==================== design 1
`src/rtl/fetch_stage.sv`:
```
// rtl/fetch_stage.sv - instruction fetch stage with IF/ID register and skid buffer
// One outstanding imem request; redirect flushes and restarts fetch.
module fetch_stage #(
  parameter int              XLEN      = 32,
  parameter logic [XLEN-1:0] RESET_PC  = 32'h0000_0000,
  parameter logic [XLEN-1:0] NOP_INSTR = 32'h0000_0013
) (
  input  logic            clk,
  input  logic            rst,
  output logic            imem_req_valid,
  input  logic            imem_req_ready,
  output logic [XLEN-1:0] imem_addr,
  input  logic            imem_rsp_valid,
  input  logic [XLEN-1:0] imem_rdata,
  input  logic            stall,
  input  logic            redirect_valid,
  input  logic [XLEN-1:0] redirect_pc,
  output logic            if_valid,
  output logic [XLEN-1:0] if_pc,
  output logic [XLEN-1:0] if_instr,
  output logic [6:0]      opcode,
  output logic [2:0]      funct3,
  output logic [6:0]      funct7,
  output logic [4:0]      rd,
  output logic [4:0]      rs1,
  output logic [4:0]      rs2
);

  typedef enum logic [1:0] {S_REQ, S_WAIT, S_HOLD, S_KILL} state_t;

  state_t          state, state_n;
  logic [XLEN-1:0] pc, pc_n;
  logic            valid_n;
  logic [XLEN-1:0] if_pc_n, if_instr_n;
  logic [XLEN-1:0] skid_instr, skid_instr_n, skid_pc, skid_pc_n;
  logic            slot_free;

  always_ff @(posedge clk) begin
    if (rst) begin
      state      <= S_REQ;
      pc         <= RESET_PC;
      if_valid   <= 1'b0;
      if_pc      <= '0;
      if_instr   <= NOP_INSTR;
      skid_instr <= NOP_INSTR;
      skid_pc    <= '0;
    end else begin
      state      <= state_n;
      pc         <= pc_n;
      if_valid   <= valid_n;
      if_pc      <= if_pc_n;
      if_instr   <= if_instr_n;
      skid_instr <= skid_instr_n;
      skid_pc    <= skid_pc_n;
    end
  end

  always_comb begin
    state_n      = state;
    pc_n         = pc;
    valid_n      = if_valid;
    if_pc_n      = if_pc;
    if_instr_n   = if_instr;
    skid_instr_n = skid_instr;
    skid_pc_n    = skid_pc;
    slot_free    = !if_valid || !stall;

    // An unstalled consumer drains the slot unless something new loads below.
    if (!stall) begin
      valid_n    = 1'b0;
      if_instr_n = NOP_INSTR;
    end

    case (state)
      S_REQ: begin
        if (imem_req_ready) state_n = S_WAIT;
      end
      S_WAIT: begin
        if (imem_rsp_valid) begin
          if (slot_free) begin
            valid_n    = 1'b1;
            if_pc_n    = pc;
            if_instr_n = imem_rdata;
            pc_n       = pc + XLEN'(4);
            state_n    = S_REQ;
          end else begin
            skid_instr_n = imem_rdata;
            skid_pc_n    = pc;
            state_n      = S_HOLD;
          end
        end
      end
      S_HOLD: begin
        if (!stall) begin
          valid_n    = 1'b1;
          if_pc_n    = skid_pc;
          if_instr_n = skid_instr;
          pc_n       = pc + XLEN'(4);
          state_n    = S_REQ;
        end
      end
      S_KILL: begin
        if (imem_rsp_valid) state_n = S_REQ;
      end
      default: state_n = S_REQ;
    endcase

    // Redirect wins over everything; a response landing this cycle is stale.
    if (redirect_valid) begin
      pc_n       = {redirect_pc[XLEN-1:2], 2'b00};
      valid_n    = 1'b0;
      if_instr_n = NOP_INSTR;
      case (state)
        S_REQ:          state_n = imem_req_ready ? S_KILL : S_REQ;
        S_WAIT, S_KILL: state_n = imem_rsp_valid ? S_REQ : S_KILL;
        default:        state_n = S_REQ;
      endcase
    end
  end

  assign imem_req_valid = (state == S_REQ) && !rst;
  assign imem_addr      = pc;

  assign opcode = if_instr[6:0];
  assign rd     = if_instr[11:7];
  assign funct3 = if_instr[14:12];
  assign rs1    = if_instr[19:15];
  assign rs2    = if_instr[24:20];
  assign funct7 = if_instr[31:25];

endmodule

```
`config.mk`:
```
export PLATFORM = sky130hd
export DESIGN_NAME = fetch_stage
export DESIGN_NICKNAME = d
export VERILOG_FILES = /design/src/rtl/fetch_stage.sv
export SDC_FILE = /design/constraint.sdc
export NUM_CORES = 1
export LEC_CHECK = 0
export ABC_AREA = 1
export ABC_CLOCK_PERIOD_IN_PS = 3600
export CORE_ASPECT_RATIO = 0.6
export CORE_MARGIN = 2
export CORE_UTILIZATION = 48
export CTS_CLUSTER_SIZE = 24
export DETAILED_ROUTE_END_ITERATION = 8
export GPL_ROUTABILITY_DRIVEN = 0
export PLACE_DENSITY_LB_ADDON = 0.3
export SLEW_MARGIN = 20
export SYNTH_ARGS = -nofsm -noshare
export SYNTH_HDL_FRONTEND = slang
export SYNTH_SLANG_ARGS = --single-unit
```
`constraint.sdc`:
```
create_clock -name clk -period 3.6 [get_ports clk]
set_input_delay 0.9 -clock clk [delete_from_list [all_inputs] [get_ports clk]]
set_output_delay 0.9 -clock clk [all_outputs]
set_load 0.02 [all_outputs]
```
Figure 1. Routing congestion map (design 1).
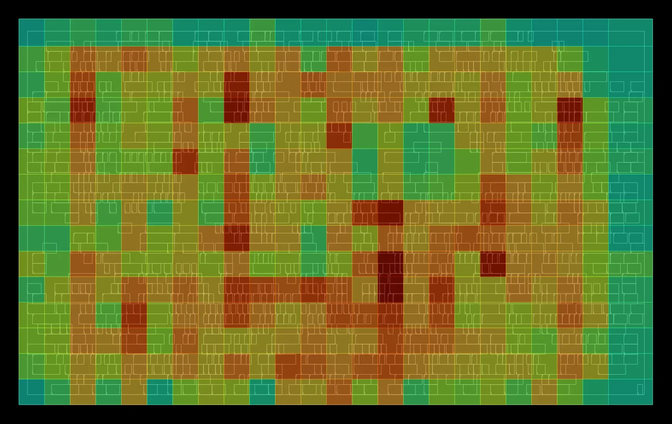
all-layer global routing usage: 0.266
met2 GRT Util: 0.394

==> flow_summary.json <==
{
  "dr_wl_met3_um": 2330,
  "area_leaders": "dfxtp_1 39%, nand2_1 13%, a21oi_1 10%",
  "vdd_drop_max_mv": 0.250,
  "cts_num_sinks": 157,
  "crit_slowest_cell": "clkdlybuf4s50_1",
  "clkCellAreaFrac": 0.0539,
  "insertion_delay_ns": 0.42,
  "comb_power_w": 0.00148,
  "clk-power_w": 0.00173,
  "crit_arrival_ns": 2.26,
  "clock_skew_ns": 0.0118,
  "busiest_layer": "met1",
  "diodes": 0,
  "top_area_cell": "dfxtp_1",
  "drv_cap": 0,
  "synth-main-ff-cell": "dfxtp_1",
  "fillCellCount": 1519,
  "synthAdderAreaFrac": 0.00783,
  "flops": 157,
  "layout_top_cells": "278 x nand2_1, 192 x clkdlybuf4s50_1, 161 x a21oi_1, 157 x dfxtp_1, 147 x o21ai_0",
  "post-route-period-util": 0.879,
  "die_area_sq_mm": 0.0177,
  "grt_max_degree": 77,
  "ys_cells": 1172,
  "sh_comb_area": 0.376,
  "wl_met2_um": 10000,
  "logic_gate_count": 808,
  "numPortBuffers": 193,
  "vias_per_cell": 5.39,
  "seq_share": 0.306,
  "warning_count": 31,
  "mostFrequentLayoutCell": "nand2_1",
  "cp_top_family": "buffers and inverters",
  "taps": 228,
  "buf_share": 0.200,
  "powerDensity_mw_per_mm2": 510,
  "worstPathRequired_ns": 2.70,
  "top_logic_kind": "AND-OR/OR-AND gates",
  "ys_seq_share": 0.393,
  "status": "finished clean",
  "clk_pin_slew_ns": 0.07
}
Figure 2. The metal 4 layer (design 1).
(3 px per um) Cells faint in the background.
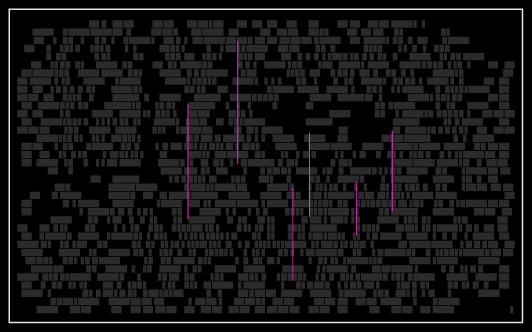
The longest straight run is 40.8 um. 4 nets have wire on it. The wires run mostly vertical. The layer holds 0.76% of the routed length.


==================== design 2
Figure 3. Wiring by layer (design 2).
(4 px per um)
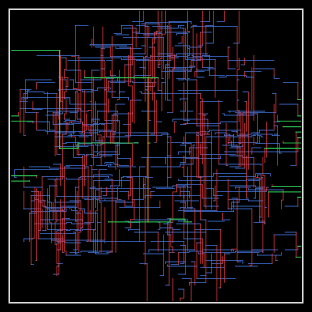
Figure 4. Register map, names as in the netlist (design 2).
(6 px per um) Other sequential cells in the stronger grey, the rest of the logic in the fainter grey.
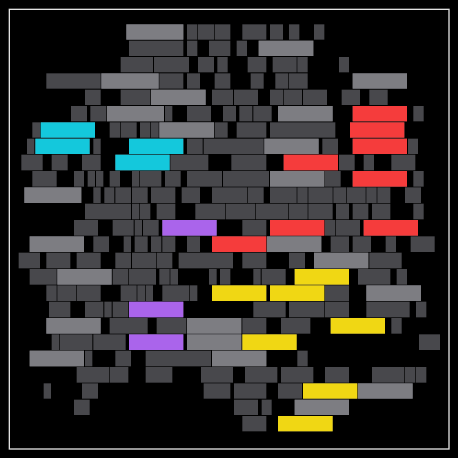
File: src/rtl/frame_sync_ctrl.sv
// frame_sync_ctrl: serial frame-sync controller.
// Hunts the bit stream for a non-overlapping sync word, then captures the
// following PAYLOAD_W bits into a single-entry valid/ready output buffer.
module frame_sync_ctrl #(
    parameter int                SYNC_W       = 4,
    parameter logic [SYNC_W-1:0] SYNC_PATTERN = 4'b1010,
    parameter int                PAYLOAD_W    = 8,
    parameter int                CNT_W        = 8
) (
    input  logic                 clk,
    input  logic                 reset,
    input  logic                 en,
    input  logic                 bit_in,
    input  logic                 bit_valid,
    output logic [PAYLOAD_W-1:0] out_data,
    output logic                 out_valid,
    input  logic                 out_ready,
    output logic                 sync_found,
    output logic                 busy,
    output logic                 drop,
    output logic [CNT_W-1:0]     frame_count,
    output logic [CNT_W-1:0]     drop_count
);

    localparam int FILL_W = $clog2(SYNC_W + 1);
    localparam int BC_W   = $clog2(PAYLOAD_W + 1);

    typedef enum logic {
        HUNT,
        CAPTURE
    } state_t;

    state_t                state;
    state_t                state_nxt;

    // Only the older SYNC_W-1 / PAYLOAD_W-1 bits are stored; the current
    // bit_in completes the word combinationally.
    logic [SYNC_W-2:0]     hist;
    logic [SYNC_W-1:0]     hist_shift;
    logic [FILL_W-1:0]     fill;
    logic [BC_W-1:0]       bit_cnt;
    logic [PAYLOAD_W-2:0]  pay_sr;
    logic [PAYLOAD_W-1:0]  pay_shift;

    logic                  accept;
    logic                  match;
    logic                  frame_done;
    logic                  can_load;

    // Decode accepted bits, sync match, and frame completion
    always_comb begin
        accept     = en & bit_valid;
        hist_shift = {hist, bit_in};
        pay_shift  = {pay_sr, bit_in};
        match      = (state == HUNT) && accept &&
                     (hist_shift == SYNC_PATTERN) &&
                     (fill >= FILL_W'(SYNC_W - 1));
        frame_done = (state == CAPTURE) && accept &&
                     (bit_cnt == BC_W'(PAYLOAD_W - 1));
        can_load   = !out_valid || out_ready;
    end

    // State register
    always_ff @(posedge clk or negedge reset) begin
        if (!reset) begin
            state <= HUNT;
        end else begin
            state <= state_nxt;
        end
    end

    // Next-state logic; en low forces hunt
    always_comb begin
        state_nxt = state;
        if (!en) begin
            state_nxt = HUNT;
        end else begin
            case (state)
                HUNT:    if (match)      state_nxt = CAPTURE;
                CAPTURE: if (frame_done) state_nxt = HUNT;
                default:                 state_nxt = HUNT;
            endcase
        end
    end

    // State-decoded outputs
    always_comb begin
        busy = (state == CAPTURE);
    end

    // Hunt history, fill counter, payload shift register and bit counter
    always_ff @(posedge clk or negedge reset) begin
        if (!reset) begin
            hist    <= '0;
            fill    <= '0;
            bit_cnt <= '0;
            pay_sr  <= '0;
        end else if (!en) begin
            hist    <= '0;
            fill    <= '0;
            bit_cnt <= '0;
        end else if (state == HUNT) begin
            if (accept) begin
                if (match) begin
                    // sync bits are consumed; the next hunt starts empty
                    hist    <= '0;
                    fill    <= '0;
                    bit_cnt <= '0;
                end else begin
                    hist <= hist_shift[SYNC_W-2:0];
                    if (fill != FILL_W'(SYNC_W)) begin
                        fill <= fill + FILL_W'(1);
                    end
                end
            end
        end else begin
            if (accept) begin
                pay_sr <= pay_shift[PAYLOAD_W-2:0];
                if (frame_done) begin
                    bit_cnt <= '0;
                    hist    <= '0;
                    fill    <= '0;
                end else begin
                    bit_cnt <= bit_cnt + BC_W'(1);
                end
            end
        end
    end

    // One-cycle sync pulse following the final sync bit
    always_ff @(posedge clk or negedge reset) begin
        if (!reset) begin
            sync_found <= 1'b0;
        end else begin
            sync_found <= match;
        end
    end

    // Output buffer, handshake, drop pulse and counters
    always_ff @(posedge clk or negedge reset) begin
        if (!reset) begin
            out_data    <= '0;
            out_valid   <= 1'b0;
            drop        <= 1'b0;
            frame_count <= '0;
            drop_count  <= '0;
        end else begin
            drop <= 1'b0;
            if (frame_done && can_load) begin
                out_data    <= pay_shift;
                out_valid   <= 1'b1;
                frame_count <= frame_count + CNT_W'(1);
            end else begin
                if (frame_done) begin
                    drop <= 1'b1;
                    if (drop_count != '1) begin
                        drop_count <= drop_count + CNT_W'(1);
                    end
                end
                if (out_valid && out_ready) begin
                    out_valid <= 1'b0;
                end
            end
        end
    end

endmodule

File: config.mk
export PLATFORM = sky130hd
export DESIGN_NAME = frame_sync_ctrl
export DESIGN_NICKNAME = d
export VERILOG_FILES = /design/src/rtl/frame_sync_ctrl.sv
export SDC_FILE = /design/constraint.sdc
export NUM_CORES = 1
export LEC_CHECK = 0
export ABC_AREA = 0
export CAP_MARGIN = 25
export CORE_UTILIZATION = 40
export CTS_CLUSTER_DIAMETER = 120
export DETAILED_ROUTE_END_ITERATION = 7
export GPL_TIMING_DRIVEN = 0
export PLACE_DENSITY_LB_ADDON = 0.3
export SETUP_SLACK_MARGIN = 0.3
export SLEW_MARGIN = 15
export SYNTH_ARGS = -nofsm -noshare
export SYNTH_HDL_FRONTEND = slang
export SYNTH_SLANG_ARGS = --single-unit
File: constraint.sdc
create_clock -name clk -period 1.7 [get_ports clk]
set_input_delay 0.425 -clock clk [delete_from_list [all_inputs] [get_ports clk]]
set_output_delay 0.425 -clock clk [all_outputs]
set_load 0.02 [all_outputs]
==> flow_summary.json <==
{
  "timing.slew.headroom": 0.745,
  "compound_area_frac": 0.0874,
  "min_from": "bit_valid",
  "violations": "negative setup slack",
  "drt-met1-wl_um": 1950,
  "setup_slack_ns": -0.0554,
  "ys_sh_mux": 0.0942,
  "synthAdderAreaFrac": 0.0372,
  "cts_root_buffer": "clkbuf_8",
  "p_clk_frac": 0.383,
  "slowest_delay_ns": 0.39,
  "h-tree-depth": 2,
  "ys_seq_share": 0.558,
  "setup_violations": 4,
  "powerDensity_mw_per_mm2": 808,
  "status": "finished with violations",
  "final_nets": 250,
  "routed_wl_um": 4510,
  "final_area_sq_mm": 0.00302,
  "syn-num-nets": 177,
  "drv_slew": 0,
  "vias_per_cell": 5.01,
  "cp.buffers_inverters": 0
}
Notes on Figure 3 above:
Red shows M2, wire length 2370 um. Blue shows M1, wire length 1950 um. Orange shows M4, wire length 60.5 um. Green shows M3, wire length 135 um.

Notes on Figure 4 above:
Yellow shows pay_sr, placed flops 7. Red shows frame_count, placed flops 8. Cyan shows bit_cnt, placed flops 4. Purple shows hist, placed flops 3.


==================== design 3
Figure 5. A small window of the routed layout (design 3).
Window x 29 to 49, y 3 to 23 um. Cells in grey, sequential cells in the stronger grey; small squares are vias.
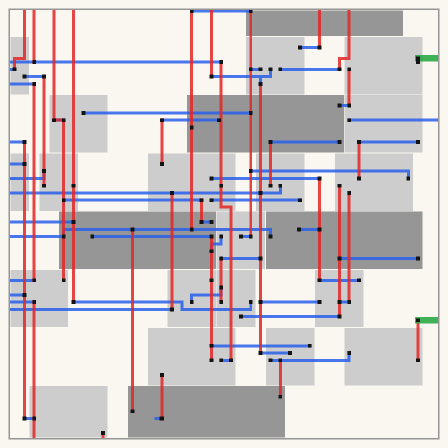
[src/rtl/rshift_deser.sv]
// Serial-in, parallel-out deserializer: collects qualified serial bits into WIDTH-bit words
// and hands each completed word to a valid/ready consumer, flagging dropped words.
module rshift_deser #(
  parameter int unsigned WIDTH     = 8,
  parameter bit          MSB_FIRST = 1'b0
) (
  input  logic                         clk,
  input  logic                         rstn,
  input  logic                         sin,
  input  logic                         sin_valid,
  input  logic                         sin_start,
  output logic [WIDTH-1:0]             out_data,
  output logic                         out_valid,
  input  logic                         out_ready,
  output logic                         busy,
  output logic [$clog2(WIDTH+1)-1:0]   bit_cnt,
  output logic                         overflow,
  input  logic                         clr_ovf
);

  localparam int unsigned CntW = $clog2(WIDTH + 1);

  typedef enum logic [0:0] {StIdle, StShift} state_e;

  state_e           state_q, state_d;
  logic [WIDTH-1:0] sr_q, sr_d;
  logic [WIDTH-1:0] data_q, data_d;
  logic [CntW-1:0]  cnt_q, cnt_d, cnt_inc;
  logic             valid_q, valid_d;
  logic             ovf_q, ovf_d;
  logic             complete;

  always_ff @(posedge clk) begin
    if (!rstn) begin
      state_q <= StIdle;
      sr_q    <= '0;
      data_q  <= '0;
      cnt_q   <= '0;
      valid_q <= 1'b0;
      ovf_q   <= 1'b0;
    end else begin
      state_q <= state_d;
      sr_q    <= sr_d;
      data_q  <= data_d;
      cnt_q   <= cnt_d;
      valid_q <= valid_d;
      ovf_q   <= ovf_d;
    end
  end

  // Datapath: shift, count and output handoff.
  always_comb begin
    cnt_inc  = (sin_start ? '0 : cnt_q) + CntW'(1);
    complete = sin_valid && (cnt_inc == CntW'(WIDTH));
    sr_d     = sr_q;
    cnt_d    = cnt_q;
    if (sin_valid) begin
      // A frame start discards old bits by shifting into an empty register.
      if (MSB_FIRST) begin
        sr_d = sin_start ? {{(WIDTH-1){1'b0}}, sin} : {sr_q[WIDTH-2:0], sin};
      end else begin
        sr_d = sin_start ? {sin, {(WIDTH-1){1'b0}}} : {sin, sr_q[WIDTH-1:1]};
      end
      cnt_d = complete ? '0 : cnt_inc;
    end

    data_d  = data_q;
    valid_d = valid_q;
    ovf_d   = clr_ovf ? 1'b0 : ovf_q;
    if (valid_q && out_ready) begin
      valid_d = 1'b0;
    end
    if (complete) begin
      if (!valid_q || out_ready) begin
        data_d  = sr_d;
        valid_d = 1'b1;
      end else begin
        ovf_d = 1'b1;
      end
    end
  end

  always_comb begin
    state_d = state_q;
    unique case (state_q)
      StIdle:  if (sin_valid && !complete) state_d = StShift;
      StShift: if (complete) state_d = StIdle;
      default: state_d = StIdle;
    endcase
  end

  always_comb begin
    out_data  = data_q;
    out_valid = valid_q;
    overflow  = ovf_q;
    bit_cnt   = cnt_q;
    busy      = (state_q == StShift);
  end

endmodule

[config.mk]
export PLATFORM = sky130hd
export DESIGN_NAME = rshift_deser
export DESIGN_NICKNAME = d
export VERILOG_FILES = /design/src/rtl/rshift_deser.sv
export SDC_FILE = /design/constraint.sdc
export NUM_CORES = 1
export LEC_CHECK = 0
export ABC_AREA = 0
export CELL_PAD_IN_SITES_DETAIL_PLACEMENT = 0
export CELL_PAD_IN_SITES_GLOBAL_PLACEMENT = 1
export CORE_UTILIZATION = 40
export DETAILED_ROUTE_END_ITERATION = 12
export PLACE_DENSITY_LB_ADDON = 0.1
export SYNTH_ARGS = -nofsm -noshare
export SYNTH_HDL_FRONTEND = slang
export SYNTH_SLANG_ARGS = --single-unit
export TNS_END_PERCENT = 10
[constraint.sdc]
create_clock -name clk -period 2.57 [get_ports clk]
set_input_delay 0.514 -clock clk [delete_from_list [all_inputs] [get_ports clk]]
set_output_delay 0.514 -clock clk [all_outputs]
set_load 0.005 [all_outputs]
==> flow_summary.json <==
{
  "ys_seq_share": 0.454,
  "synth_flops": 23,
  "clk-power_w": 0.000164,
  "regArea_sq_um": 460,
  "crit_slowest_cell": "clkdlybuf4s50_1",
  "ys_sh_mux": 0.0974,
  "cp.buffers_inverters": 1,
  "p_int_w": 0.000444,
  "yosysUniqueCellTypes": 31,
  "clkCellAreaFrac": 0.0213,
  "sh_comb_area": 0.409,
  "taps": 28,
  "fin_setup_tns_ns": 0,
  "logic_gate_count": 73,
  "compound_area_frac": 0.101,
  "mostFrequentLayoutCell": "dfxtp_1",
  "crit_path_start": "sin_start",
  "flops": 23,
  "drv_slew": 0,
  "rr_worst_depth": 5,
  "top_logic_kind": "simple AND/OR/NAND/NOR gates",
  "buf_share": 0.180,
  "edf_count": 0,
  "min_from": "overflow",
  "cts_inserted_buffers": 3,
  "finalPower_w": 0.000573,
  "rr_startpoint": "bit_cnt[0]",
  "status": "finished clean",
  "async_flop_share": 0,
  "diodes": 0,
  "grt_first_pass_wirelength_um": 3480,
  "clk_path_buf_depth": 2,
  "p_seq_w": 0.000364,
  "dr_wl_met3_um": 62,
  "seq_share": 0.357,
  "drv_cap": 0,
  "synth-main-ff-cell": "dfxtp_1",
  "cp.depth": 6,
  "place.gp.congestion": 0.738,
  "final_nets": 135
}
Notes on Figure 5 above:
Red shows M2. Green shows M3. Blue shows M1.
Sequential cells in the window: 4. Most frequent: clkdlybuf4s50_1 (5), dfxtp_1 (4), nor2b_1 (3). Netlist names of flops here include out_data (2), sr_q (2). 21 logic cells have their middle in the window.


==================== design 4
==> src/rtl/uart_pkg.sv <==
// uart_pkg: definitions shared by the 8N1 serial link blocks (uart_rx, uart_tx).
//   uart_rx_state_t : receiver FSM state encoding.
//   UART_DATA_BITS  : data bits per frame.
package uart_pkg;

    typedef enum logic [2:0] {
        IDLE,
        START,
        DATA,
        STOP,
        WAIT_HIGH
    } uart_rx_state_t;

    localparam int UART_DATA_BITS = 8;

endpackage

==> src/rtl/uart_rx_if.sv <==
// uart_rx_if: byte-side bus of the receiver.
//   data_out  : last good byte received.
//   rx_valid  : 1-cycle strobe, data_out updated this cycle.
//   frame_err : 1-cycle strobe, stop bit sampled low.
//   rx_busy   : receiver is not idle.
// Modports: master = receiver (drives), slave = byte consumer (reads).
interface uart_rx_if;
    import uart_pkg::*;

    logic [UART_DATA_BITS-1:0] data_out;
    logic                      rx_valid;
    logic                      frame_err;
    logic                      rx_busy;

    modport master (
        output data_out,
        output rx_valid,
        output frame_err,
        output rx_busy
    );

    modport slave (
        input data_out,
        input rx_valid,
        input frame_err,
        input rx_busy
    );

endinterface

==> src/rtl/uart_sync.sv <==
// uart_sync: 2-flop synchroniser for an asynchronous level input.
//   clk     : destination clock.
//   reset_n : asynchronous active-low reset; both flops reset to 1 (idle line).
//   d       : asynchronous input.
//   q       : synchronised output.
module uart_sync (
    input  logic clk,
    input  logic reset_n,
    input  logic d,
    output logic q
);

    logic meta;

    always_ff @(posedge clk or negedge reset_n) begin
        if (!reset_n) begin
            meta <= 1'b1;
            q    <= 1'b1;
        end else begin
            meta <= d;
            q    <= meta;
        end
    end

endmodule

==> src/rtl/uart_rx.sv <==
// uart_rx: 8N1 serial receiver. Deserialises rx into bytes, CLK_PER_BIT clocks
// per bit, LSB first, idle-high line.
//   clk     : system clock, posedge.
//   reset_n : asynchronous active-low reset.
//   rx      : serial input, asynchronous to clk.
//   bus     : uart_rx_if.master (data_out, rx_valid, frame_err, rx_busy).
module uart_rx
    import uart_pkg::*;
#(
    parameter int CLK_PER_BIT = 10
) (
    input  logic      clk,
    input  logic      reset_n,
    input  logic      rx,
    uart_rx_if.master bus
);

    localparam int CW = $clog2(CLK_PER_BIT);
    localparam logic [CW-1:0] LAST    = CW'(CLK_PER_BIT - 1);
    localparam logic [CW-1:0] HALF_M1 = CW'(CLK_PER_BIT / 2 - 1);
    localparam logic [2:0]    LAST_BIT = 3'(UART_DATA_BITS - 1);

    uart_rx_state_t            state;
    logic [CW-1:0]             clk_count;
    logic [2:0]                bit_index;
    logic [UART_DATA_BITS-1:0] shift_reg;
    logic [UART_DATA_BITS-1:0] data_q;
    logic                      valid_q;
    logic                      ferr_q;
    logic                      rx_s;

    uart_sync u_sync (
        .clk     (clk),
        .reset_n (reset_n),
        .d       (rx),
        .q       (rx_s)
    );

    // START waits half a bit so every later sample lands mid-bit; DATA/STOP
    // then step one full bit period per sample.
    always_ff @(posedge clk or negedge reset_n) begin
        if (!reset_n) begin
            state     <= IDLE;
            clk_count <= '0;
            bit_index <= '0;
            shift_reg <= '0;
            data_q    <= '0;
            valid_q   <= 1'b0;
            ferr_q    <= 1'b0;
        end else begin
            valid_q <= 1'b0;
            ferr_q  <= 1'b0;
            case (state)
                IDLE: begin
                    clk_count <= '0;
                    if (!rx_s) state <= START;
                end
                START: begin
                    if (clk_count == HALF_M1) begin
                        clk_count <= '0;
                        bit_index <= '0;
                        state     <= rx_s ? IDLE : DATA;
                    end else begin
                        clk_count <= clk_count + 1'b1;
                    end
                end
                DATA: begin
                    if (clk_count == LAST) begin
                        clk_count            <= '0;
                        shift_reg[bit_index] <= rx_s;
                        if (bit_index == LAST_BIT) state <= STOP;
                        else bit_index <= bit_index + 3'd1;
                    end else begin
                        clk_count <= clk_count + 1'b1;
                    end
                end
                STOP: begin
                    if (clk_count == LAST) begin
                        clk_count <= '0;
                        if (rx_s) begin
                            data_q  <= shift_reg;
                            valid_q <= 1'b1;
                            state   <= IDLE;
                        end else begin
                            ferr_q <= 1'b1;
                            state  <= WAIT_HIGH;
                        end
                    end else begin
                        clk_count <= clk_count + 1'b1;
                    end
                end
                WAIT_HIGH: begin
                    // A held-low line (break) must not be taken as a new start bit.
                    if (rx_s) state <= IDLE;
                end
                default: state <= IDLE;
            endcase
        end
    end

    assign bus.data_out  = data_q;
    assign bus.rx_valid  = valid_q;
    assign bus.frame_err = ferr_q;
    assign bus.rx_busy   = (state != IDLE);

endmodule
==> src/flat_wrapper.sv <==
// flat-port wrapper written by rule: the top's interface ports become plain ports
module uart_rx_flat import uart_pkg::*;
#(
    parameter int CLK_PER_BIT = 10
)
  (clk, reset_n, rx, bus_data_out, bus_rx_valid, bus_frame_err, bus_rx_busy);
  uart_rx_if bus_i ();
  input  logic clk;
  input  logic reset_n;
  input  logic rx;
  output wire logic [$bits(bus_i.data_out)-1:0] bus_data_out;
  output wire logic [$bits(bus_i.rx_valid)-1:0] bus_rx_valid;
  output wire logic [$bits(bus_i.frame_err)-1:0] bus_frame_err;
  output wire logic [$bits(bus_i.rx_busy)-1:0] bus_rx_busy;
  assign bus_data_out = bus_i.data_out;
  assign bus_rx_valid = bus_i.rx_valid;
  assign bus_frame_err = bus_i.frame_err;
  assign bus_rx_busy = bus_i.rx_busy;
  uart_rx #(.CLK_PER_BIT(CLK_PER_BIT)) u_core (.clk(clk), .reset_n(reset_n), .rx(rx), .bus(bus_i));
endmodule
==> config.mk <==
export PLATFORM = sky130hd
export DESIGN_NAME = uart_rx_flat
export DESIGN_NICKNAME = d
export VERILOG_FILES = /design/src/rtl/uart_pkg.sv /design/src/rtl/uart_rx_if.sv /design/src/rtl/uart_sync.sv /design/src/rtl/uart_rx.sv /design/src/flat_wrapper.sv
export SDC_FILE = /design/constraint.sdc
export NUM_CORES = 1
export LEC_CHECK = 0
export CORE_MARGIN = 1.5
export CORE_UTILIZATION = 35
export DETAILED_ROUTE_END_ITERATION = 10
export GPL_TIMING_DRIVEN = 0
export PLACE_DENSITY = 0.65
export SYNTH_ARGS = -nofsm -noshare
export SYNTH_HDL_FRONTEND = slang
export SYNTH_SLANG_ARGS = --single-unit
==> constraint.sdc <==
create_clock -name clk -period 1.9 [get_ports clk]
set_input_delay 0.285 -clock clk [delete_from_list [all_inputs] [get_ports clk]]
set_output_delay 0.285 -clock clk [all_outputs]
set_load 0.05 [all_outputs]
Figure 6. Register map, names as in the netlist (design 4).
(8 px per um) Other sequential cells in the stronger grey, the rest of the logic in the fainter grey.
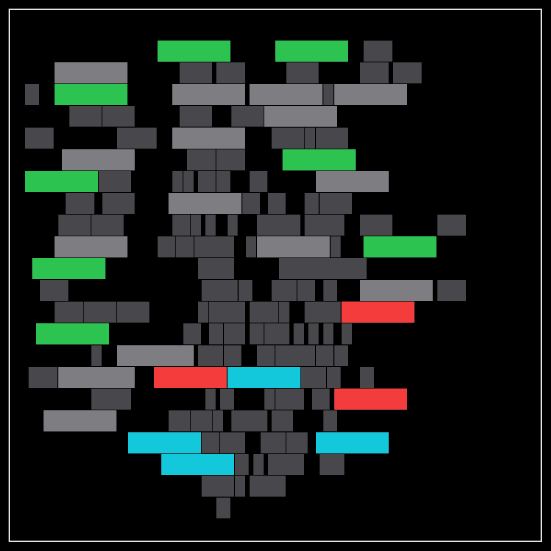
Green shows u_core.bus.data_out, placed flops 8. Red shows u_core.state, placed flops 3. Cyan shows u_core.clk_count, placed flops 4, where bottom middle.
Another 15 sequential cells are not coloured.

==> flow_summary.json <==
{
  "status": "finished clean",
  "mostFrequentLayoutCell": "dfrtp_1",
  "cts_resized": 5,
  "grt_first_pass_wirelength_um": 4350,
  "setup_violations": 0,
  "numPortBuffers": 13,
  "vias": 963,
  "fp_util": 0.375,
  "edf_count": 0,
  "top_area_cell": "dfrtp_1",
  "drv_slew": 0,
  "synthAdderAreaFrac": 0.0446,
  "dr_wl_met3_um": 107,
  "clkCellAreaFrac": 0.0629,
  "end_kind": "output port",
  "worstSetupStartpointType": "flip-flop",
  "globalRouteTotalUtil": 0.135,
  "grt_max_degree": 31,
  "grt_overflow": 0,
  "setup_slack_ns": 0.0738,
  "postSynthCellCount": 116,
  "comb_power_share": 0.299,
  "cts_tree": "yes",
  "buffers": 18,
  "rr_startpoint": "u_core.clk_count[1]"
}
Figure 7. Routing congestion map (design 4).
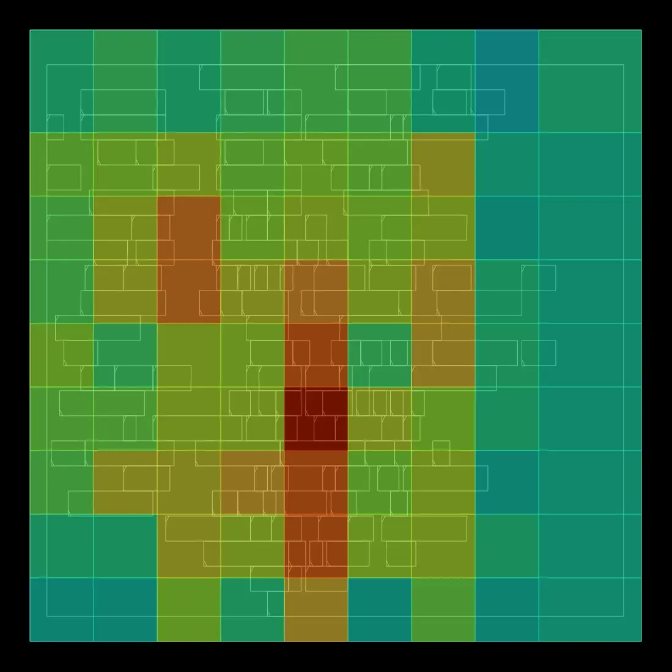
GR Util met1: 0.165
Top Usage Layer GRT: met2


==================== design 5
--- src/rtl/rr_res_arbiter.sv ---
// Round-robin arbiter that sequences one shared multi-cycle resource between NumPorts requesters.
// Optional watchdog abort is built when RR_RES_ARBITER_WATCHDOG_EN is defined.
module rr_res_arbiter #(
    parameter int  NumPorts      = 4,
    parameter type T             = logic [7:0],
    parameter type O             = logic [7:0],
    parameter int  TimeoutCycles = 16,
    localparam int IdxW          = NumPorts > 1 ? $clog2(NumPorts) : 1
) (
    input  logic                clk,
    input  logic                rst,
    input  logic [NumPorts-1:0] req_valid,
    output logic [NumPorts-1:0] req_ready,
    input  T                    req_data [NumPorts],
    output logic [NumPorts-1:0] rsp_valid,
    output O                    rsp_data,
    output logic                rsp_err,
    output logic                res_valid,
    input  logic                res_ready,
    output T                    res_data,
    input  logic                res_done,
    input  O                    res_result,
    output logic [IdxW-1:0]     grant,
    output logic                busy
);
    typedef enum logic [1:0] {IDLE, ISSUE, WAIT} state_t;

    state_t              state;
    logic [IdxW-1:0]     ptr;
    logic [IdxW-1:0]     win;
    logic [IdxW-1:0]     ptr_nxt;
    logic                found;
    logic                done_ok;
    logic                tmo;
    logic [NumPorts-1:0] grant_oh;

    // first valid port at or after ptr, wrapping modulo NumPorts
    always_comb begin
        found = 1'b0;
        win   = '0;
        for (int i = 0; i < NumPorts; i++) begin
            if (!found && req_valid[(int'(ptr) + i) % NumPorts]) begin
                found = 1'b1;
                win   = IdxW'((int'(ptr) + i) % NumPorts);
            end
        end
    end

    always_comb begin
        req_ready = '0;
        if (!rst && state == IDLE && found)
            req_ready[win] = 1'b1;
    end

    always_comb begin
        grant_oh = '0;
        for (int i = 0; i < NumPorts; i++)
            grant_oh[i] = (grant == IdxW'(i));
    end

    assign ptr_nxt = (grant == IdxW'(NumPorts - 1)) ? '0 : grant + 1'b1;
    assign done_ok = res_done && ((state == WAIT) || (state == ISSUE && res_ready));
    assign busy    = (state != IDLE);

`ifdef RR_RES_ARBITER_WATCHDOG_EN
    localparam int CntW = $clog2(TimeoutCycles + 1);
    logic [CntW-1:0] cnt;

    assign tmo = busy && (cnt == CntW'(TimeoutCycles - 1));

    // held at zero in IDLE, so it starts from zero on every ISSUE entry
    always_ff @(posedge clk or posedge rst) begin
        if (rst)
            cnt <= '0;
        else if (state == IDLE)
            cnt <= '0;
        else
            cnt <= cnt + 1'b1;
    end

    always_ff @(posedge clk or posedge rst) begin
        if (rst)
            rsp_err <= 1'b0;
        else if (done_ok)
            rsp_err <= 1'b0;
        else if (tmo)
            rsp_err <= 1'b1;
    end
`else
    logic unused_cfg;
    assign unused_cfg = (TimeoutCycles > 0);
    assign tmo        = 1'b0;
    assign rsp_err    = 1'b0;
`endif

    always_ff @(posedge clk or posedge rst) begin
        if (rst) begin
            state     <= IDLE;
            ptr       <= '0;
            grant     <= '0;
            res_valid <= 1'b0;
            res_data  <= '0;
            rsp_valid <= '0;
            rsp_data  <= '0;
        end else begin
            rsp_valid <= '0;
            if (state == IDLE) begin
                if (found) begin
                    res_data  <= req_data[win];
                    grant     <= win;
                    res_valid <= 1'b1;
                    state     <= ISSUE;
                end
            end else if (done_ok) begin
                rsp_valid <= grant_oh;
                rsp_data  <= res_result;
                res_valid <= 1'b0;
                ptr       <= ptr_nxt;
                state     <= IDLE;
            end else if (tmo) begin
                rsp_valid <= grant_oh;
                rsp_data  <= '0;
                res_valid <= 1'b0;
                ptr       <= ptr_nxt;
                state     <= IDLE;
            end else if (state == ISSUE && res_ready) begin
                res_valid <= 1'b0;
                state     <= WAIT;
            end
        end
    end
endmodule

--- config.mk ---
export PLATFORM = sky130hd
export DESIGN_NAME = rr_res_arbiter
export DESIGN_NICKNAME = d
export VERILOG_FILES = /design/src/rtl/rr_res_arbiter.sv
export SDC_FILE = /design/constraint.sdc
export NUM_CORES = 1
export LEC_CHECK = 0
export ABC_CLOCK_PERIOD_IN_PS = 2500
export CORE_MARGIN = 2
export CORE_UTILIZATION = 25
export CTS_BUF_LIST = sky130_fd_sc_hd__clkbuf_16
export CTS_CLUSTER_DIAMETER = 80
export DETAILED_ROUTE_END_ITERATION = 8
export HOLD_SLACK_MARGIN = 0.02
export RECOVER_POWER = 50
export SYNTH_ARGS = -nofsm -noshare
export SYNTH_HDL_FRONTEND = slang
export SYNTH_SLANG_ARGS = --single-unit
--- constraint.sdc ---
create_clock -name clk -period 2.5 [get_ports clk]
set_input_delay 0.5 -clock clk [delete_from_list [all_inputs] [get_ports clk]]
set_output_delay 0.5 -clock clk [all_outputs]
set_load 0.005 [all_outputs]
Figure 8. A small window of the routed layout (design 5).
Window x 51 to 71, y 10 to 30 um. Cells in grey, sequential cells in the stronger grey; small squares are vias.
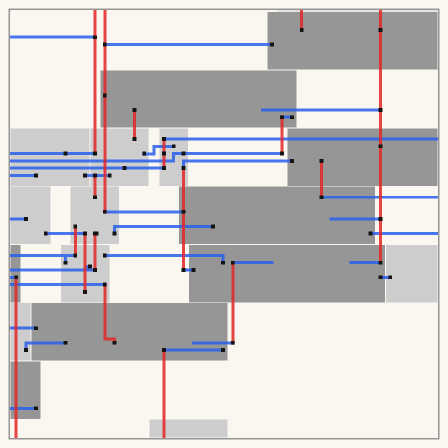
Blue shows M1. Red shows M2.
Sequential cells in the window: 6. 12 logic cells have their middle in the window. Netlist names of flops here include rsp_valid (3), rsp_data (2). Most frequent: dfrtp_1 (6), and3_1 (2).

==> flow_summary.json <==
{
  "fmax_mhz": 418,
  "yosys-stat-area_sq_mm": 0.00149,
  "antenna_found_initial": 0,
  "drv_cap": 0,
  "seq_share": 0.263,
  "status": "finished clean",
  "h-tree-depth": 1,
  "wl_met2_um": 1900,
  "ys_cells": 140,
  "p_clk_frac": 0.152,
  "synthAdderAreaFrac": 0.0336,
  "timing.slew.headroom": 0.0501,
  "cts_num_sinks": 26,
  "rows": 28,
  "crit_path_start": "req_valid[2]",
  "layout_top_cells": "57 x clkdlybuf4s50_1, 26 x dfrtp_1, 16 x and2_1, 12 x buf_4",
  "logic_area_sq_um": 774
}
Figure 9. Clock distribution (design 5).
(3 px per um)
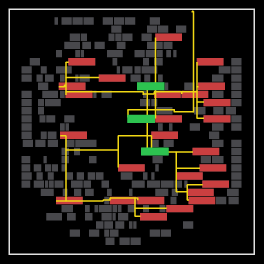
Green shows clock-net drivers, count 3. Yellow shows clock wires, length 371 um. Red shows flip-flops, count 26.
There are 4 routed clock nets.


==================== design 6
Figure 10. The metal 4 layer (design 6).
(3 px per um) Cells faint in the background.
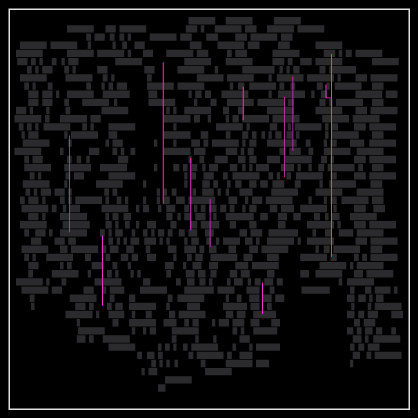
`config.mk`:
```
export PLATFORM = sky130hd
export DESIGN_NAME = jtag_driver
export DESIGN_NICKNAME = d
export VERILOG_FILES = /design/src/rtl/jtag_pkg.sv /design/src/rtl/jtag_tap_mirror.sv /design/src/rtl/jtag_driver.sv
export SDC_FILE = /design/constraint.sdc
export NUM_CORES = 1
export LEC_CHECK = 0
export ABC_AREA = 0
export CELL_PAD_IN_SITES_DETAIL_PLACEMENT = 1
export CELL_PAD_IN_SITES_GLOBAL_PLACEMENT = 2
export CORE_UTILIZATION = 37
export DETAILED_ROUTE_END_ITERATION = 8
export DONT_BUFFER_PORTS = 1
export GPL_TIMING_DRIVEN = 0
export PLACE_DENSITY = 0.81
export SLEW_MARGIN = 20
export SYNTH_ARGS = -nofsm -noshare
export SYNTH_HDL_FRONTEND = slang
export SYNTH_HIERARCHICAL = 1
export SYNTH_SLANG_ARGS = --single-unit
```
`constraint.sdc`:
```
create_clock -name tck -period 2.7 [get_ports tck]
set_input_delay 0.675 -clock tck [delete_from_list [all_inputs] [get_ports tck]]
set_output_delay 0.675 -clock tck [all_outputs]
set_load 0.01 [all_outputs]
```
`src/rtl/jtag_pkg.sv`:
```
// Shared JTAG definitions: TAP state encoding, command opcodes, driver FSM states
// and the IEEE 1149.1 TAP transition function.
package jtag_pkg;

  localparam logic [4:0] TAP_TEST_LOGIC_RESET = 5'h00;
  localparam logic [4:0] TAP_RUN_TEST_IDLE    = 5'h01;
  localparam logic [4:0] TAP_SELECT_DR        = 5'h02;
  localparam logic [4:0] TAP_SELECT_IR        = 5'h03;
  localparam logic [4:0] TAP_CAPTURE_DR       = 5'h04;
  localparam logic [4:0] TAP_CAPTURE_IR       = 5'h05;
  localparam logic [4:0] TAP_SHIFT_DR         = 5'h06;
  localparam logic [4:0] TAP_SHIFT_IR         = 5'h07;
  localparam logic [4:0] TAP_EXIT1_DR         = 5'h08;
  localparam logic [4:0] TAP_EXIT1_IR         = 5'h09;
  localparam logic [4:0] TAP_PAUSE_DR         = 5'h10;
  localparam logic [4:0] TAP_PAUSE_IR         = 5'h11;
  localparam logic [4:0] TAP_EXIT2_DR         = 5'h12;
  localparam logic [4:0] TAP_EXIT2_IR         = 5'h13;
  localparam logic [4:0] TAP_UPDATE_DR        = 5'h14;
  localparam logic [4:0] TAP_UPDATE_IR        = 5'h15;

  localparam logic [1:0] OP_RESET   = 2'd0;
  localparam logic [1:0] OP_IDLE    = 2'd1;
  localparam logic [1:0] OP_SCAN_IR = 2'd2;
  localparam logic [1:0] OP_SCAN_DR = 2'd3;

  typedef enum logic [2:0] {
    ST_INIT,
    ST_READY,
    ST_SEQ,
    ST_SHIFT,
    ST_IDLE_WAIT
  } drv_state_t;

  function automatic logic [4:0] tap_next(input logic [4:0] state, input logic tms);
    logic [4:0] nxt;
    nxt = TAP_TEST_LOGIC_RESET;
    case (state)
      TAP_TEST_LOGIC_RESET: nxt = tms ? TAP_TEST_LOGIC_RESET : TAP_RUN_TEST_IDLE;
      TAP_RUN_TEST_IDLE:    nxt = tms ? TAP_SELECT_DR : TAP_RUN_TEST_IDLE;
      TAP_SELECT_DR:        nxt = tms ? TAP_SELECT_IR : TAP_CAPTURE_DR;
      TAP_SELECT_IR:        nxt = tms ? TAP_TEST_LOGIC_RESET : TAP_CAPTURE_IR;
      TAP_CAPTURE_DR:       nxt = tms ? TAP_EXIT1_DR : TAP_SHIFT_DR;
      TAP_SHIFT_DR:         nxt = tms ? TAP_EXIT1_DR : TAP_SHIFT_DR;
      TAP_EXIT1_DR:         nxt = tms ? TAP_UPDATE_DR : TAP_PAUSE_DR;
      TAP_PAUSE_DR:         nxt = tms ? TAP_EXIT2_DR : TAP_PAUSE_DR;
      TAP_EXIT2_DR:         nxt = tms ? TAP_UPDATE_DR : TAP_SHIFT_DR;
      TAP_UPDATE_DR:        nxt = tms ? TAP_SELECT_DR : TAP_RUN_TEST_IDLE;
      TAP_CAPTURE_IR:       nxt = tms ? TAP_EXIT1_IR : TAP_SHIFT_IR;
      TAP_SHIFT_IR:         nxt = tms ? TAP_EXIT1_IR : TAP_SHIFT_IR;
      TAP_EXIT1_IR:         nxt = tms ? TAP_UPDATE_IR : TAP_PAUSE_IR;
      TAP_PAUSE_IR:         nxt = tms ? TAP_EXIT2_IR : TAP_PAUSE_IR;
      TAP_EXIT2_IR:         nxt = tms ? TAP_UPDATE_IR : TAP_SHIFT_IR;
      TAP_UPDATE_IR:        nxt = tms ? TAP_SELECT_DR : TAP_RUN_TEST_IDLE;
      default:              nxt = TAP_TEST_LOGIC_RESET;
    endcase
    return nxt;
  endfunction

endpackage

```
`src/rtl/jtag_tap_mirror.sv`:
```
// Registered copy of the TAP state, advanced each tck edge from the tms being presented.
// One-cycle latency, no backpressure.
module jtag_tap_mirror
  import jtag_pkg::*;
(
  input  logic       tck,
  input  logic       trst_n,
  input  logic       tms,
  output logic [4:0] tap_state
);

  always_ff @(posedge tck or negedge trst_n) begin
    if (!trst_n) tap_state <= TAP_TEST_LOGIC_RESET;
    else         tap_state <= tap_next(tap_state, tms);
  end

endmodule

```
`src/rtl/jtag_driver.sv`:
```
// Turns RESET/IDLE/SCAN commands into registered TMS/TDI sequences and collects TDO.
// First tms bit one cycle after accept; cmd_ready low while a command runs, busy offers dropped.
module jtag_driver
  import jtag_pkg::*;
#(
  parameter int MAX_LEN = 32,
  parameter int LEN_W   = 6
) (
  input  logic               tck,
  input  logic               trst_n,
  input  logic               cmd_valid,
  output logic               cmd_ready,
  input  logic [1:0]         cmd_op,
  input  logic [LEN_W-1:0]   cmd_len,
  input  logic [MAX_LEN-1:0] cmd_data,
  output logic               rsp_valid,
  output logic [MAX_LEN-1:0] rsp_data,
  output logic               tms,
  output logic               tdi,
  input  logic               tdo,
  output logic [4:0]         tap_state
);

  drv_state_t         state_q, state_d;
  logic [LEN_W-1:0]   cnt_q, cnt_d, len_q, len_d;
  logic [LEN_W-1:0]   cmd_n, cnt_inc, len_m1;
  logic [MAX_LEN-1:0] data_q, data_d, cap_q, cap_d, bit_mask;
  logic [5:0]         pat_q, pat_d;
  logic               scan_q, scan_d, post_q, post_d;
  logic               tms_d, tdi_d, ready_d, rsp_valid_d;
  logic [MAX_LEN-1:0] rsp_data_d;
  logic               accept, seq_end, shift_end, idle_end;

  assign accept    = cmd_valid && cmd_ready;
  assign cnt_inc   = cnt_q + LEN_W'(1);
  assign len_m1    = len_q - LEN_W'(1);
  assign seq_end   = (cnt_q == '0);
  assign shift_end = (cnt_q == len_m1);
  assign idle_end  = (cnt_inc >= len_q);
  assign bit_mask  = {{(MAX_LEN-1){1'b0}}, 1'b1} << cnt_q;

  // Scan length clamped to 1..MAX_LEN
  always_comb begin
    cmd_n = cmd_len;
    if (cmd_len == '0)                    cmd_n = LEN_W'(1);
    else if (cmd_len > LEN_W'(MAX_LEN))   cmd_n = LEN_W'(MAX_LEN);
  end

  always_ff @(posedge tck or negedge trst_n) begin
    if (!trst_n) begin
      state_q   <= ST_INIT;
      cnt_q     <= '0;
      len_q     <= '0;
      data_q    <= '0;
      cap_q     <= '0;
      pat_q     <= '0;
      scan_q    <= 1'b0;
      post_q    <= 1'b0;
      tms       <= 1'b1;
      tdi       <= 1'b0;
      cmd_ready <= 1'b0;
      rsp_valid <= 1'b0;
      rsp_data  <= '0;
    end else begin
      state_q   <= state_d;
      cnt_q     <= cnt_d;
      len_q     <= len_d;
      data_q    <= data_d;
      cap_q     <= cap_d;
      pat_q     <= pat_d;
      scan_q    <= scan_d;
      post_q    <= post_d;
      tms       <= tms_d;
      tdi       <= tdi_d;
      cmd_ready <= ready_d;
      rsp_valid <= rsp_valid_d;
      rsp_data  <= rsp_data_d;
    end
  end

  // In SEQ, cnt_q counts the tms bits still to present and pat_q holds them LSB first.
  always_comb begin
    state_d = state_q;
    cnt_d   = cnt_q;
    len_d   = len_q;
    data_d  = data_q;
    cap_d   = cap_q;
    pat_d   = pat_q;
    scan_d  = scan_q;
    post_d  = post_q;
    case (state_q)
      ST_INIT: begin
        cnt_d = cnt_inc;
        if (cnt_q == LEN_W'(5)) begin
          state_d = ST_READY;
          cnt_d   = '0;
        end
      end
      ST_READY: begin
        if (accept) begin
          data_d = cmd_data;
          cap_d  = '0;
          post_d = 1'b0;
          scan_d = cmd_op[1];
          len_d  = cmd_n;
          case (cmd_op)
            OP_RESET: begin
              state_d = ST_SEQ;
              pat_d   = 6'b001111;
              cnt_d   = LEN_W'(5);
            end
            OP_IDLE: begin
              state_d = ST_IDLE_WAIT;
              cnt_d   = '0;
              len_d   = cmd_len;
            end
            OP_SCAN_IR: begin
              state_d = ST_SEQ;
              pat_d   = 6'b000001;
              cnt_d   = LEN_W'(3);
            end
            default: begin
              state_d = ST_SEQ;
              pat_d   = 6'b000000;
              cnt_d   = LEN_W'(2);
            end
          endcase
        end
      end
      ST_SEQ: begin
        if (!seq_end) begin
          pat_d = pat_q >> 1;
          cnt_d = cnt_q - LEN_W'(1);
        end else if (scan_q && !post_q) begin
          state_d = ST_SHIFT;
          cnt_d   = '0;
        end else begin
          state_d = ST_READY;
        end
      end
      ST_SHIFT: begin
        cap_d  = tdo ? (cap_q | bit_mask) : cap_q;
        data_d = data_q >> 1;
        if (shift_end) begin
          // Exit1 reached; one remaining tms=0 after Update returns to Run-Test/Idle
          state_d = ST_SEQ;
          post_d  = 1'b1;
          pat_d   = '0;
          cnt_d   = LEN_W'(1);
        end else begin
          cnt_d = cnt_inc;
        end
      end
      ST_IDLE_WAIT: begin
        if (idle_end) state_d = ST_READY;
        else          cnt_d   = cnt_inc;
      end
      default: state_d = ST_INIT;
    endcase
  end

  always_comb begin
    tms_d       = 1'b0;
    tdi_d       = 1'b0;
    ready_d     = 1'b0;
    rsp_valid_d = 1'b0;
    rsp_data_d  = rsp_data;
    case (state_q)
      ST_INIT: begin
        tms_d   = (cnt_q < LEN_W'(4));
        ready_d = (cnt_q == LEN_W'(5));
      end
      ST_READY: begin
        ready_d = !accept;
        tms_d   = accept && (cmd_op != OP_IDLE);
      end
      ST_SEQ: begin
        if (!seq_end) begin
          tms_d = pat_q[0];
        end else if (scan_q && !post_q) begin
          tms_d = (len_q == LEN_W'(1));
          tdi_d = data_q[0];
        end else begin
          ready_d     = 1'b1;
          rsp_valid_d = post_q;
          if (post_q) rsp_data_d = cap_q;
        end
      end
      ST_SHIFT: begin
        if (shift_end) begin
          tms_d = 1'b1;
        end else begin
          tms_d = (cnt_inc == len_m1);
          tdi_d = data_q[1];
        end
      end
      ST_IDLE_WAIT: ready_d = idle_end;
      default: ;
    endcase
  end

  jtag_tap_mirror u_tap_mirror (
    .tck       (tck),
    .trst_n    (trst_n),
    .tms       (tms),
    .tap_state (tap_state)
  );

endmodule

```
==> flow_summary.json <==
{
  "status": "finished with violations",
  "violations": "negative hold slack",
  "cts_num_sinks": 126,
  "place.gp.congestion": 0.851,
  "setup_slack_ns": 0.0710,
  "stdcell_count": 884,
  "async_flop_share": 1.00,
  "min_path_type": "input port to asynchronous set/reset pin",
  "period_minus_slack_ns": 2.63,
  "dieHeight_um": 133,
  "drt-met1-wl_um": 7190,
  "drc_errors": 0,
  "globalRouteTotalUtil": 0.203,
  "p_seq_w": 0.00269,
  "buffers": 58,
  "areaGrowthSynthToFinish_pct": 18.6,
  "grt_max_degree": 127,
  "synth_flops": 126,
  "cts_resized": 20,
  "h-tree-depth": 4,
  "crit_top_cell": "buf_4",
  "final_area_sq_mm": 0.00751,
  "endpoint": "cnt_q[4]",
  "timing.slew.headroom": 0.532,
  "drv_cap": 0,
  "p_clk_frac": 0.264,
  "synthAdderAreaFrac": 0.0297,
  "wl_met2_um": 8700,
  "cts_root_buffer": "clkbuf_16",
  "inverters": 20,
  "final_nets": 710,
  "finalHoldViolations": 125,
  "crit_arrival_ns": 2.94,
  "vias_per_cell": 5.41,
  "fin_hold_ws_ns": -0.0600,
  "drv_slew": 0,
  "hpwl_um": 12000,
  "area_leaders": "dfrtp_1 49%, mux2_2 5.9%, mux2i_1 5.2%",
  "clock_skew_ns": 0.00842,
  "path_cells": "buf_4 -> nand3_2 -> xnor2_4 -> ha_1 -> a21o_1 -> a2111oi_4 -> o21ai_2 -> a21boi_2 -> buf_4 -> nand2_1 -> a211o_1"
}
About Figure 10:
The layer carries 287 um of wire. The longest straight run is 67.3 um. The wires run mostly vertical. 6 nets have wire on it.


==================== design 7
`src/rtl/ifetch_pkg.sv`:
```
// Shared definitions for the instruction-memory fetch path.
package ifetch_pkg;

  localparam int unsigned IM_WORDS   = 64;
  localparam int unsigned IM_SEL_W   = 6;
  localparam int unsigned ZERO_CNT_W = 4;

  localparam logic [1:0] RVC_QUAD_FULL = 2'b11;

  typedef enum logic [0:0] {
    RUN  = 1'b0,
    HALT = 1'b1
  } fetch_state_t;

endpackage

```
`src/rtl/im_fetch_unit.sv`:
```
// Instruction-memory read client: walks the PC, skips zero padding slots,
// tags RVC encodings and hands instructions to decode on valid/ready.
module im_fetch_unit
  import ifetch_pkg::*;
#(
  parameter int unsigned       ADDR_W       = 8,
  parameter logic [ADDR_W-1:0] RESET_PC     = '0,
  parameter int unsigned       MAX_ZERO_RUN = 4
) (
  input  logic                clk,
  input  logic                reset,
  output logic [IM_SEL_W-1:0] im_sel,
  input  logic [63:0]         im_data,
  input  logic                redirect_valid,
  input  logic [ADDR_W-1:0]   redirect_pc,
  output logic                instr_valid,
  input  logic                instr_ready,
  output logic [31:0]         instr,
  output logic [ADDR_W-1:0]   instr_pc,
  output logic                instr_is_c,
  output logic                halted
);

  localparam logic [ADDR_W-1:0]     PC_MASK   = ~ADDR_W'(3);
  localparam logic [ADDR_W-1:0]     PC_STEP   = ADDR_W'(4);
  localparam logic [ZERO_CNT_W-1:0] ZERO_HALT = ZERO_CNT_W'(MAX_ZERO_RUN);

  fetch_state_t            state_q, state_d;
  logic [ADDR_W-1:0]       pc_q, pc_d;
  logic [ZERO_CNT_W-1:0]   zero_cnt_q, zero_cnt_d;
  logic                    valid_d;
  logic                    load_out;
  logic                    out_free;
  logic [31:0]             word;
  logic                    slot_is_c;
  logic [31:0]             slot_instr;

  // Even slot sits in the upper half of the pair.
  assign word       = pc_q[2] ? im_data[31:0] : im_data[63:32];
  assign slot_is_c  = (word[1:0] != RVC_QUAD_FULL);
  assign slot_instr = slot_is_c ? {16'b0, word[15:0]} : word;

  assign out_free = !instr_valid || instr_ready;
  assign im_sel   = pc_q[IM_SEL_W+1:2];
  assign halted   = (state_q == HALT);

  always_comb begin
    state_d    = state_q;
    pc_d       = pc_q;
    zero_cnt_d = zero_cnt_q;
    valid_d    = instr_valid;
    load_out   = 1'b0;
    if (redirect_valid) begin
      // Flush wins over any fetch; a concurrent handshake still completes.
      state_d    = RUN;
      pc_d       = redirect_pc & PC_MASK;
      zero_cnt_d = '0;
      valid_d    = 1'b0;
    end else if (state_q == RUN && out_free) begin
      pc_d = pc_q + PC_STEP;
      if (word != '0) begin
        load_out   = 1'b1;
        valid_d    = 1'b1;
        zero_cnt_d = '0;
      end else begin
        valid_d    = 1'b0;
        zero_cnt_d = zero_cnt_q + 1'b1;
        if (zero_cnt_d == ZERO_HALT) begin
          state_d = HALT;
        end
      end
    end
  end

  always_ff @(posedge clk or negedge reset) begin
    if (!reset) begin
      state_q     <= RUN;
      pc_q        <= RESET_PC & PC_MASK;
      zero_cnt_q  <= '0;
      instr_valid <= 1'b0;
      instr       <= '0;
      instr_pc    <= '0;
      instr_is_c  <= 1'b0;
    end else begin
      state_q     <= state_d;
      pc_q        <= pc_d;
      zero_cnt_q  <= zero_cnt_d;
      instr_valid <= valid_d;
      if (load_out) begin
        instr      <= slot_instr;
        instr_pc   <= pc_q;
        instr_is_c <= slot_is_c;
      end
    end
  end

endmodule

```
`config.mk`:
```
export PLATFORM = sky130hd
export DESIGN_NAME = im_fetch_unit
export DESIGN_NICKNAME = d
export VERILOG_FILES = /design/src/rtl/ifetch_pkg.sv /design/src/rtl/im_fetch_unit.sv
export SDC_FILE = /design/constraint.sdc
export NUM_CORES = 1
export LEC_CHECK = 0
export CAP_MARGIN = 20
export CORE_MARGIN = 4
export CORE_UTILIZATION = 55
export DETAILED_ROUTE_END_ITERATION = 10
export DONT_BUFFER_PORTS = 1
export PLACE_DENSITY = 0.7
export SLEW_MARGIN = 20
export SYNTH_ARGS = -nofsm -noshare
export SYNTH_HDL_FRONTEND = slang
export SYNTH_SLANG_ARGS = --single-unit
```
`constraint.sdc`:
```
create_clock -name clk -period 3.76 [get_ports clk]
set_input_delay 1.128 -clock clk [delete_from_list [all_inputs] [get_ports clk]]
set_output_delay 1.128 -clock clk [all_outputs]
set_load 0.03 [all_outputs]
```
Figure 11. Routing congestion map (design 7).
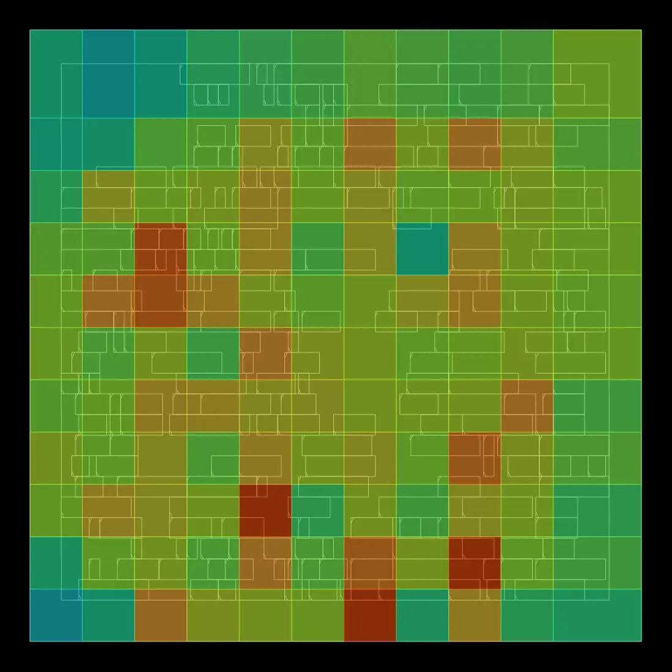
Avg WL per Cell: 20.5 um
GR Util met1: 0.264
met2 GRT Util: 0.305

Figure 12. A small window of the routed layout (design 7).
Window x 50 to 70, y 10 to 30 um. Cells in grey, sequential cells in the stronger grey; small squares are vias.
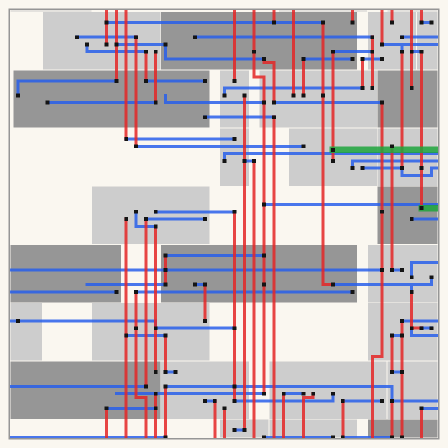
Green shows M3. Red shows M2. Blue shows M1.
20 logic cells have their middle in the window. Sequential cells in the window: 5. Netlist names of flops here include instr (5). Most frequent: mux2_4 (7), dfrtp_1 (5), mux2_2 (4).

==> flow_summary.json <==
{
  "status": "finished clean",
  "globalRouteTotalUtil": 0.195,
  "cp_max_fo": 20,
  "rows": 26,
  "final_area_sq_mm": 0.00301,
  "path_cells": "nor4_1 -> nand2_1 -> nor4_2 -> mux2i_2 -> nand2_4 -> buf_4 -> mux2_4",
  "die_width_um": 80.6,
  "ys_seq_share": 0.440,
  "final_nets": 311,
  "dr_wl_met3_um": 614,
  "fillCellCount": 421,
  "rr_endpoint": "instr_pc[3]",
  "syn_area_sq_mm": 0.00290,
  "p_clk_frac": 0.216,
  "cts_inserted_buffers": 5,
  "fmax_mhz": 351,
  "worstSetupStartpointType": "input port",
  "cts_tree": "yes",
  "area_leaders": "dfrtp_1 44%, mux2_4 20%, mux2_2 6.2%"
}
Figure 13. Clock distribution (design 7).
(3 px per um)
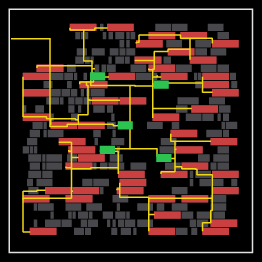
Yellow shows clock wires, length 600 um. Green shows clock-net drivers, count 5. Red shows flip-flops, count 51.
There are 6 routed clock nets.


==================== design 8
File: src/rtl/game_select_ctrl.sv
// Game selection controller: debounces the slide-switch request, then sequences
// blank -> hold all games in reset -> release the chosen game, all paced by vsync frames.
module game_select_ctrl #(
  parameter int STABLE_FRAMES = 4,
  parameter int BLANK_FRAMES  = 8,
  parameter int RST_FRAMES    = 2
) (
  input  logic       sys_clk,
  input  logic       rst_n,
  input  logic [2:0] ctrl,
  input  logic       vsync,
  output logic [2:0] game_sel,
  output logic [4:0] game_rst,
  output logic       blank,
  output logic       busy
);

  function automatic int max_i(input int a, input int b);
    return (a > b) ? a : b;
  endfunction

  localparam int MAX_FRAMES = max_i(max_i(STABLE_FRAMES, BLANK_FRAMES), RST_FRAMES);
  localparam int CNT_W      = (MAX_FRAMES < 1) ? 1 : $clog2(MAX_FRAMES + 1);

  localparam logic [CNT_W-1:0] STABLE_LAST = CNT_W'(STABLE_FRAMES - 1);
  localparam logic [CNT_W-1:0] BLANK_LAST  = CNT_W'(BLANK_FRAMES - 1);
  localparam logic [CNT_W-1:0] RST_LAST    = CNT_W'(RST_FRAMES - 1);

  typedef enum logic [1:0] {
    ST_RUN,
    ST_FADE,
    ST_HOLD,
    ST_RELEASE
  } state_t;

  // Codes 110/111 have no game behind them and fall back to the menu.
  function automatic logic [2:0] map_req(input logic [2:0] code);
    return (code[2] && code[1]) ? 3'b000 : code;
  endfunction

  // Reset vector with only the selected game's bit cleared; {dino, ttt, dg, pp, dc}.
  function automatic logic [4:0] rst_decode(input logic [2:0] sel);
    logic [4:0] v;
    case (sel)
      3'b001:  v = 5'b01111;
      3'b010:  v = 5'b10111;
      3'b011:  v = 5'b11011;
      3'b100:  v = 5'b11101;
      3'b101:  v = 5'b11110;
      default: v = 5'b11111;
    endcase
    return v;
  endfunction

  logic [2:0]       ctrl_p0, ctrl_p1;
  logic             vsync_p0, vsync_p1, vsync_p2;
  logic             frame_tick;

  logic [2:0]       req, req_d;
  logic             req_changed, req_differs, deb_done;
  logic [CNT_W-1:0] deb_cnt, deb_cnt_nxt;

  state_t           state, state_nxt;
  logic [CNT_W-1:0] frame_cnt, frame_cnt_nxt;
  logic [2:0]       target, target_nxt;
  logic [2:0]       game_sel_nxt;
  logic [4:0]       game_rst_nxt;

  // Stage p0/p1: two-flop synchronizers; p2 holds the previous vsync for edge detection
  always_ff @(posedge sys_clk or negedge rst_n) begin
    if (!rst_n) begin
      ctrl_p0  <= 3'b000;
      ctrl_p1  <= 3'b000;
      vsync_p0 <= 1'b0;
      vsync_p1 <= 1'b0;
      vsync_p2 <= 1'b0;
    end else begin
      ctrl_p0  <= ctrl;
      ctrl_p1  <= ctrl_p0;
      vsync_p0 <= vsync;
      vsync_p1 <= vsync_p0;
      vsync_p2 <= vsync_p1;
    end
  end

  assign frame_tick = vsync_p2 & ~vsync_p1;

  // Debounce: the request must stay put and differ from the running game
  assign req         = map_req(ctrl_p1);
  assign req_changed = (req != req_d);
  assign req_differs = (req != game_sel);
  assign deb_done    = (state == ST_RUN) && !req_changed && req_differs &&
                       frame_tick && (deb_cnt == STABLE_LAST);

  always_comb begin
    deb_cnt_nxt = deb_cnt;
    if ((state != ST_RUN) || req_changed || !req_differs || deb_done) begin
      deb_cnt_nxt = '0;
    end else if (frame_tick) begin
      deb_cnt_nxt = deb_cnt + CNT_W'(1);
    end
  end

  always_ff @(posedge sys_clk or negedge rst_n) begin
    if (!rst_n) begin
      req_d   <= 3'b000;
      deb_cnt <= '0;
    end else begin
      req_d   <= req;
      deb_cnt <= deb_cnt_nxt;
    end
  end

  // Transition sequencer: counters advance only on frame ticks, so a stopped vsync stalls it
  always_comb begin
    state_nxt     = state;
    frame_cnt_nxt = frame_cnt;
    target_nxt    = target;
    game_sel_nxt  = game_sel;
    game_rst_nxt  = game_rst;
    case (state)
      ST_RUN: begin
        if (deb_done) begin
          state_nxt     = ST_FADE;
          target_nxt    = req;
          frame_cnt_nxt = '0;
        end
      end
      ST_FADE: begin
        if (frame_tick) begin
          if (frame_cnt == BLANK_LAST) begin
            state_nxt     = ST_HOLD;
            frame_cnt_nxt = '0;
            game_sel_nxt  = target;
            game_rst_nxt  = 5'b11111;
          end else begin
            frame_cnt_nxt = frame_cnt + CNT_W'(1);
          end
        end
      end
      ST_HOLD: begin
        if (frame_tick) begin
          if (frame_cnt == RST_LAST) begin
            state_nxt     = ST_RELEASE;
            frame_cnt_nxt = '0;
            game_rst_nxt  = rst_decode(game_sel);
          end else begin
            frame_cnt_nxt = frame_cnt + CNT_W'(1);
          end
        end
      end
      ST_RELEASE: begin
        state_nxt = ST_RUN;
      end
      default: begin
        state_nxt     = ST_RUN;
        frame_cnt_nxt = '0;
      end
    endcase
  end

  always_ff @(posedge sys_clk or negedge rst_n) begin
    if (!rst_n) begin
      state     <= ST_RUN;
      frame_cnt <= '0;
      target    <= 3'b000;
      game_sel  <= 3'b000;
      game_rst  <= 5'b11111;
      blank     <= 1'b0;
      busy      <= 1'b0;
    end else begin
      state     <= state_nxt;
      frame_cnt <= frame_cnt_nxt;
      target    <= target_nxt;
      game_sel  <= game_sel_nxt;
      game_rst  <= game_rst_nxt;
      blank     <= (state_nxt != ST_RUN);
      busy      <= (state_nxt != ST_RUN);
    end
  end

endmodule
File: config.mk
export PLATFORM = sky130hd
export DESIGN_NAME = game_select_ctrl
export DESIGN_NICKNAME = d
export VERILOG_FILES = /design/src/rtl/game_select_ctrl.sv
export SDC_FILE = /design/constraint.sdc
export NUM_CORES = 1
export LEC_CHECK = 0
export ABC_AREA = 1
export CAP_MARGIN = 20
export CORE_AREA = 2 2 61 63
export DETAILED_ROUTE_END_ITERATION = 10
export DIE_AREA = 0 0 63 65
export PLACE_DENSITY = 0.73
export RECOVER_POWER = 50
export SLEW_MARGIN = 20
export SYNTH_ARGS = -nofsm -noshare
export SYNTH_HDL_FRONTEND = slang
export SYNTH_SLANG_ARGS = --single-unit
File: constraint.sdc
create_clock -name sys_clk -period 1.7 [get_ports sys_clk]
set_clock_uncertainty 0.1 [all_clocks]
set_input_delay 0.34 -clock sys_clk [delete_from_list [all_inputs] [get_ports sys_clk]]
set_output_delay 0.34 -clock sys_clk [all_outputs]
set_load 0.02 [all_outputs]
Figure 14. A small window of the routed layout (design 8).
Window x 37 to 57, y 6 to 26 um. Cells in grey, sequential cells in the stronger grey; small squares are vias.
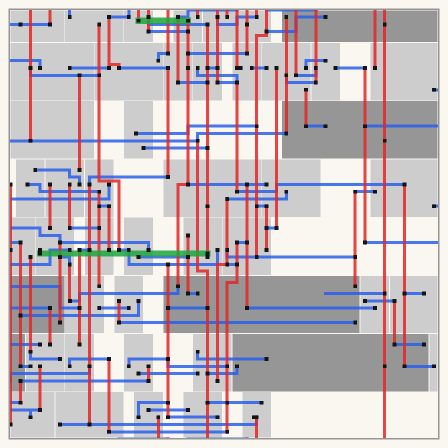
Red shows M2. Blue shows M1. Green shows M3.
Most frequent: nand2_1 (7), nor2_1 (5), inv_1 (4). Netlist names of flops here include game_rst (2), game_sel (2). 44 logic cells have their middle in the window. Sequential cells in the window: 4.

==> flow_summary.json <==
{
  "status": "finished with violations",
  "violations": "negative setup slack",
  "largest_registers": "game_rst (5), deb_cnt (4), frame_cnt (4)",
  "seqPwrFrac": 0.420,
  "path_cells": "inv_2 -> ha_4 -> inv_2 -> a21oi_2 -> nand3_2 -> nor2_4 -> nand3_4 -> nand2_4 -> nand2_4 -> nand2_1 -> nand2_1",
  "top_logic_kind": "simple AND/OR/NAND/NOR gates",
  "cts_setup_buffers": 2,
  "slowest_delay_ns": 0.43,
  "setup_slack_ns": -0.0130,
  "grt_pass1_vias": 1251,
  "clk_pin_slew_ns": 0.10,
  "min_path_type": "flip-flop to flip-flop",
  "async_flop_share": 1.00,
  "clk_path_buf_depth": 2,
  "cp.depth": 11,
  "fin_setup_tns_ns": -0.0278,
  "h-tree-depth": 2,
  "holdPathStages": 0,
  "rr_startpoint": "state[1]",
  "synthAdderAreaFrac": 0.0675,
  "regArea_sq_um": 857,
  "area_leaders": "dfrtp_1 44%, dfstp_2 7.9%, nand2_1 7.7%",
  "drv_cap": 0,
  "wl_met2_um": 1600,
  "syn_area_per_cell_sq_um": 9.11,
  "sh_comb_area": 0.364,
  "setup_violations": 3,
  "crit_arrival_ns": 1.84
}

==================== design 9
<file path="src/rtl/mips_run_ctrl.sv">
// rtl/mips_run_ctrl.sv - run/debug sequencer gating Top_MIPS with enable, start reset, cycle count and watchdog
module mips_run_ctrl #(
    parameter int NBITS   = 32,
    parameter int RUNBITS = 16,
    parameter int TIMEOUT = 100000
) (
    input  logic               basys_clk,
    input  logic               basys_reset,
    input  logic               i_start,
    input  logic [1:0]         i_mode,
    input  logic               i_step,
    input  logic [RUNBITS-1:0] i_run_cycles,
    input  logic               i_mips_halt,
    output logic               o_mips_enable,
    output logic               o_mips_reset,
    output logic [NBITS-1:0]   o_cycle_count,
    output logic               o_done,
    output logic               o_timeout,
    output logic [2:0]         o_state
);

    typedef enum logic [2:0] {
        S_IDLE   = 3'd0,
        S_CPURST = 3'd1,
        S_RUN    = 3'd2,
        S_STEPW  = 3'd3,
        S_STEPX  = 3'd4,
        S_DONE   = 3'd5
    } state_t;

    localparam logic [1:0] MODE_CONT = 2'b00;
    localparam logic [1:0] MODE_STEP = 2'b01;
    localparam logic [1:0] MODE_RUNN = 2'b10;

    // One extra bit so count+1 never wraps before being compared to the limit.
    localparam logic [NBITS:0] TIMEOUT_W = (NBITS+1)'(TIMEOUT);

    state_t               state, state_nxt;
    logic [1:0]           mode, mode_nxt;
    logic [RUNBITS-1:0]   remaining, remaining_nxt;
    logic [NBITS-1:0]     cycle_count, cycle_count_nxt;
    logic                 timeout_q, timeout_nxt;

    logic [NBITS:0]       count_plus;
    logic [NBITS-1:0]     count_sat;
    logic                 hits_timeout;
    logic                 enable;

    always_ff @(posedge basys_clk) begin
        if (basys_reset) begin
            state       <= S_IDLE;
            mode        <= MODE_CONT;
            remaining   <= '0;
            cycle_count <= '0;
            timeout_q   <= 1'b0;
        end else begin
            state       <= state_nxt;
            mode        <= mode_nxt;
            remaining   <= remaining_nxt;
            cycle_count <= cycle_count_nxt;
            timeout_q   <= timeout_nxt;
        end
    end

    always_comb begin
        state_nxt       = state;
        mode_nxt        = mode;
        remaining_nxt   = remaining;
        cycle_count_nxt = cycle_count;
        timeout_nxt     = timeout_q;

        count_plus   = {1'b0, cycle_count} + {{NBITS{1'b0}}, 1'b1};
        count_sat    = (cycle_count == {NBITS{1'b1}}) ? cycle_count : count_plus[NBITS-1:0];
        hits_timeout = (count_plus == TIMEOUT_W);
        enable       = ((state == S_RUN) || (state == S_STEPX)) && !i_mips_halt;

        case (state)
            S_IDLE, S_DONE: begin
                if (i_start) begin
                    state_nxt       = S_CPURST;
                    mode_nxt        = (i_mode == 2'b11) ? MODE_CONT : i_mode;
                    remaining_nxt   = i_run_cycles;
                    cycle_count_nxt = '0;
                    timeout_nxt     = 1'b0;
                end
            end
            S_CPURST: begin
                if (mode == MODE_STEP)
                    state_nxt = S_STEPW;
                else if ((mode == MODE_RUNN) && (remaining == '0))
                    state_nxt = S_DONE;
                else
                    state_nxt = S_RUN;
            end
            S_RUN: begin
                // A halted edge is not an executed cycle, so nothing counts.
                if (i_mips_halt) begin
                    state_nxt = S_DONE;
                end else begin
                    cycle_count_nxt = count_sat;
                    if (mode == MODE_RUNN)
                        remaining_nxt = remaining - 1'b1;
                    if ((mode == MODE_RUNN) && (remaining == {{(RUNBITS-1){1'b0}}, 1'b1})) begin
                        state_nxt = S_DONE;
                    end else if (hits_timeout) begin
                        state_nxt   = S_DONE;
                        timeout_nxt = 1'b1;
                    end
                end
            end
            S_STEPW: begin
                if (i_mips_halt)
                    state_nxt = S_DONE;
                else if (i_step)
                    state_nxt = S_STEPX;
            end
            S_STEPX: begin
                if (i_mips_halt) begin
                    state_nxt = S_DONE;
                end else begin
                    cycle_count_nxt = count_sat;
                    if (hits_timeout) begin
                        state_nxt   = S_DONE;
                        timeout_nxt = 1'b1;
                    end else begin
                        state_nxt = S_STEPW;
                    end
                end
            end
            default: state_nxt = S_IDLE;
        endcase
    end

    assign o_mips_enable = enable;
    assign o_mips_reset  = (state == S_CPURST);
    assign o_done        = (state == S_DONE);
    assign o_cycle_count = cycle_count;
    assign o_timeout     = timeout_q;
    assign o_state       = state;

endmodule
</file>
<file path="config.mk">
export PLATFORM = sky130hd
export DESIGN_NAME = mips_run_ctrl
export DESIGN_NICKNAME = d
export VERILOG_FILES = /design/src/rtl/mips_run_ctrl.sv
export SDC_FILE = /design/constraint.sdc
export NUM_CORES = 1
export LEC_CHECK = 0
export CORE_UTILIZATION = 50
export DETAILED_ROUTE_END_ITERATION = 12
export PLACE_DENSITY = 0.76
export SLEW_MARGIN = 20
export SYNTH_ARGS = -nofsm -noshare
export SYNTH_HDL_FRONTEND = slang
export SYNTH_SLANG_ARGS = --single-unit
</file>
<file path="constraint.sdc">
create_clock -name basys_clk -period 2.95 [get_ports basys_clk]
set_input_delay 0.295 -clock basys_clk [delete_from_list [all_inputs] [get_ports basys_clk]]
set_output_delay 0.295 -clock basys_clk [all_outputs]
set_load 0.01 [all_outputs]
</file>
Figure 15. Wiring by layer (design 9).
(4 px per um)
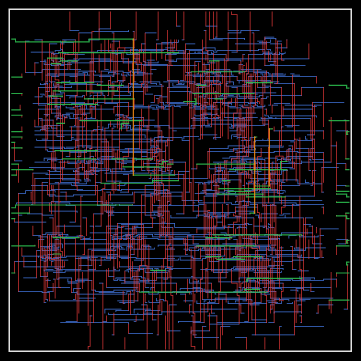
Green shows M3, wire length 578 um. Orange shows M4, wire length 67.3 um. Blue shows M1, wire length 4120 um. Red shows M2, wire length 4050 um.

==> flow_summary.json <==
{
  "top_area_cell_class": "combinational gates",
  "seqPwrFrac": 0.381,
  "endpoint": "o_state[2]",
  "inverters": 12,
  "rr_endpoint": "o_state[2]",
  "comb_power_share": 0.446,
  "postSynthCellCount": 467,
  "cts_inserted_buffers": 5,
  "drc_errors": 0,
  "top_logic_kind": "simple AND/OR/NAND/NOR gates",
  "die_area_sq_mm": 0.00725,
  "status": "finished clean",
  "crit_top_cell": "nand3_1",
  "ys_seq_share": 0.313,
  "ys_top_cells_by_count": "70 x nor2_1, 54 x dfxtp_1, 37 x nand2_1",
  "grt_first_pass_wirelength_um": 14700,
  "core_sq_mm": 0.00649,
  "p_leak_nw": 1.45,
  "vdd_drop_max_mv": 0.442
}
Figure 16. Routing congestion map (design 9).
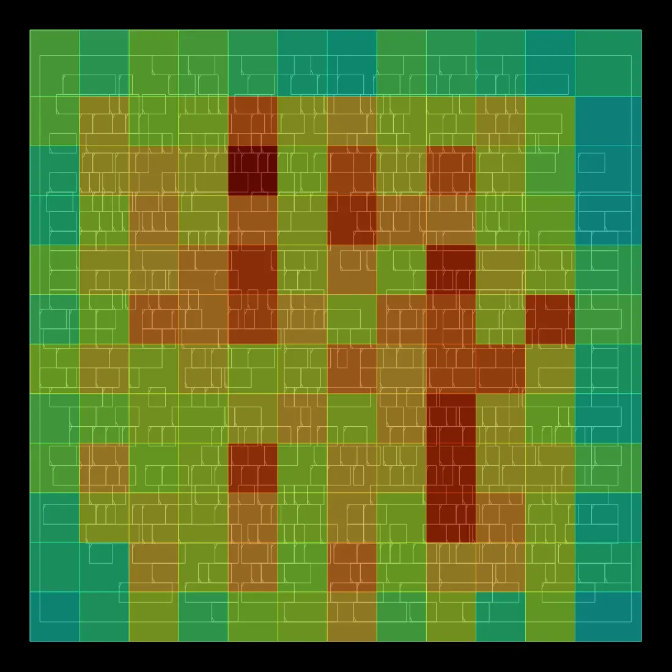
Top Usage Layer GRT: met2
met3 Use GR: 0.0360
GR Util met1: 0.348
met2 GRT Util: 0.400
Avg WL per Cell: 15.0 um


==================== design 10
`src/rtl/imem_loader_pkg.sv`:
```
// Shared encodings and sizes for the instruction-memory loader.
// Macro IMEM_LOADER_CHECKSUM_EN adds the CHK state used by the trailing-checksum feature.
package imem_loader_pkg;

  localparam int HDR_BYTES  = 2;
  localparam int WORD_BYTES = 4;
  localparam int BYTE_CNT_W = $clog2(WORD_BYTES);

  typedef enum logic [2:0] {
    IDLE   = 3'd0,
    LEN_LO = 3'd1,
    LEN_HI = 3'd2,
    DATA   = 3'd3,
    WRITE  = 3'd4,
`ifdef IMEM_LOADER_CHECKSUM_EN
    CHK    = 3'd5,
`endif
    DONE   = 3'd6,
    ERR    = 3'd7
  } state_t;

  function automatic logic [63:0] word_addr(input logic [HDR_BYTES*8-1:0] idx);
    return {{(64-HDR_BYTES*8-BYTE_CNT_W){1'b0}}, idx, {BYTE_CNT_W{1'b0}}};
  endfunction

endpackage

```
`src/rtl/imem_loader_byte_packer.sv`:
```
// Little-endian 8-to-32-bit word assembly with a 0..3 byte counter.
// last_byte flags the transfer that completes the current word.
import imem_loader_pkg::*;

module byte_packer (
  input  logic                    clk,
  input  logic                    reset,
  input  logic                    clear,
  input  logic                    take,
  input  logic [7:0]              byte_data,
  output logic [WORD_BYTES*8-1:0] word,
  output logic                    last_byte
);

  logic [BYTE_CNT_W-1:0] cnt;

  assign last_byte = take && (cnt == BYTE_CNT_W'(WORD_BYTES - 1));

  // Shift in from the top so the first byte ends up in the least-significant lane.
  always_ff @(posedge clk or negedge reset) begin
    if (!reset) begin
      cnt  <= '0;
      word <= '0;
    end else if (clear) begin
      cnt  <= '0;
      word <= '0;
    end else if (take) begin
      word <= {byte_data, word[WORD_BYTES*8-1:8]};
      cnt  <= last_byte ? '0 : cnt + 1'b1;
    end
  end

endmodule

```
`src/rtl/imem_loader.sv`:
```
// Streams a length-prefixed program into instruction memory while holding the core in reset.
// Define IMEM_LOADER_CHECKSUM_EN to require a trailing XOR checksum byte.
import imem_loader_pkg::*;

// state  | meaning
// IDLE   | waiting for start, core held
// LEN_LO | receiving word-count low byte
// LEN_HI | receiving word-count high byte, range check
// DATA   | receiving payload bytes of the current word
// WRITE  | one-cycle instruction-memory write
// CHK    | receiving checksum byte (checksum build only)
// DONE   | load complete, core released
// ERR    | load aborted, core held
module imem_loader #(
  parameter int MAX_WORDS = 256
) (
  input  logic        clk,
  input  logic        reset,
  input  logic        start,
  input  logic        byte_valid,
  input  logic [7:0]  byte_data,
  output logic        byte_ready,
  output logic        imem_we,
  output logic [63:0] imem_addr,
  output logic [31:0] imem_wdata,
  output logic        core_hold,
  output logic        done,
  output logic        error
);

  localparam int CNT_W = HDR_BYTES * 8;
  localparam logic [CNT_W:0] MAX_N = (CNT_W + 1)'(MAX_WORDS);

`ifdef IMEM_LOADER_CHECKSUM_EN
  localparam state_t AFTER_PAYLOAD = CHK;
`else
  localparam state_t AFTER_PAYLOAD = DONE;
`endif

  state_t            state, state_nxt;
  logic [7:0]        len_lo_q;
  logic [CNT_W-1:0]  count_q;
  logic [CNT_W-1:0]  index_q;
  logic [CNT_W-1:0]  index_inc;
  logic [CNT_W-1:0]  len_full;
  logic              start_accept;
  logic              take;
  logic              last_byte;
  logic [31:0]       word;

  assign start_accept = start && (state == IDLE || state == DONE || state == ERR);
  assign len_full     = {byte_data, len_lo_q};
  assign index_inc    = index_q + 1'b1;
  assign take         = byte_valid && byte_ready && (state == DATA);

  byte_packer u_packer (
    .clk       (clk),
    .reset     (reset),
    .clear     (start_accept),
    .take      (take),
    .byte_data (byte_data),
    .word      (word),
    .last_byte (last_byte)
  );

`ifdef IMEM_LOADER_CHECKSUM_EN
  logic [7:0] xor_q;

  always_ff @(posedge clk or negedge reset) begin
    if (!reset)            xor_q <= '0;
    else if (start_accept) xor_q <= '0;
    else if (take)         xor_q <= xor_q ^ byte_data;
  end
`endif

  always_ff @(posedge clk or negedge reset) begin
    if (!reset) state <= IDLE;
    else        state <= state_nxt;
  end

  always_comb begin
    state_nxt  = state;
    byte_ready = 1'b0;
    case (state)
      IDLE, DONE, ERR: begin
        if (start) state_nxt = LEN_LO;
      end
      LEN_LO: begin
        byte_ready = 1'b1;
        if (byte_valid) state_nxt = LEN_HI;
      end
      LEN_HI: begin
        byte_ready = 1'b1;
        if (byte_valid) begin
          if ({1'b0, len_full} > MAX_N) state_nxt = ERR;
          else if (len_full == '0)      state_nxt = AFTER_PAYLOAD;
          else                          state_nxt = DATA;
        end
      end
      DATA: begin
        byte_ready = 1'b1;
        if (last_byte) state_nxt = WRITE;
      end
      WRITE: begin
        state_nxt = (index_inc < count_q) ? DATA : AFTER_PAYLOAD;
      end
`ifdef IMEM_LOADER_CHECKSUM_EN
      CHK: begin
        byte_ready = 1'b1;
        if (byte_valid) state_nxt = (byte_data == xor_q) ? DONE : ERR;
      end
`endif
      default: state_nxt = IDLE;
    endcase
  end

  always_ff @(posedge clk or negedge reset) begin
    if (!reset) begin
      len_lo_q <= '0;
      count_q  <= '0;
      index_q  <= '0;
    end else begin
      if (state == LEN_LO && byte_valid) len_lo_q <= byte_data;
      if (state == LEN_HI && byte_valid) count_q <= len_full;
      if (start_accept)          index_q <= '0;
      else if (state == WRITE)   index_q <= index_inc;
    end
  end

  // Address and data are gated to zero outside WRITE so reset forces them low immediately.
  assign imem_we    = (state == WRITE);
  assign imem_addr  = imem_we ? word_addr(index_q) : 64'd0;
  assign imem_wdata = imem_we ? word : 32'd0;
  assign done       = (state == DONE);
  assign error      = (state == ERR);
  assign core_hold  = (state != DONE);

endmodule

```
`config.mk`:
```
export PLATFORM = sky130hd
export DESIGN_NAME = imem_loader
export DESIGN_NICKNAME = d
export VERILOG_FILES = /design/src/rtl/imem_loader_pkg.sv /design/src/rtl/imem_loader_byte_packer.sv /design/src/rtl/imem_loader.sv
export SDC_FILE = /design/constraint.sdc
export NUM_CORES = 1
export LEC_CHECK = 0
export CAP_MARGIN = 25
export CORE_UTILIZATION = 54
export DETAILED_ROUTE_END_ITERATION = 10
export GPL_ROUTABILITY_DRIVEN = 0
export PLACE_DENSITY = 0.89
export SYNTH_ARGS = -nofsm -noshare
export SYNTH_HDL_FRONTEND = slang
export SYNTH_SLANG_ARGS = --single-unit
```
`constraint.sdc`:
```
create_clock -name clk -period 4.8 [get_ports clk]
set_clock_uncertainty 0.15 [all_clocks]
set_input_delay 0.96 -clock clk [delete_from_list [all_inputs] [get_ports clk]]
set_output_delay 0.96 -clock clk [all_outputs]
set_load 0.005 [all_outputs]
```
==> flow_summary.json <==
{
  "status": "finished clean",
  "pin_count": 113,
  "worstPathRequired_ns": 3.69,
  "endpoint": "imem_we",
  "largest_registers": "u_packer.word (32), count_q (16), index_q (16)",
  "post-place-ws_ns": 1.55,
  "synthAdderAreaFrac": 0.0464,
  "min_from": "u_packer.word[1]",
  "die_area_sq_mm": 0.00886,
  "yosysUniqueCellTypes": 49,
  "slowest_delay_ns": 0.54,
  "postCtsHoldBufs": 0,
  "die_width_um": 94.1,
  "numPortBuffers": 64,
  "ys_top_cells_by_count": "116 x nand2_1, 77 x dfrtp_1, 53 x and3_1",
  "tightest_slew_ns": 0.669,
  "ys_sh_mux": 0.0243,
  "busiest_layer": "met2",
  "async_flop_share": 1.00,
  "edf_count": 0,
  "p_seq_w": 0.00103,
  "antenna_left": 0,
  "final_area_sq_mm": 0.00535,
  "finalHoldViolations": 0,
  "fmax_mhz": 291,
  "buf_share": 0.139,
  "dr_wl_met3_um": 682,
  "setup_slack_ns": 1.36,
  "comb_power_w": 0.000836,
  "routed_wl_um": 11000,
  "grt_max_degree": 51,
  "sh_comb_area": 0.425,
  "compound_area_frac": 0.117,
  "p_int_w": 0.00144,
  "grt_pass1_vias": 3606,
  "wl_met2_um": 5660,
  "drc_errors": 0,
  "rsz0062_at_grt": "no",
  "crit_top_cell": "buf_4",
  "initialDrtViolationCount": 359,
  "globalRouteTotalUtil": 0.251,
  "flops": 77,
  "cts_setup_buffers": 0
}
Figure 17. Clock distribution (design 10).
(3 px per um)
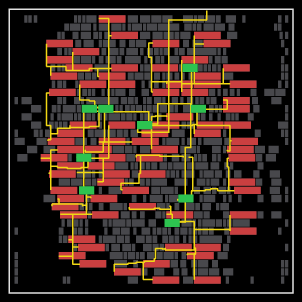
Red shows flip-flops, count 77. Yellow shows clock wires, length 879 um. Green shows clock-net drivers, count 9.
There are 10 routed clock nets.

Figure 18. Wiring by layer (design 10).
(4 px per um)
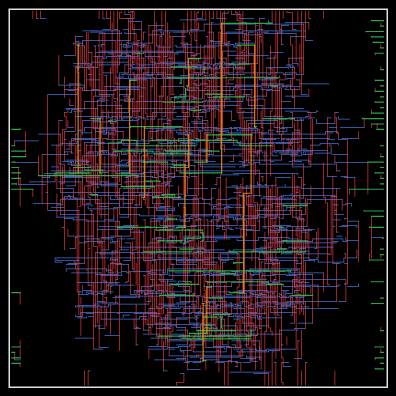
Green shows M3, wire length 682 um. Orange shows M4, wire length 249 um. Blue shows M1, wire length 4460 um. Red shows M2, wire length 5660 um.


==================== design 11
### src/rtl/sobel_window_scan_ctrl.sv
`default_nettype none
// ============================================================================
//  Module   : sobel_window_scan_ctrl
//  Purpose  : Walks every interior 3x3 window of an X_SIZE x Y_SIZE image.
//             For each centre it fetches the nine taps one at a time from a
//             single-outstanding-read memory port, then presents the
//             assembled window to a valid/ready consumer.
//  Ports    : clk_i, rstn_i           - clock, async active-low reset
//             Start_i                 - begin one full-image scan (IDLE only)
//             X_o, Y_o, MemRd_o       - read request and tap coordinates
//             MemWaitReq_i            - read not accepted this cycle
//             MemRdValid_i, MemRdData_i - read return
//             Win_o, WinX_o, WinY_o   - window taps and centre coordinates
//             Valid_o, Ready_i        - window handshake
//             Busy_o, Done_o          - scan status / end-of-scan pulse
//  Revision : 1.0  initial release
// ============================================================================
module sobel_window_scan_ctrl #(
  parameter  int X_SIZE = 100,
  parameter  int Y_SIZE = 100,
  parameter  int DATA_W = 8,
  localparam int X_BITS = $clog2(X_SIZE),
  localparam int Y_BITS = $clog2(Y_SIZE)
) (
  input  logic                  clk_i,
  input  logic                  rstn_i,
  input  logic                  Start_i,
  output logic [X_BITS-1:0]     X_o,
  output logic [Y_BITS-1:0]     Y_o,
  output logic                  MemRd_o,
  input  logic                  MemWaitReq_i,
  input  logic                  MemRdValid_i,
  input  logic [DATA_W-1:0]     MemRdData_i,
  output logic [9*DATA_W-1:0]   Win_o,
  output logic [X_BITS-1:0]     WinX_o,
  output logic [Y_BITS-1:0]     WinY_o,
  output logic                  Valid_o,
  input  logic                  Ready_i,
  output logic                  Busy_o,
  output logic                  Done_o
);

  typedef enum logic [2:0] {
    IDLE = 3'd0,
    READ = 3'd1,
    WAIT = 3'd2,
    OUT  = 3'd3,
    DONE = 3'd4
  } state_t;

  state_t              state_q, state_d;
  logic [X_BITS-1:0]   px_q, px_d, x_q, x_d, win_x_q, win_x_d;
  logic [Y_BITS-1:0]   py_q, py_d, y_q, y_d, win_y_q, win_y_d;
  logic [3:0]          k_q, k_d;
  logic [DATA_W-1:0]   tap_q [9];
  logic [DATA_W-1:0]   tap_d [9];
  logic [9*DATA_W-1:0] win_q, win_d;
  logic                mem_rd_q, mem_rd_d;
  logic                valid_q, valid_d;
  logic                busy_q, busy_d;
  logic                done_q, done_d;
  logic [1:0]          tap_row, tap_col;
  logic                last_centre;

  always_comb begin
    state_d  = state_q;
    px_d     = px_q;
    py_d     = py_q;
    k_d      = k_q;
    tap_d    = tap_q;
    win_d    = win_q;
    win_x_d  = win_x_q;
    win_y_d  = win_y_q;
    x_d      = x_q;
    y_d      = y_q;
    tap_row  = 2'd0;
    tap_col  = 2'd0;

    last_centre = (px_q == X_BITS'(X_SIZE - 2)) && (py_q == Y_BITS'(Y_SIZE - 2));

    case (state_q)
      IDLE: begin
        if (Start_i) begin
          state_d = READ;
          px_d    = X_BITS'(1);
          py_d    = Y_BITS'(1);
          k_d     = 4'd0;
        end
      end
      READ: begin
        if (!MemWaitReq_i) state_d = WAIT;
      end
      WAIT: begin
        if (MemRdValid_i) begin
          tap_d[k_q] = MemRdData_i;
          if (k_q == 4'd8) begin
            state_d = OUT;
            win_x_d = px_q;
            win_y_d = py_q;
            // Snapshot includes the tap captured this cycle.
            for (int i = 0; i < 9; i++) win_d[i*DATA_W +: DATA_W] = tap_d[i];
          end else begin
            state_d = READ;
            k_d     = k_q + 4'd1;
          end
        end
      end
      OUT: begin
        if (Ready_i) begin
          k_d = 4'd0;
          if (last_centre) begin
            state_d = DONE;
          end else begin
            state_d = READ;
            if (py_q == Y_BITS'(Y_SIZE - 2)) begin
              py_d = Y_BITS'(1);
              px_d = px_q + X_BITS'(1);
            end else begin
              py_d = py_q + Y_BITS'(1);
            end
          end
        end
      end
      DONE:    state_d = IDLE;
      default: state_d = IDLE;
    endcase

    // Tap index -> (row, col) offset within the 3x3 window.
    case (k_d)
      4'd0, 4'd1, 4'd2: tap_row = 2'd0;
      4'd3, 4'd4, 4'd5: tap_row = 2'd1;
      default:          tap_row = 2'd2;
    endcase
    case (k_d)
      4'd0, 4'd3, 4'd6: tap_col = 2'd0;
      4'd1, 4'd4, 4'd7: tap_col = 2'd1;
      default:          tap_col = 2'd2;
    endcase

    // Address only moves when a new read is being launched, so it stays
    // frozen through wait-request stalls and between reads.
    if (state_d == READ) begin
      x_d = px_d + X_BITS'(tap_row) - X_BITS'(1);
      y_d = py_d + Y_BITS'(tap_col) - Y_BITS'(1);
    end

    mem_rd_d = (state_d == READ);
    valid_d  = (state_d == OUT);
    busy_d   = (state_d == READ) || (state_d == WAIT) || (state_d == OUT);
    done_d   = (state_d == DONE);
  end

  always_ff @(posedge clk_i or negedge rstn_i) begin
    if (!rstn_i) begin
      state_q  <= IDLE;
      px_q     <= '0;
      py_q     <= '0;
      k_q      <= '0;
      x_q      <= '0;
      y_q      <= '0;
      win_q    <= '0;
      win_x_q  <= '0;
      win_y_q  <= '0;
      mem_rd_q <= 1'b0;
      valid_q  <= 1'b0;
      busy_q   <= 1'b0;
      done_q   <= 1'b0;
      for (int i = 0; i < 9; i++) tap_q[i] <= '0;
    end else begin
      state_q  <= state_d;
      px_q     <= px_d;
      py_q     <= py_d;
      k_q      <= k_d;
      x_q      <= x_d;
      y_q      <= y_d;
      win_q    <= win_d;
      win_x_q  <= win_x_d;
      win_y_q  <= win_y_d;
      mem_rd_q <= mem_rd_d;
      valid_q  <= valid_d;
      busy_q   <= busy_d;
      done_q   <= done_d;
      for (int i = 0; i < 9; i++) tap_q[i] <= tap_d[i];
    end
  end

  assign X_o     = x_q;
  assign Y_o     = y_q;
  assign MemRd_o = mem_rd_q;
  assign Win_o   = win_q;
  assign WinX_o  = win_x_q;
  assign WinY_o  = win_y_q;
  assign Valid_o = valid_q;
  assign Busy_o  = busy_q;
  assign Done_o  = done_q;

endmodule
`default_nettype wire

### config.mk
export PLATFORM = sky130hd
export DESIGN_NAME = sobel_window_scan_ctrl
export DESIGN_NICKNAME = d
export VERILOG_FILES = /design/src/rtl/sobel_window_scan_ctrl.sv
export SDC_FILE = /design/constraint.sdc
export NUM_CORES = 1
export LEC_CHECK = 0
export ABC_AREA = 0
export CAP_MARGIN = 20
export CORE_ASPECT_RATIO = 0.75
export CORE_MARGIN = 3
export CORE_UTILIZATION = 30
export CTS_CLUSTER_SIZE = 25
export DETAILED_ROUTE_END_ITERATION = 7
export PLACE_DENSITY_LB_ADDON = 0.25
export SLEW_MARGIN = 20
export SYNTH_ARGS = -nofsm -noshare
export SYNTH_HDL_FRONTEND = slang
export SYNTH_SLANG_ARGS = --single-unit
### constraint.sdc
create_clock -name clk_i -period 6.05 [get_ports clk_i]
set_clock_uncertainty 0.1 [all_clocks]
set_input_delay 0.9075 -clock clk_i [delete_from_list [all_inputs] [get_ports clk_i]]
set_output_delay 0.9075 -clock clk_i [all_outputs]
set_load 0.05 [all_outputs]
Figure 19. Clock distribution (design 11).
(1.5 px per um)
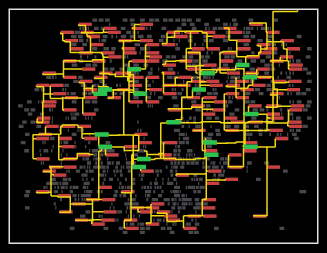
Yellow shows clock wires, length 2570 um. Red shows flip-flops, count 189. Green shows clock-net drivers, count 17.
Position of the flops: all over the die.

==> flow_summary.json <==
{
  "hold_path_end": "Win_o[70]",
  "drive_above_1_share": 0.133,
  "busiest_layer": "met1",
  "yosysTopAreaCellShare": 0.532,
  "status": "finished clean",
  "synth-main-ff-cell": "dfrtp_1",
  "first_pass_iters": 5,
  "buf_share": 0.110,
  "simple_gate_share": 0.124,
  "hpwl_um": 15100,
  "flops": 189,
  "fp_util": 0.311,
  "antenna_left": 0,
  "h-tree-depth": 4,
  "setup_slack_ns": 1.69,
  "edf_count": 0,
  "endpoint": "Y_o[6]",
  "crit_arrival_ns": 4.58,
  "min_from": "Win_o[70]",
  "area_leaders": "dfrtp_1 53%, mux2_2 8.4%, mux2i_1 7.3%",
  "seq_share": 0.432,
  "cts_inserted_buffers": 17,
  "syn_area_sq_mm": 0.00888
}

==================== design 12
### config.mk
export PLATFORM = sky130hd
export DESIGN_NAME = gmii_loopback_tester_flat
export DESIGN_NICKNAME = d
export VERILOG_FILES = /design/src/rtl/gmii_lb_pkg.sv /design/src/rtl/gmii_lb_if.sv /design/src/rtl/gmii_lb_rx_checker.sv /design/src/rtl/gmii_loopback_tester.sv /design/src/flat_wrapper.sv
export SDC_FILE = /design/constraint.sdc
export NUM_CORES = 1
export LEC_CHECK = 0
export ABC_AREA = 1
export CORE_ASPECT_RATIO = 0.7
export CORE_UTILIZATION = 30
export CTS_CLUSTER_DIAMETER = 80
export DETAILED_ROUTE_END_ITERATION = 12
export PLACE_DENSITY = 0.53
export SETUP_SLACK_MARGIN = 0.02
export SLEW_MARGIN = 20
export SYNTH_ARGS = -nofsm -noshare
export SYNTH_HDL_FRONTEND = slang
export SYNTH_SLANG_ARGS = --single-unit
### constraint.sdc
create_clock -name clk -period 2.9 [get_ports clk]
set_input_delay 0.435 -clock clk [delete_from_list [all_inputs] [get_ports clk]]
set_output_delay 0.435 -clock clk [all_outputs]
set_load 0.02 [all_outputs]
### src/rtl/gmii_lb_pkg.sv
// Shared constants, state encodings and the length-sweep helper for the GMII loopback tester.
package gmii_lb_pkg;

    localparam logic [7:0] PREAMBLE_BYTE = 8'h55;
    localparam logic [7:0] SFD_BYTE      = 8'hD5;
    localparam int unsigned LEN_W        = 16;

    typedef enum logic [2:0] {
        TX_IDLE,
        TX_PRE,
        TX_SFD,
        TX_DATA,
        TX_IFG,
        TX_DRAIN
    } tx_state_e;

    typedef enum logic [1:0] {
        RX_IDLE,
        RX_PRE,
        RX_DATA,
        RX_DROP
    } rx_state_e;

    function automatic logic [LEN_W-1:0] next_len(input logic [LEN_W-1:0] len,
                                                  input logic [LEN_W-1:0] lmin,
                                                  input logic [LEN_W-1:0] lmax);
        return (len >= lmax) ? lmin : len + LEN_W'(1);
    endfunction

endpackage

### src/rtl/gmii_lb_if.sv
// GMII pin bundle; master is the tester side, slave is the PHY/loopback side.
interface gmii_lb_if;
    logic [7:0] gmii_txd;
    logic       gmii_tx_en;
    logic       gmii_tx_er;
    logic [7:0] gmii_rxd;
    logic       gmii_rx_dv;
    logic       gmii_rx_er;

    modport master (output gmii_txd, gmii_tx_en, gmii_tx_er,
                    input  gmii_rxd, gmii_rx_dv, gmii_rx_er);
    modport slave  (input  gmii_txd, gmii_tx_en, gmii_tx_er,
                    output gmii_rxd, gmii_rx_dv, gmii_rx_er);
endinterface

### src/rtl/gmii_lb_rx_checker.sv
// Receive-side checker: tracks the expected sequence/length per frame and counts good/bad frames.
module gmii_lb_rx_checker
    import gmii_lb_pkg::*;
#(
    parameter int unsigned LEN_MIN = 64,
    parameter int unsigned LEN_MAX = 1518,
    parameter int unsigned CNT_W   = 16
) (
    input  logic             clk,
    input  logic             rst_n,
    input  logic             clear,
    input  logic [7:0]       rxd,
    input  logic             rx_dv,
    input  logic             rx_er,
    output logic [CNT_W-1:0] rx_ok,
    output logic [CNT_W-1:0] rx_bad
);

    rx_state_e        state_q, state_d;
    logic [7:0]       exp_seq_q, exp_seq_d;
    logic [LEN_W-1:0] exp_len_q, exp_len_d;
    logic [LEN_W-1:0] byte_cnt_q, byte_cnt_d;
    logic             mis_q, mis_d;
    logic             err_q, err_d;
    logic [CNT_W-1:0] ok_q, ok_d;
    logic [CNT_W-1:0] bad_q, bad_d;
    logic             frame_end;
    logic             frame_good;

    always_comb begin
        state_d    = state_q;
        exp_seq_d  = exp_seq_q;
        exp_len_d  = exp_len_q;
        byte_cnt_d = byte_cnt_q;
        mis_d      = mis_q;
        err_d      = err_q;
        ok_d       = ok_q;
        bad_d      = bad_q;
        frame_end  = 1'b0;
        frame_good = 1'b0;
        case (state_q)
            RX_IDLE: begin
                if (rx_dv && rxd == PREAMBLE_BYTE) begin
                    state_d = RX_PRE;
                    err_d   = rx_er;
                end
            end
            RX_PRE: begin
                if (!rx_dv) begin
                    state_d = RX_IDLE;
                end else if (rxd == SFD_BYTE) begin
                    state_d    = RX_DATA;
                    byte_cnt_d = '0;
                    mis_d      = 1'b0;
                    err_d      = err_q | rx_er;
                end else if (rxd != PREAMBLE_BYTE) begin
                    state_d = RX_DROP;
                end else begin
                    err_d = err_q | rx_er;
                end
            end
            RX_DATA: begin
                if (rx_dv) begin
                    if (rxd != exp_seq_q + byte_cnt_q[7:0]) mis_d = 1'b1;
                    if (byte_cnt_q != '1) byte_cnt_d = byte_cnt_q + LEN_W'(1);
                    err_d = err_q | rx_er;
                end else begin
                    frame_end  = 1'b1;
                    frame_good = !mis_q && !err_q && (byte_cnt_q == exp_len_q);
                    state_d    = RX_IDLE;
                end
            end
            RX_DROP: begin
                if (!rx_dv) begin
                    frame_end = 1'b1;
                    state_d   = RX_IDLE;
                end
            end
            default: state_d = RX_IDLE;
        endcase

        // Every terminated frame, good or bad, consumes one expected slot so the sequence stays locked.
        if (frame_end) begin
            exp_seq_d = exp_seq_q + 8'd1;
            exp_len_d = next_len(exp_len_q, LEN_W'(LEN_MIN), LEN_W'(LEN_MAX));
            if (frame_good) begin
                if (ok_q != '1) ok_d = ok_q + CNT_W'(1);
            end else if (bad_q != '1) begin
                bad_d = bad_q + CNT_W'(1);
            end
        end

        if (clear) begin
            state_d    = RX_IDLE;
            exp_seq_d  = '0;
            exp_len_d  = LEN_W'(LEN_MIN);
            byte_cnt_d = '0;
            mis_d      = 1'b0;
            err_d      = 1'b0;
            ok_d       = '0;
            bad_d      = '0;
        end
    end

    always_ff @(posedge clk or negedge rst_n) begin
        if (!rst_n) begin
            state_q    <= RX_IDLE;
            exp_seq_q  <= '0;
            exp_len_q  <= LEN_W'(LEN_MIN);
            byte_cnt_q <= '0;
            mis_q      <= 1'b0;
            err_q      <= 1'b0;
            ok_q       <= '0;
            bad_q      <= '0;
        end else begin
            state_q    <= state_d;
            exp_seq_q  <= exp_seq_d;
            exp_len_q  <= exp_len_d;
            byte_cnt_q <= byte_cnt_d;
            mis_q      <= mis_d;
            err_q      <= err_d;
            ok_q       <= ok_d;
            bad_q      <= bad_d;
        end
    end

    assign rx_ok  = ok_q;
    assign rx_bad = bad_q;

endmodule

### src/rtl/gmii_loopback_tester.sv
// GMII loopback traffic generator: TX framing FSM, run control and drain/timeout handling.
// Looped-back frames are checked by gmii_lb_rx_checker on the TX clock.
module gmii_loopback_tester
    import gmii_lb_pkg::*;
#(
    parameter int unsigned LEN_MIN    = 64,
    parameter int unsigned LEN_MAX    = 1518,
    parameter int unsigned IFG_CYCLES = 12,
    parameter int unsigned PRE_LEN    = 7,
    parameter int unsigned CNT_W      = 16,
    parameter int unsigned RX_TIMEOUT = 256
) (
    input  logic             clk,
    input  logic             rst_n,
    input  logic             start,
    input  logic             stop,
    input  logic [CNT_W-1:0] frame_count,
    gmii_lb_if.master        gmii,
    output logic             busy,
    output logic             done,
    output logic [CNT_W-1:0] tx_frames,
    output logic [CNT_W-1:0] rx_ok,
    output logic [CNT_W-1:0] rx_bad
);

    tx_state_e        state_q, state_d;
    logic [LEN_W-1:0] cnt_q, cnt_d;
    logic [7:0]       seq_q, seq_d;
    logic [LEN_W-1:0] len_q, len_d;
    logic [CNT_W-1:0] frames_q, frames_d;
    logic             stop_q, stop_d;
    logic [7:0]       txd_q, txd_d;
    logic             tx_en_q, tx_en_d;
    logic             busy_q, busy_d;
    logic             done_q, done_d;
    logic             start_ok;
    logic [CNT_W:0]   rx_sum;

    assign start_ok = start && (state_q == TX_IDLE);
    assign rx_sum   = {1'b0, rx_ok} + {1'b0, rx_bad};

    always_comb begin
        state_d  = state_q;
        cnt_d    = cnt_q;
        seq_d    = seq_q;
        len_d    = len_q;
        frames_d = frames_q;
        stop_d   = stop_q | (stop & busy_q);
        txd_d    = '0;
        tx_en_d  = 1'b0;
        busy_d   = busy_q;
        done_d   = 1'b0;
        // Output registers are loaded from the next state so the first preamble byte follows start by one cycle.
        case (state_q)
            TX_IDLE: begin
                if (start_ok) begin
                    state_d  = TX_PRE;
                    cnt_d    = LEN_W'(1);
                    seq_d    = '0;
                    len_d    = LEN_W'(LEN_MIN);
                    frames_d = '0;
                    stop_d   = stop;
                    busy_d   = 1'b1;
                    tx_en_d  = 1'b1;
                    txd_d    = PREAMBLE_BYTE;
                end
            end
            TX_PRE: begin
                tx_en_d = 1'b1;
                if (cnt_q == LEN_W'(PRE_LEN)) begin
                    state_d = TX_SFD;
                    txd_d   = SFD_BYTE;
                end else begin
                    cnt_d = cnt_q + LEN_W'(1);
                    txd_d = PREAMBLE_BYTE;
                end
            end
            TX_SFD: begin
                state_d = TX_DATA;
                cnt_d   = LEN_W'(1);
                tx_en_d = 1'b1;
                txd_d   = seq_q;
            end
            TX_DATA: begin
                if (cnt_q == len_q) begin
                    state_d  = TX_IFG;
                    cnt_d    = LEN_W'(1);
                    frames_d = (frames_q == '1) ? frames_q : frames_q + CNT_W'(1);
                    seq_d    = seq_q + 8'd1;
                    len_d    = next_len(len_q, LEN_W'(LEN_MIN), LEN_W'(LEN_MAX));
                end else begin
                    cnt_d   = cnt_q + LEN_W'(1);
                    tx_en_d = 1'b1;
                    txd_d   = seq_q + cnt_q[7:0];
                end
            end
            TX_IFG: begin
                if (cnt_q == LEN_W'(IFG_CYCLES)) begin
                    if (stop_q || stop || (frame_count != '0 && frames_q == frame_count)) begin
                        state_d = TX_DRAIN;
                        cnt_d   = '0;
                    end else begin
                        state_d = TX_PRE;
                        cnt_d   = LEN_W'(1);
                        tx_en_d = 1'b1;
                        txd_d   = PREAMBLE_BYTE;
                    end
                end else begin
                    cnt_d = cnt_q + LEN_W'(1);
                end
            end
            TX_DRAIN: begin
                if (rx_sum == {1'b0, frames_q} || cnt_q == LEN_W'(RX_TIMEOUT)) begin
                    state_d = TX_IDLE;
                    cnt_d   = '0;
                    busy_d  = 1'b0;
                    done_d  = 1'b1;
                end else if (gmii.gmii_rx_dv) begin
                    cnt_d = '0;
                end else begin
                    cnt_d = cnt_q + LEN_W'(1);
                end
            end
            default: state_d = TX_IDLE;
        endcase
    end

    always_ff @(posedge clk or negedge rst_n) begin
        if (!rst_n) begin
            state_q  <= TX_IDLE;
            cnt_q    <= '0;
            seq_q    <= '0;
            len_q    <= LEN_W'(LEN_MIN);
            frames_q <= '0;
            stop_q   <= 1'b0;
            txd_q    <= '0;
            tx_en_q  <= 1'b0;
            busy_q   <= 1'b0;
            done_q   <= 1'b0;
        end else begin
            state_q  <= state_d;
            cnt_q    <= cnt_d;
            seq_q    <= seq_d;
            len_q    <= len_d;
            frames_q <= frames_d;
            stop_q   <= stop_d;
            txd_q    <= txd_d;
            tx_en_q  <= tx_en_d;
            busy_q   <= busy_d;
            done_q   <= done_d;
        end
    end

    gmii_lb_rx_checker #(
        .LEN_MIN (LEN_MIN),
        .LEN_MAX (LEN_MAX),
        .CNT_W   (CNT_W)
    ) u_rx_checker (
        .clk    (clk),
        .rst_n  (rst_n),
        .clear  (start_ok),
        .rxd    (gmii.gmii_rxd),
        .rx_dv  (gmii.gmii_rx_dv),
        .rx_er  (gmii.gmii_rx_er),
        .rx_ok  (rx_ok),
        .rx_bad (rx_bad)
    );

    assign gmii.gmii_txd   = txd_q;
    assign gmii.gmii_tx_en = tx_en_q;
    assign gmii.gmii_tx_er = 1'b0;
    assign busy            = busy_q;
    assign done            = done_q;
    assign tx_frames       = frames_q;

endmodule

### src/flat_wrapper.sv
// flat-port wrapper written by rule: the top's interface ports become plain ports
module gmii_loopback_tester_flat import gmii_lb_pkg::*;
#(
    parameter int unsigned LEN_MIN    = 64,
    parameter int unsigned LEN_MAX    = 1518,
    parameter int unsigned IFG_CYCLES = 12,
    parameter int unsigned PRE_LEN    = 7,
    parameter int unsigned CNT_W      = 16,
    parameter int unsigned RX_TIMEOUT = 256
)
  (clk, rst_n, start, stop, frame_count, busy, done, tx_frames, rx_ok, rx_bad, gmii_gmii_txd, gmii_gmii_tx_en, gmii_gmii_tx_er, gmii_gmii_rxd, gmii_gmii_rx_dv, gmii_gmii_rx_er);
  gmii_lb_if gmii_i ();
  input  logic clk;
  input  logic rst_n;
  input  logic start;
  input  logic stop;
  input  logic [CNT_W-1:0] frame_count;
  output logic busy;
  output logic done;
  output logic [CNT_W-1:0] tx_frames;
  output logic [CNT_W-1:0] rx_ok;
  output logic [CNT_W-1:0] rx_bad;
  output wire logic [$bits(gmii_i.gmii_txd)-1:0] gmii_gmii_txd;
  output wire logic [$bits(gmii_i.gmii_tx_en)-1:0] gmii_gmii_tx_en;
  output wire logic [$bits(gmii_i.gmii_tx_er)-1:0] gmii_gmii_tx_er;
  input wire logic [$bits(gmii_i.gmii_rxd)-1:0] gmii_gmii_rxd;
  input wire logic [$bits(gmii_i.gmii_rx_dv)-1:0] gmii_gmii_rx_dv;
  input wire logic [$bits(gmii_i.gmii_rx_er)-1:0] gmii_gmii_rx_er;
  assign gmii_gmii_txd = gmii_i.gmii_txd;
  assign gmii_gmii_tx_en = gmii_i.gmii_tx_en;
  assign gmii_gmii_tx_er = gmii_i.gmii_tx_er;
  assign gmii_i.gmii_rxd = gmii_gmii_rxd;
  assign gmii_i.gmii_rx_dv = gmii_gmii_rx_dv;
  assign gmii_i.gmii_rx_er = gmii_gmii_rx_er;
  gmii_loopback_tester #(.LEN_MIN(LEN_MIN), .LEN_MAX(LEN_MAX), .IFG_CYCLES(IFG_CYCLES), .PRE_LEN(PRE_LEN), .CNT_W(CNT_W), .RX_TIMEOUT(RX_TIMEOUT)) u_core (.clk(clk), .rst_n(rst_n), .start(start), .stop(stop), .frame_count(frame_count), .gmii(gmii_i), .busy(busy), .done(done), .tx_frames(tx_frames), .rx_ok(rx_ok), .rx_bad(rx_bad));
endmodule
Figure 20. Routing congestion map (design 12).
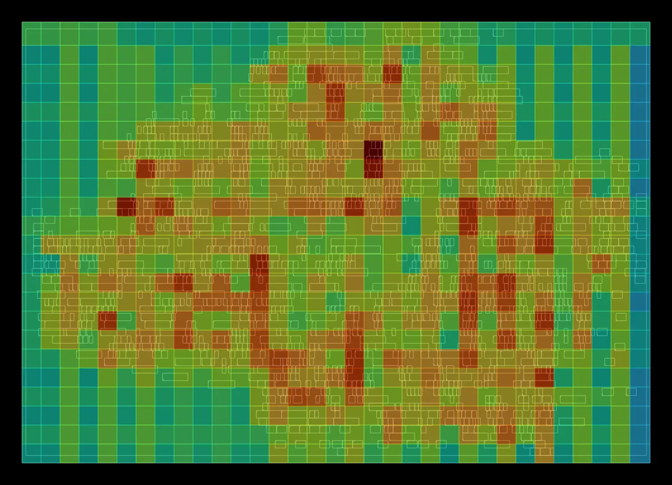
GR Util met1: 0.292
met2 GRT Util: 0.254
met3 Use GR: 0.0300
all-layer global routing usage: 0.184

Figure 21. The metal 4 layer (design 12).
(1.5 px per um) Cells faint in the background.
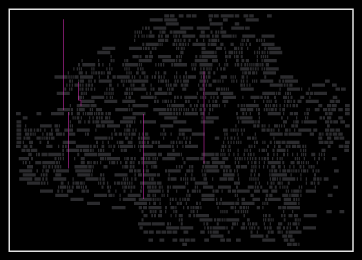
The layer holds 0.70% of the routed length. 2 nets have wire on it. The layer carries 233 um of wire.

==> flow_summary.json <==
{
  "endpoint": "u_core.state_q[2]",
  "crit_arrival_ns": 2.99,
  "postSynthCellCount": 1520,
  "crit_type": "flip-flop to flip-flop",
  "grt_pass1_vias": 9683,
  "ys_cells": 1520,
  "r2r_slack_ns": 0.23,
  "sh_comb_area": 0.463,
  "swShare": 0.387,
  "rr_endpoint": "u_core.state_q[2]",
  "die_area_sq_mm": 0.0366,
  "syn_area_sq_mm": 0.0107,
  "cp_max_fo": 6,
  "grt_overflow": 0,
  "status": "finished clean",
  "routed.top_layer": "met4",
  "cts_root_buffer": "clkbuf_16",
  "drv_slew": 0,
  "die_width_um": 228,
  "syn-num-nets": 1599,
  "p_int_w": 0.00515,
  "tightest_slew_ns": 0.589,
  "areaGrowthSynthToFinish_pct": 21.6,
  "rr_startpoint": "u_core.u_rx_checker.rx_ok[3]",
  "antenna_found_initial": 0,
  "fmax_mhz": 374,
  "drc_errors": 0,
  "timing.slew.headroom": 0.607,
  "comb_power_share": 0.386
}

==================== design 13
Figure 22. Routing congestion map (design 13).
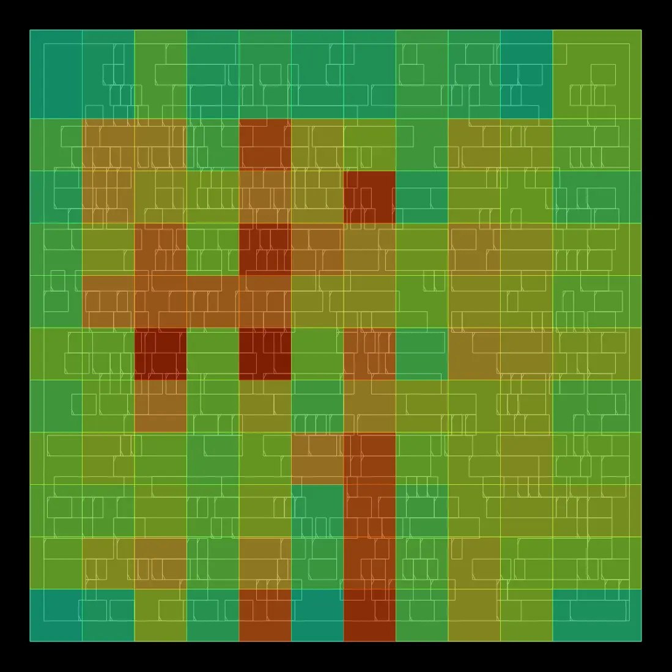
Figure 23. Register map, names as in the netlist (design 13).
(6 px per um) Other cells in grey.
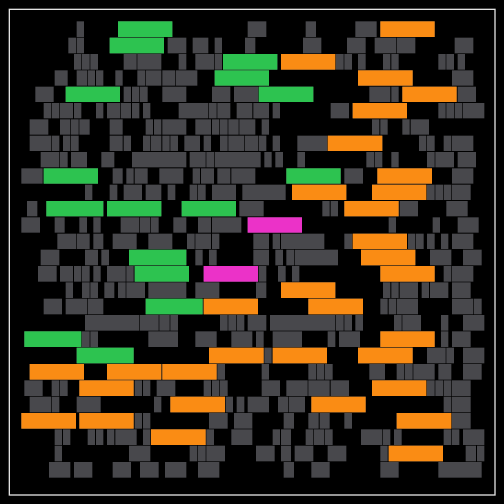
--- src/rtl/ahb_addr_decoder.sv ---
`default_nettype none
// ============================================================================
//  Module   : ahb_addr_decoder
//  Purpose  : AHB address-phase decoder with an integrated default slave.
//             Produces a one-hot slave select (lowest matching index wins),
//             claims unmapped active transfers with a two-cycle ERROR
//             response, and logs the error count and last faulting address.
//  Revision : 1.0 - initial release
// ============================================================================
module ahb_addr_decoder #(
  parameter int NUM_SLAVES = 4,
  parameter int ADDR_WIDTH = 32,
  parameter logic [NUM_SLAVES*ADDR_WIDTH-1:0] SLAVE_BASE =
    {32'h3000_0000, 32'h2000_0000, 32'h1000_0000, 32'h0000_0000},
  parameter logic [NUM_SLAVES*ADDR_WIDTH-1:0] SLAVE_MASK =
    {4{32'hF000_0000}},
  parameter int CNT_WIDTH  = 16
) (
  input  logic                  Hclk,
  input  logic                  Hresetn,
  input  logic [ADDR_WIDTH-1:0] Haddr,
  input  logic [1:0]            Htrans,
  input  logic                  Hready,
  output logic [NUM_SLAVES-1:0] slave_select,
  output logic                  def_sel,
  output logic                  def_hreadyout,
  output logic [1:0]            def_hresp,
  output logic [CNT_WIDTH-1:0]  err_count,
  output logic [ADDR_WIDTH-1:0] err_addr
);

  // Default-slave states: IDLE answers OKAY with zero wait, ERR1 is the
  // wait cycle of the ERROR response, ERR2 is its completing cycle.
  localparam logic [1:0] c_IDLE = 2'd0;
  localparam logic [1:0] c_ERR1 = 2'd1;
  localparam logic [1:0] c_ERR2 = 2'd2;

  localparam logic [NUM_SLAVES-1:0] c_ONE   = NUM_SLAVES'(1);
  localparam logic [1:0]            c_OKAY  = 2'b00;
  localparam logic [1:0]            c_ERROR = 2'b01;

  logic [NUM_SLAVES-1:0] w_match;
  logic                  w_err_req;

  logic [1:0]            state_q,     state_d;
  logic [CNT_WIDTH-1:0]  err_count_q, err_count_d;
  logic [ADDR_WIDTH-1:0] err_addr_q,  err_addr_d;

  // Per-slave masked compare against its base address.
  for (genvar i = 0; i < NUM_SLAVES; i++) begin : g_match
    assign w_match[i] =
      ((Haddr & SLAVE_MASK[i*ADDR_WIDTH +: ADDR_WIDTH]) ==
       (SLAVE_BASE[i*ADDR_WIDTH +: ADDR_WIDTH] & SLAVE_MASK[i*ADDR_WIDTH +: ADDR_WIDTH]));
  end

  // Isolating the lowest set bit resolves overlapping regions in favour of
  // the lowest slave index and guarantees a one-hot (or zero) select.
  assign slave_select = w_match & (~w_match + c_ONE);
  assign def_sel      = ~|slave_select;

  // An unmapped NONSEQ/SEQ transfer being accepted this edge.
  assign w_err_req = Hready & def_sel & Htrans[1];

  // Next-state, error counter and fault-address logic.
  always_comb begin
    state_d     = state_q;
    err_count_d = err_count_q;
    err_addr_d  = err_addr_q;
    case (state_q)
      c_IDLE: begin
        if (w_err_req) begin
          state_d    = c_ERR1;
          err_addr_d = Haddr;
        end
      end
      c_ERR1: begin
        // The wait cycle always completes; the count reflects the response
        // that is being finished in ERR2.
        state_d = c_ERR2;
        if (~&err_count_q) begin
          err_count_d = err_count_q + CNT_WIDTH'(1);
        end
      end
      c_ERR2: begin
        if (w_err_req) begin
          state_d    = c_ERR1;
          err_addr_d = Haddr;
        end else begin
          state_d    = c_IDLE;
        end
      end
      default: state_d = c_IDLE;
    endcase
  end

  // State and debug registers with asynchronous active-low reset.
  always_ff @(posedge Hclk or negedge Hresetn) begin
    if (!Hresetn) begin
      state_q     <= c_IDLE;
      err_count_q <= '0;
      err_addr_q  <= '0;
    end else begin
      state_q     <= state_d;
      err_count_q <= err_count_d;
      err_addr_q  <= err_addr_d;
    end
  end

  // Moore outputs keep HRESP stable across both cycles of the ERROR response.
  assign def_hreadyout = (state_q != c_ERR1);
  assign def_hresp     = (state_q == c_IDLE) ? c_OKAY : c_ERROR;
  assign err_count     = err_count_q;
  assign err_addr      = err_addr_q;

endmodule
`default_nettype wire

--- config.mk ---
export PLATFORM = sky130hd
export DESIGN_NAME = ahb_addr_decoder
export DESIGN_NICKNAME = d
export VERILOG_FILES = /design/src/rtl/ahb_addr_decoder.sv
export SDC_FILE = /design/constraint.sdc
export NUM_CORES = 1
export LEC_CHECK = 0
export ABC_AREA = 1
export CAP_MARGIN = 40
export CORE_MARGIN = 1.5
export CORE_UTILIZATION = 39
export DETAILED_ROUTE_END_ITERATION = 12
export GPL_ROUTABILITY_DRIVEN = 0
export PLACE_DENSITY_LB_ADDON = 0.05
export SKIP_LAST_GASP = 1
export SLEW_MARGIN = 25
export SYNTH_ARGS = -nofsm -noshare
export SYNTH_HDL_FRONTEND = slang
export SYNTH_SLANG_ARGS = --single-unit
--- constraint.sdc ---
create_clock -name Hclk -period 1.41 [get_ports Hclk]
set_input_delay 0.282 -clock Hclk [delete_from_list [all_inputs] [get_ports Hclk]]
set_output_delay 0.282 -clock Hclk [all_outputs]
set_load 0.02 [all_outputs]
==> flow_summary.json <==
{
  "synth_warnings": 0,
  "slowest_delay_ns": 0.45,
  "seq_share": 0.346,
  "post-route-period-util": 0.987,
  "power.switching_w": 0.00128,
  "routed_wl_um": 5870,
  "rsz0062_at_grt": "yes",
  "hpwl_um": 4070,
  "cts_num_sinks": 50,
  "warning_count": 28,
  "vdd_drop_max_mv": 0.777,
  "drv_cap": 0,
  "status": "finished clean",
  "regArea_sq_mm": 0.00126,
  "cts_resized": 83,
  "synth-main-ff-cell": "dfrtp_1",
  "clk_path_buf_depth": 2,
  "core_sq_mm": 0.00589,
  "swShare": 0.323,
  "flops": 50,
  "place_inst": 468,
  "setup_slack_ns": 0.0176,
  "antenna_found_initial": 0,
  "crit_top_cell": "nor2_4",
  "syn_area_per_cell_sq_um": 7.96,
  "grt_overflow": 0,
  "placed_cell_area_sq_mm": 0.00347,
  "clkCellAreaFrac": 0.0303
}
Notes on Figure 22 above:
met3 Use GR: 0.0386
Top Usage Layer GRT: met2
met2 GRT Util: 0.306
Avg WL per Cell: 12.2 um
GR Util met1: 0.254

Notes on Figure 23 above:
Magenta shows state_q, placed flops 2. Green shows err_count, placed flops 16. Orange shows err_addr, placed flops 32, where all over the die.



==> layout pictures side by side <==
Clock distribution.
picture 1
(4 px per um)
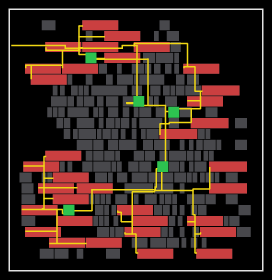
picture 2
(3 px per um)
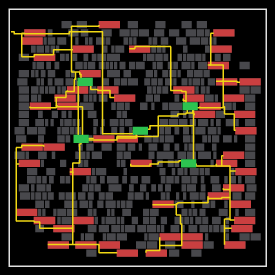
picture 3
(6 px per um)
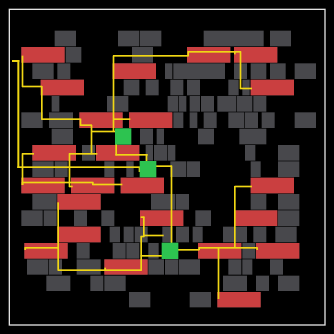
picture 4
(2 px per um)
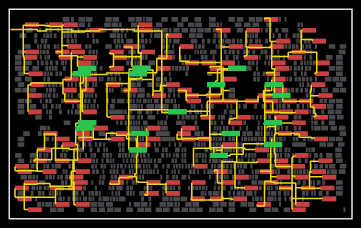
picture 5
(4 px per um)
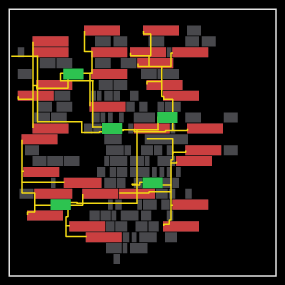
picture 6
(1 px per um)
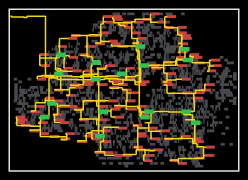
The one with the fewest sequential cells is picture 3.
The one with the smallest die is picture 3.
- picture 4 = design 1
- picture 6 = design 12
- picture 1 = design 8
- picture 3 = design 3
- picture 2 = design 9
- picture 5 = design 4


==> layout pictures side by side <==
Routing congestion map.
(a)
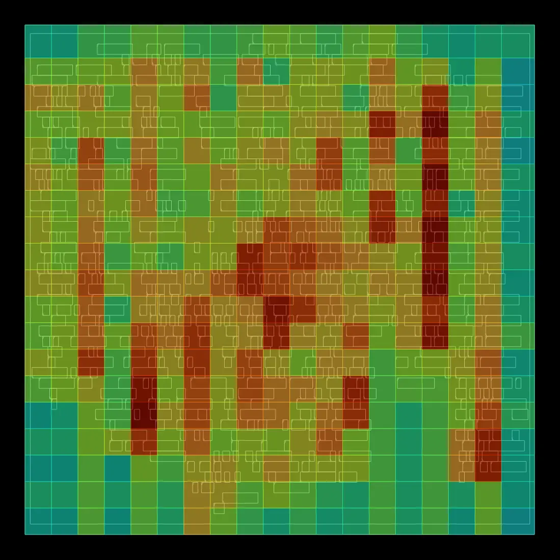
(b)
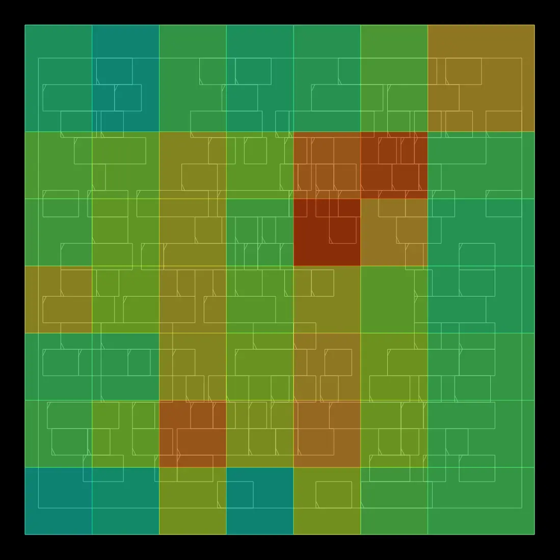
(c)
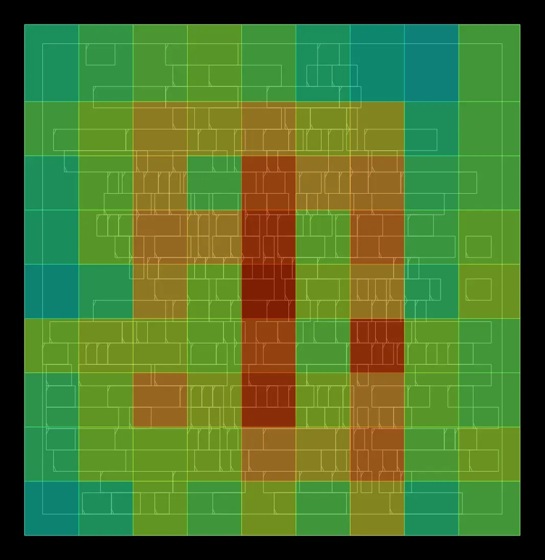
(d)
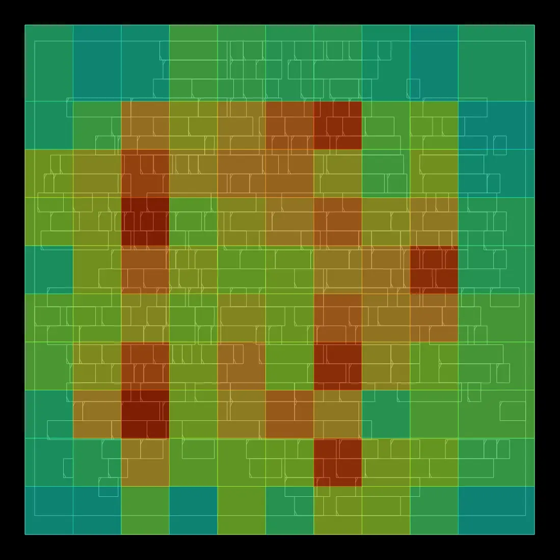
(e)
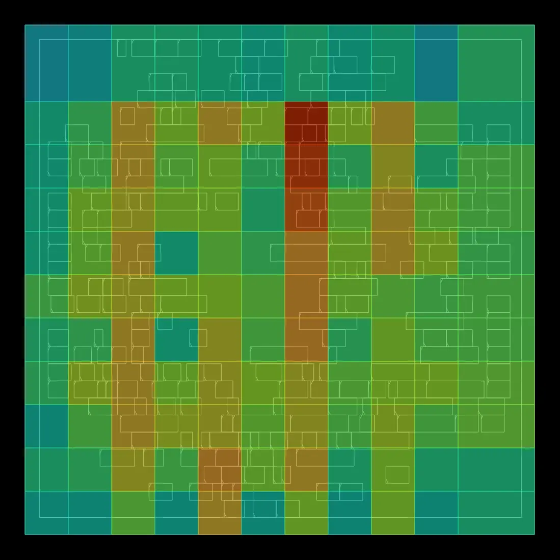
(f)
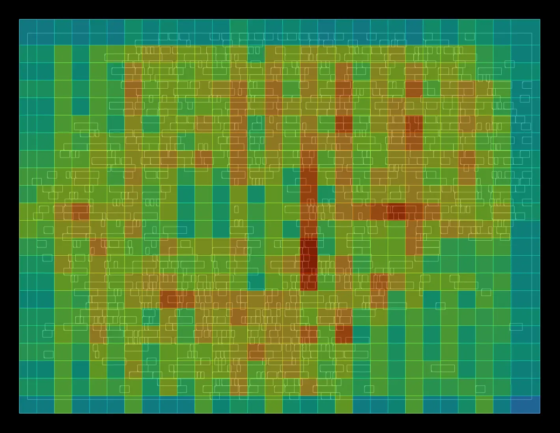
The one with the most wire per cell is (a).
| from | picture |
|---|---|
| design 3 | (b) |
| design 5 | (e) |
| design 6 | (a) |
| design 8 | (c) |
| design 2 | (d) |
| design 11 | (f) |

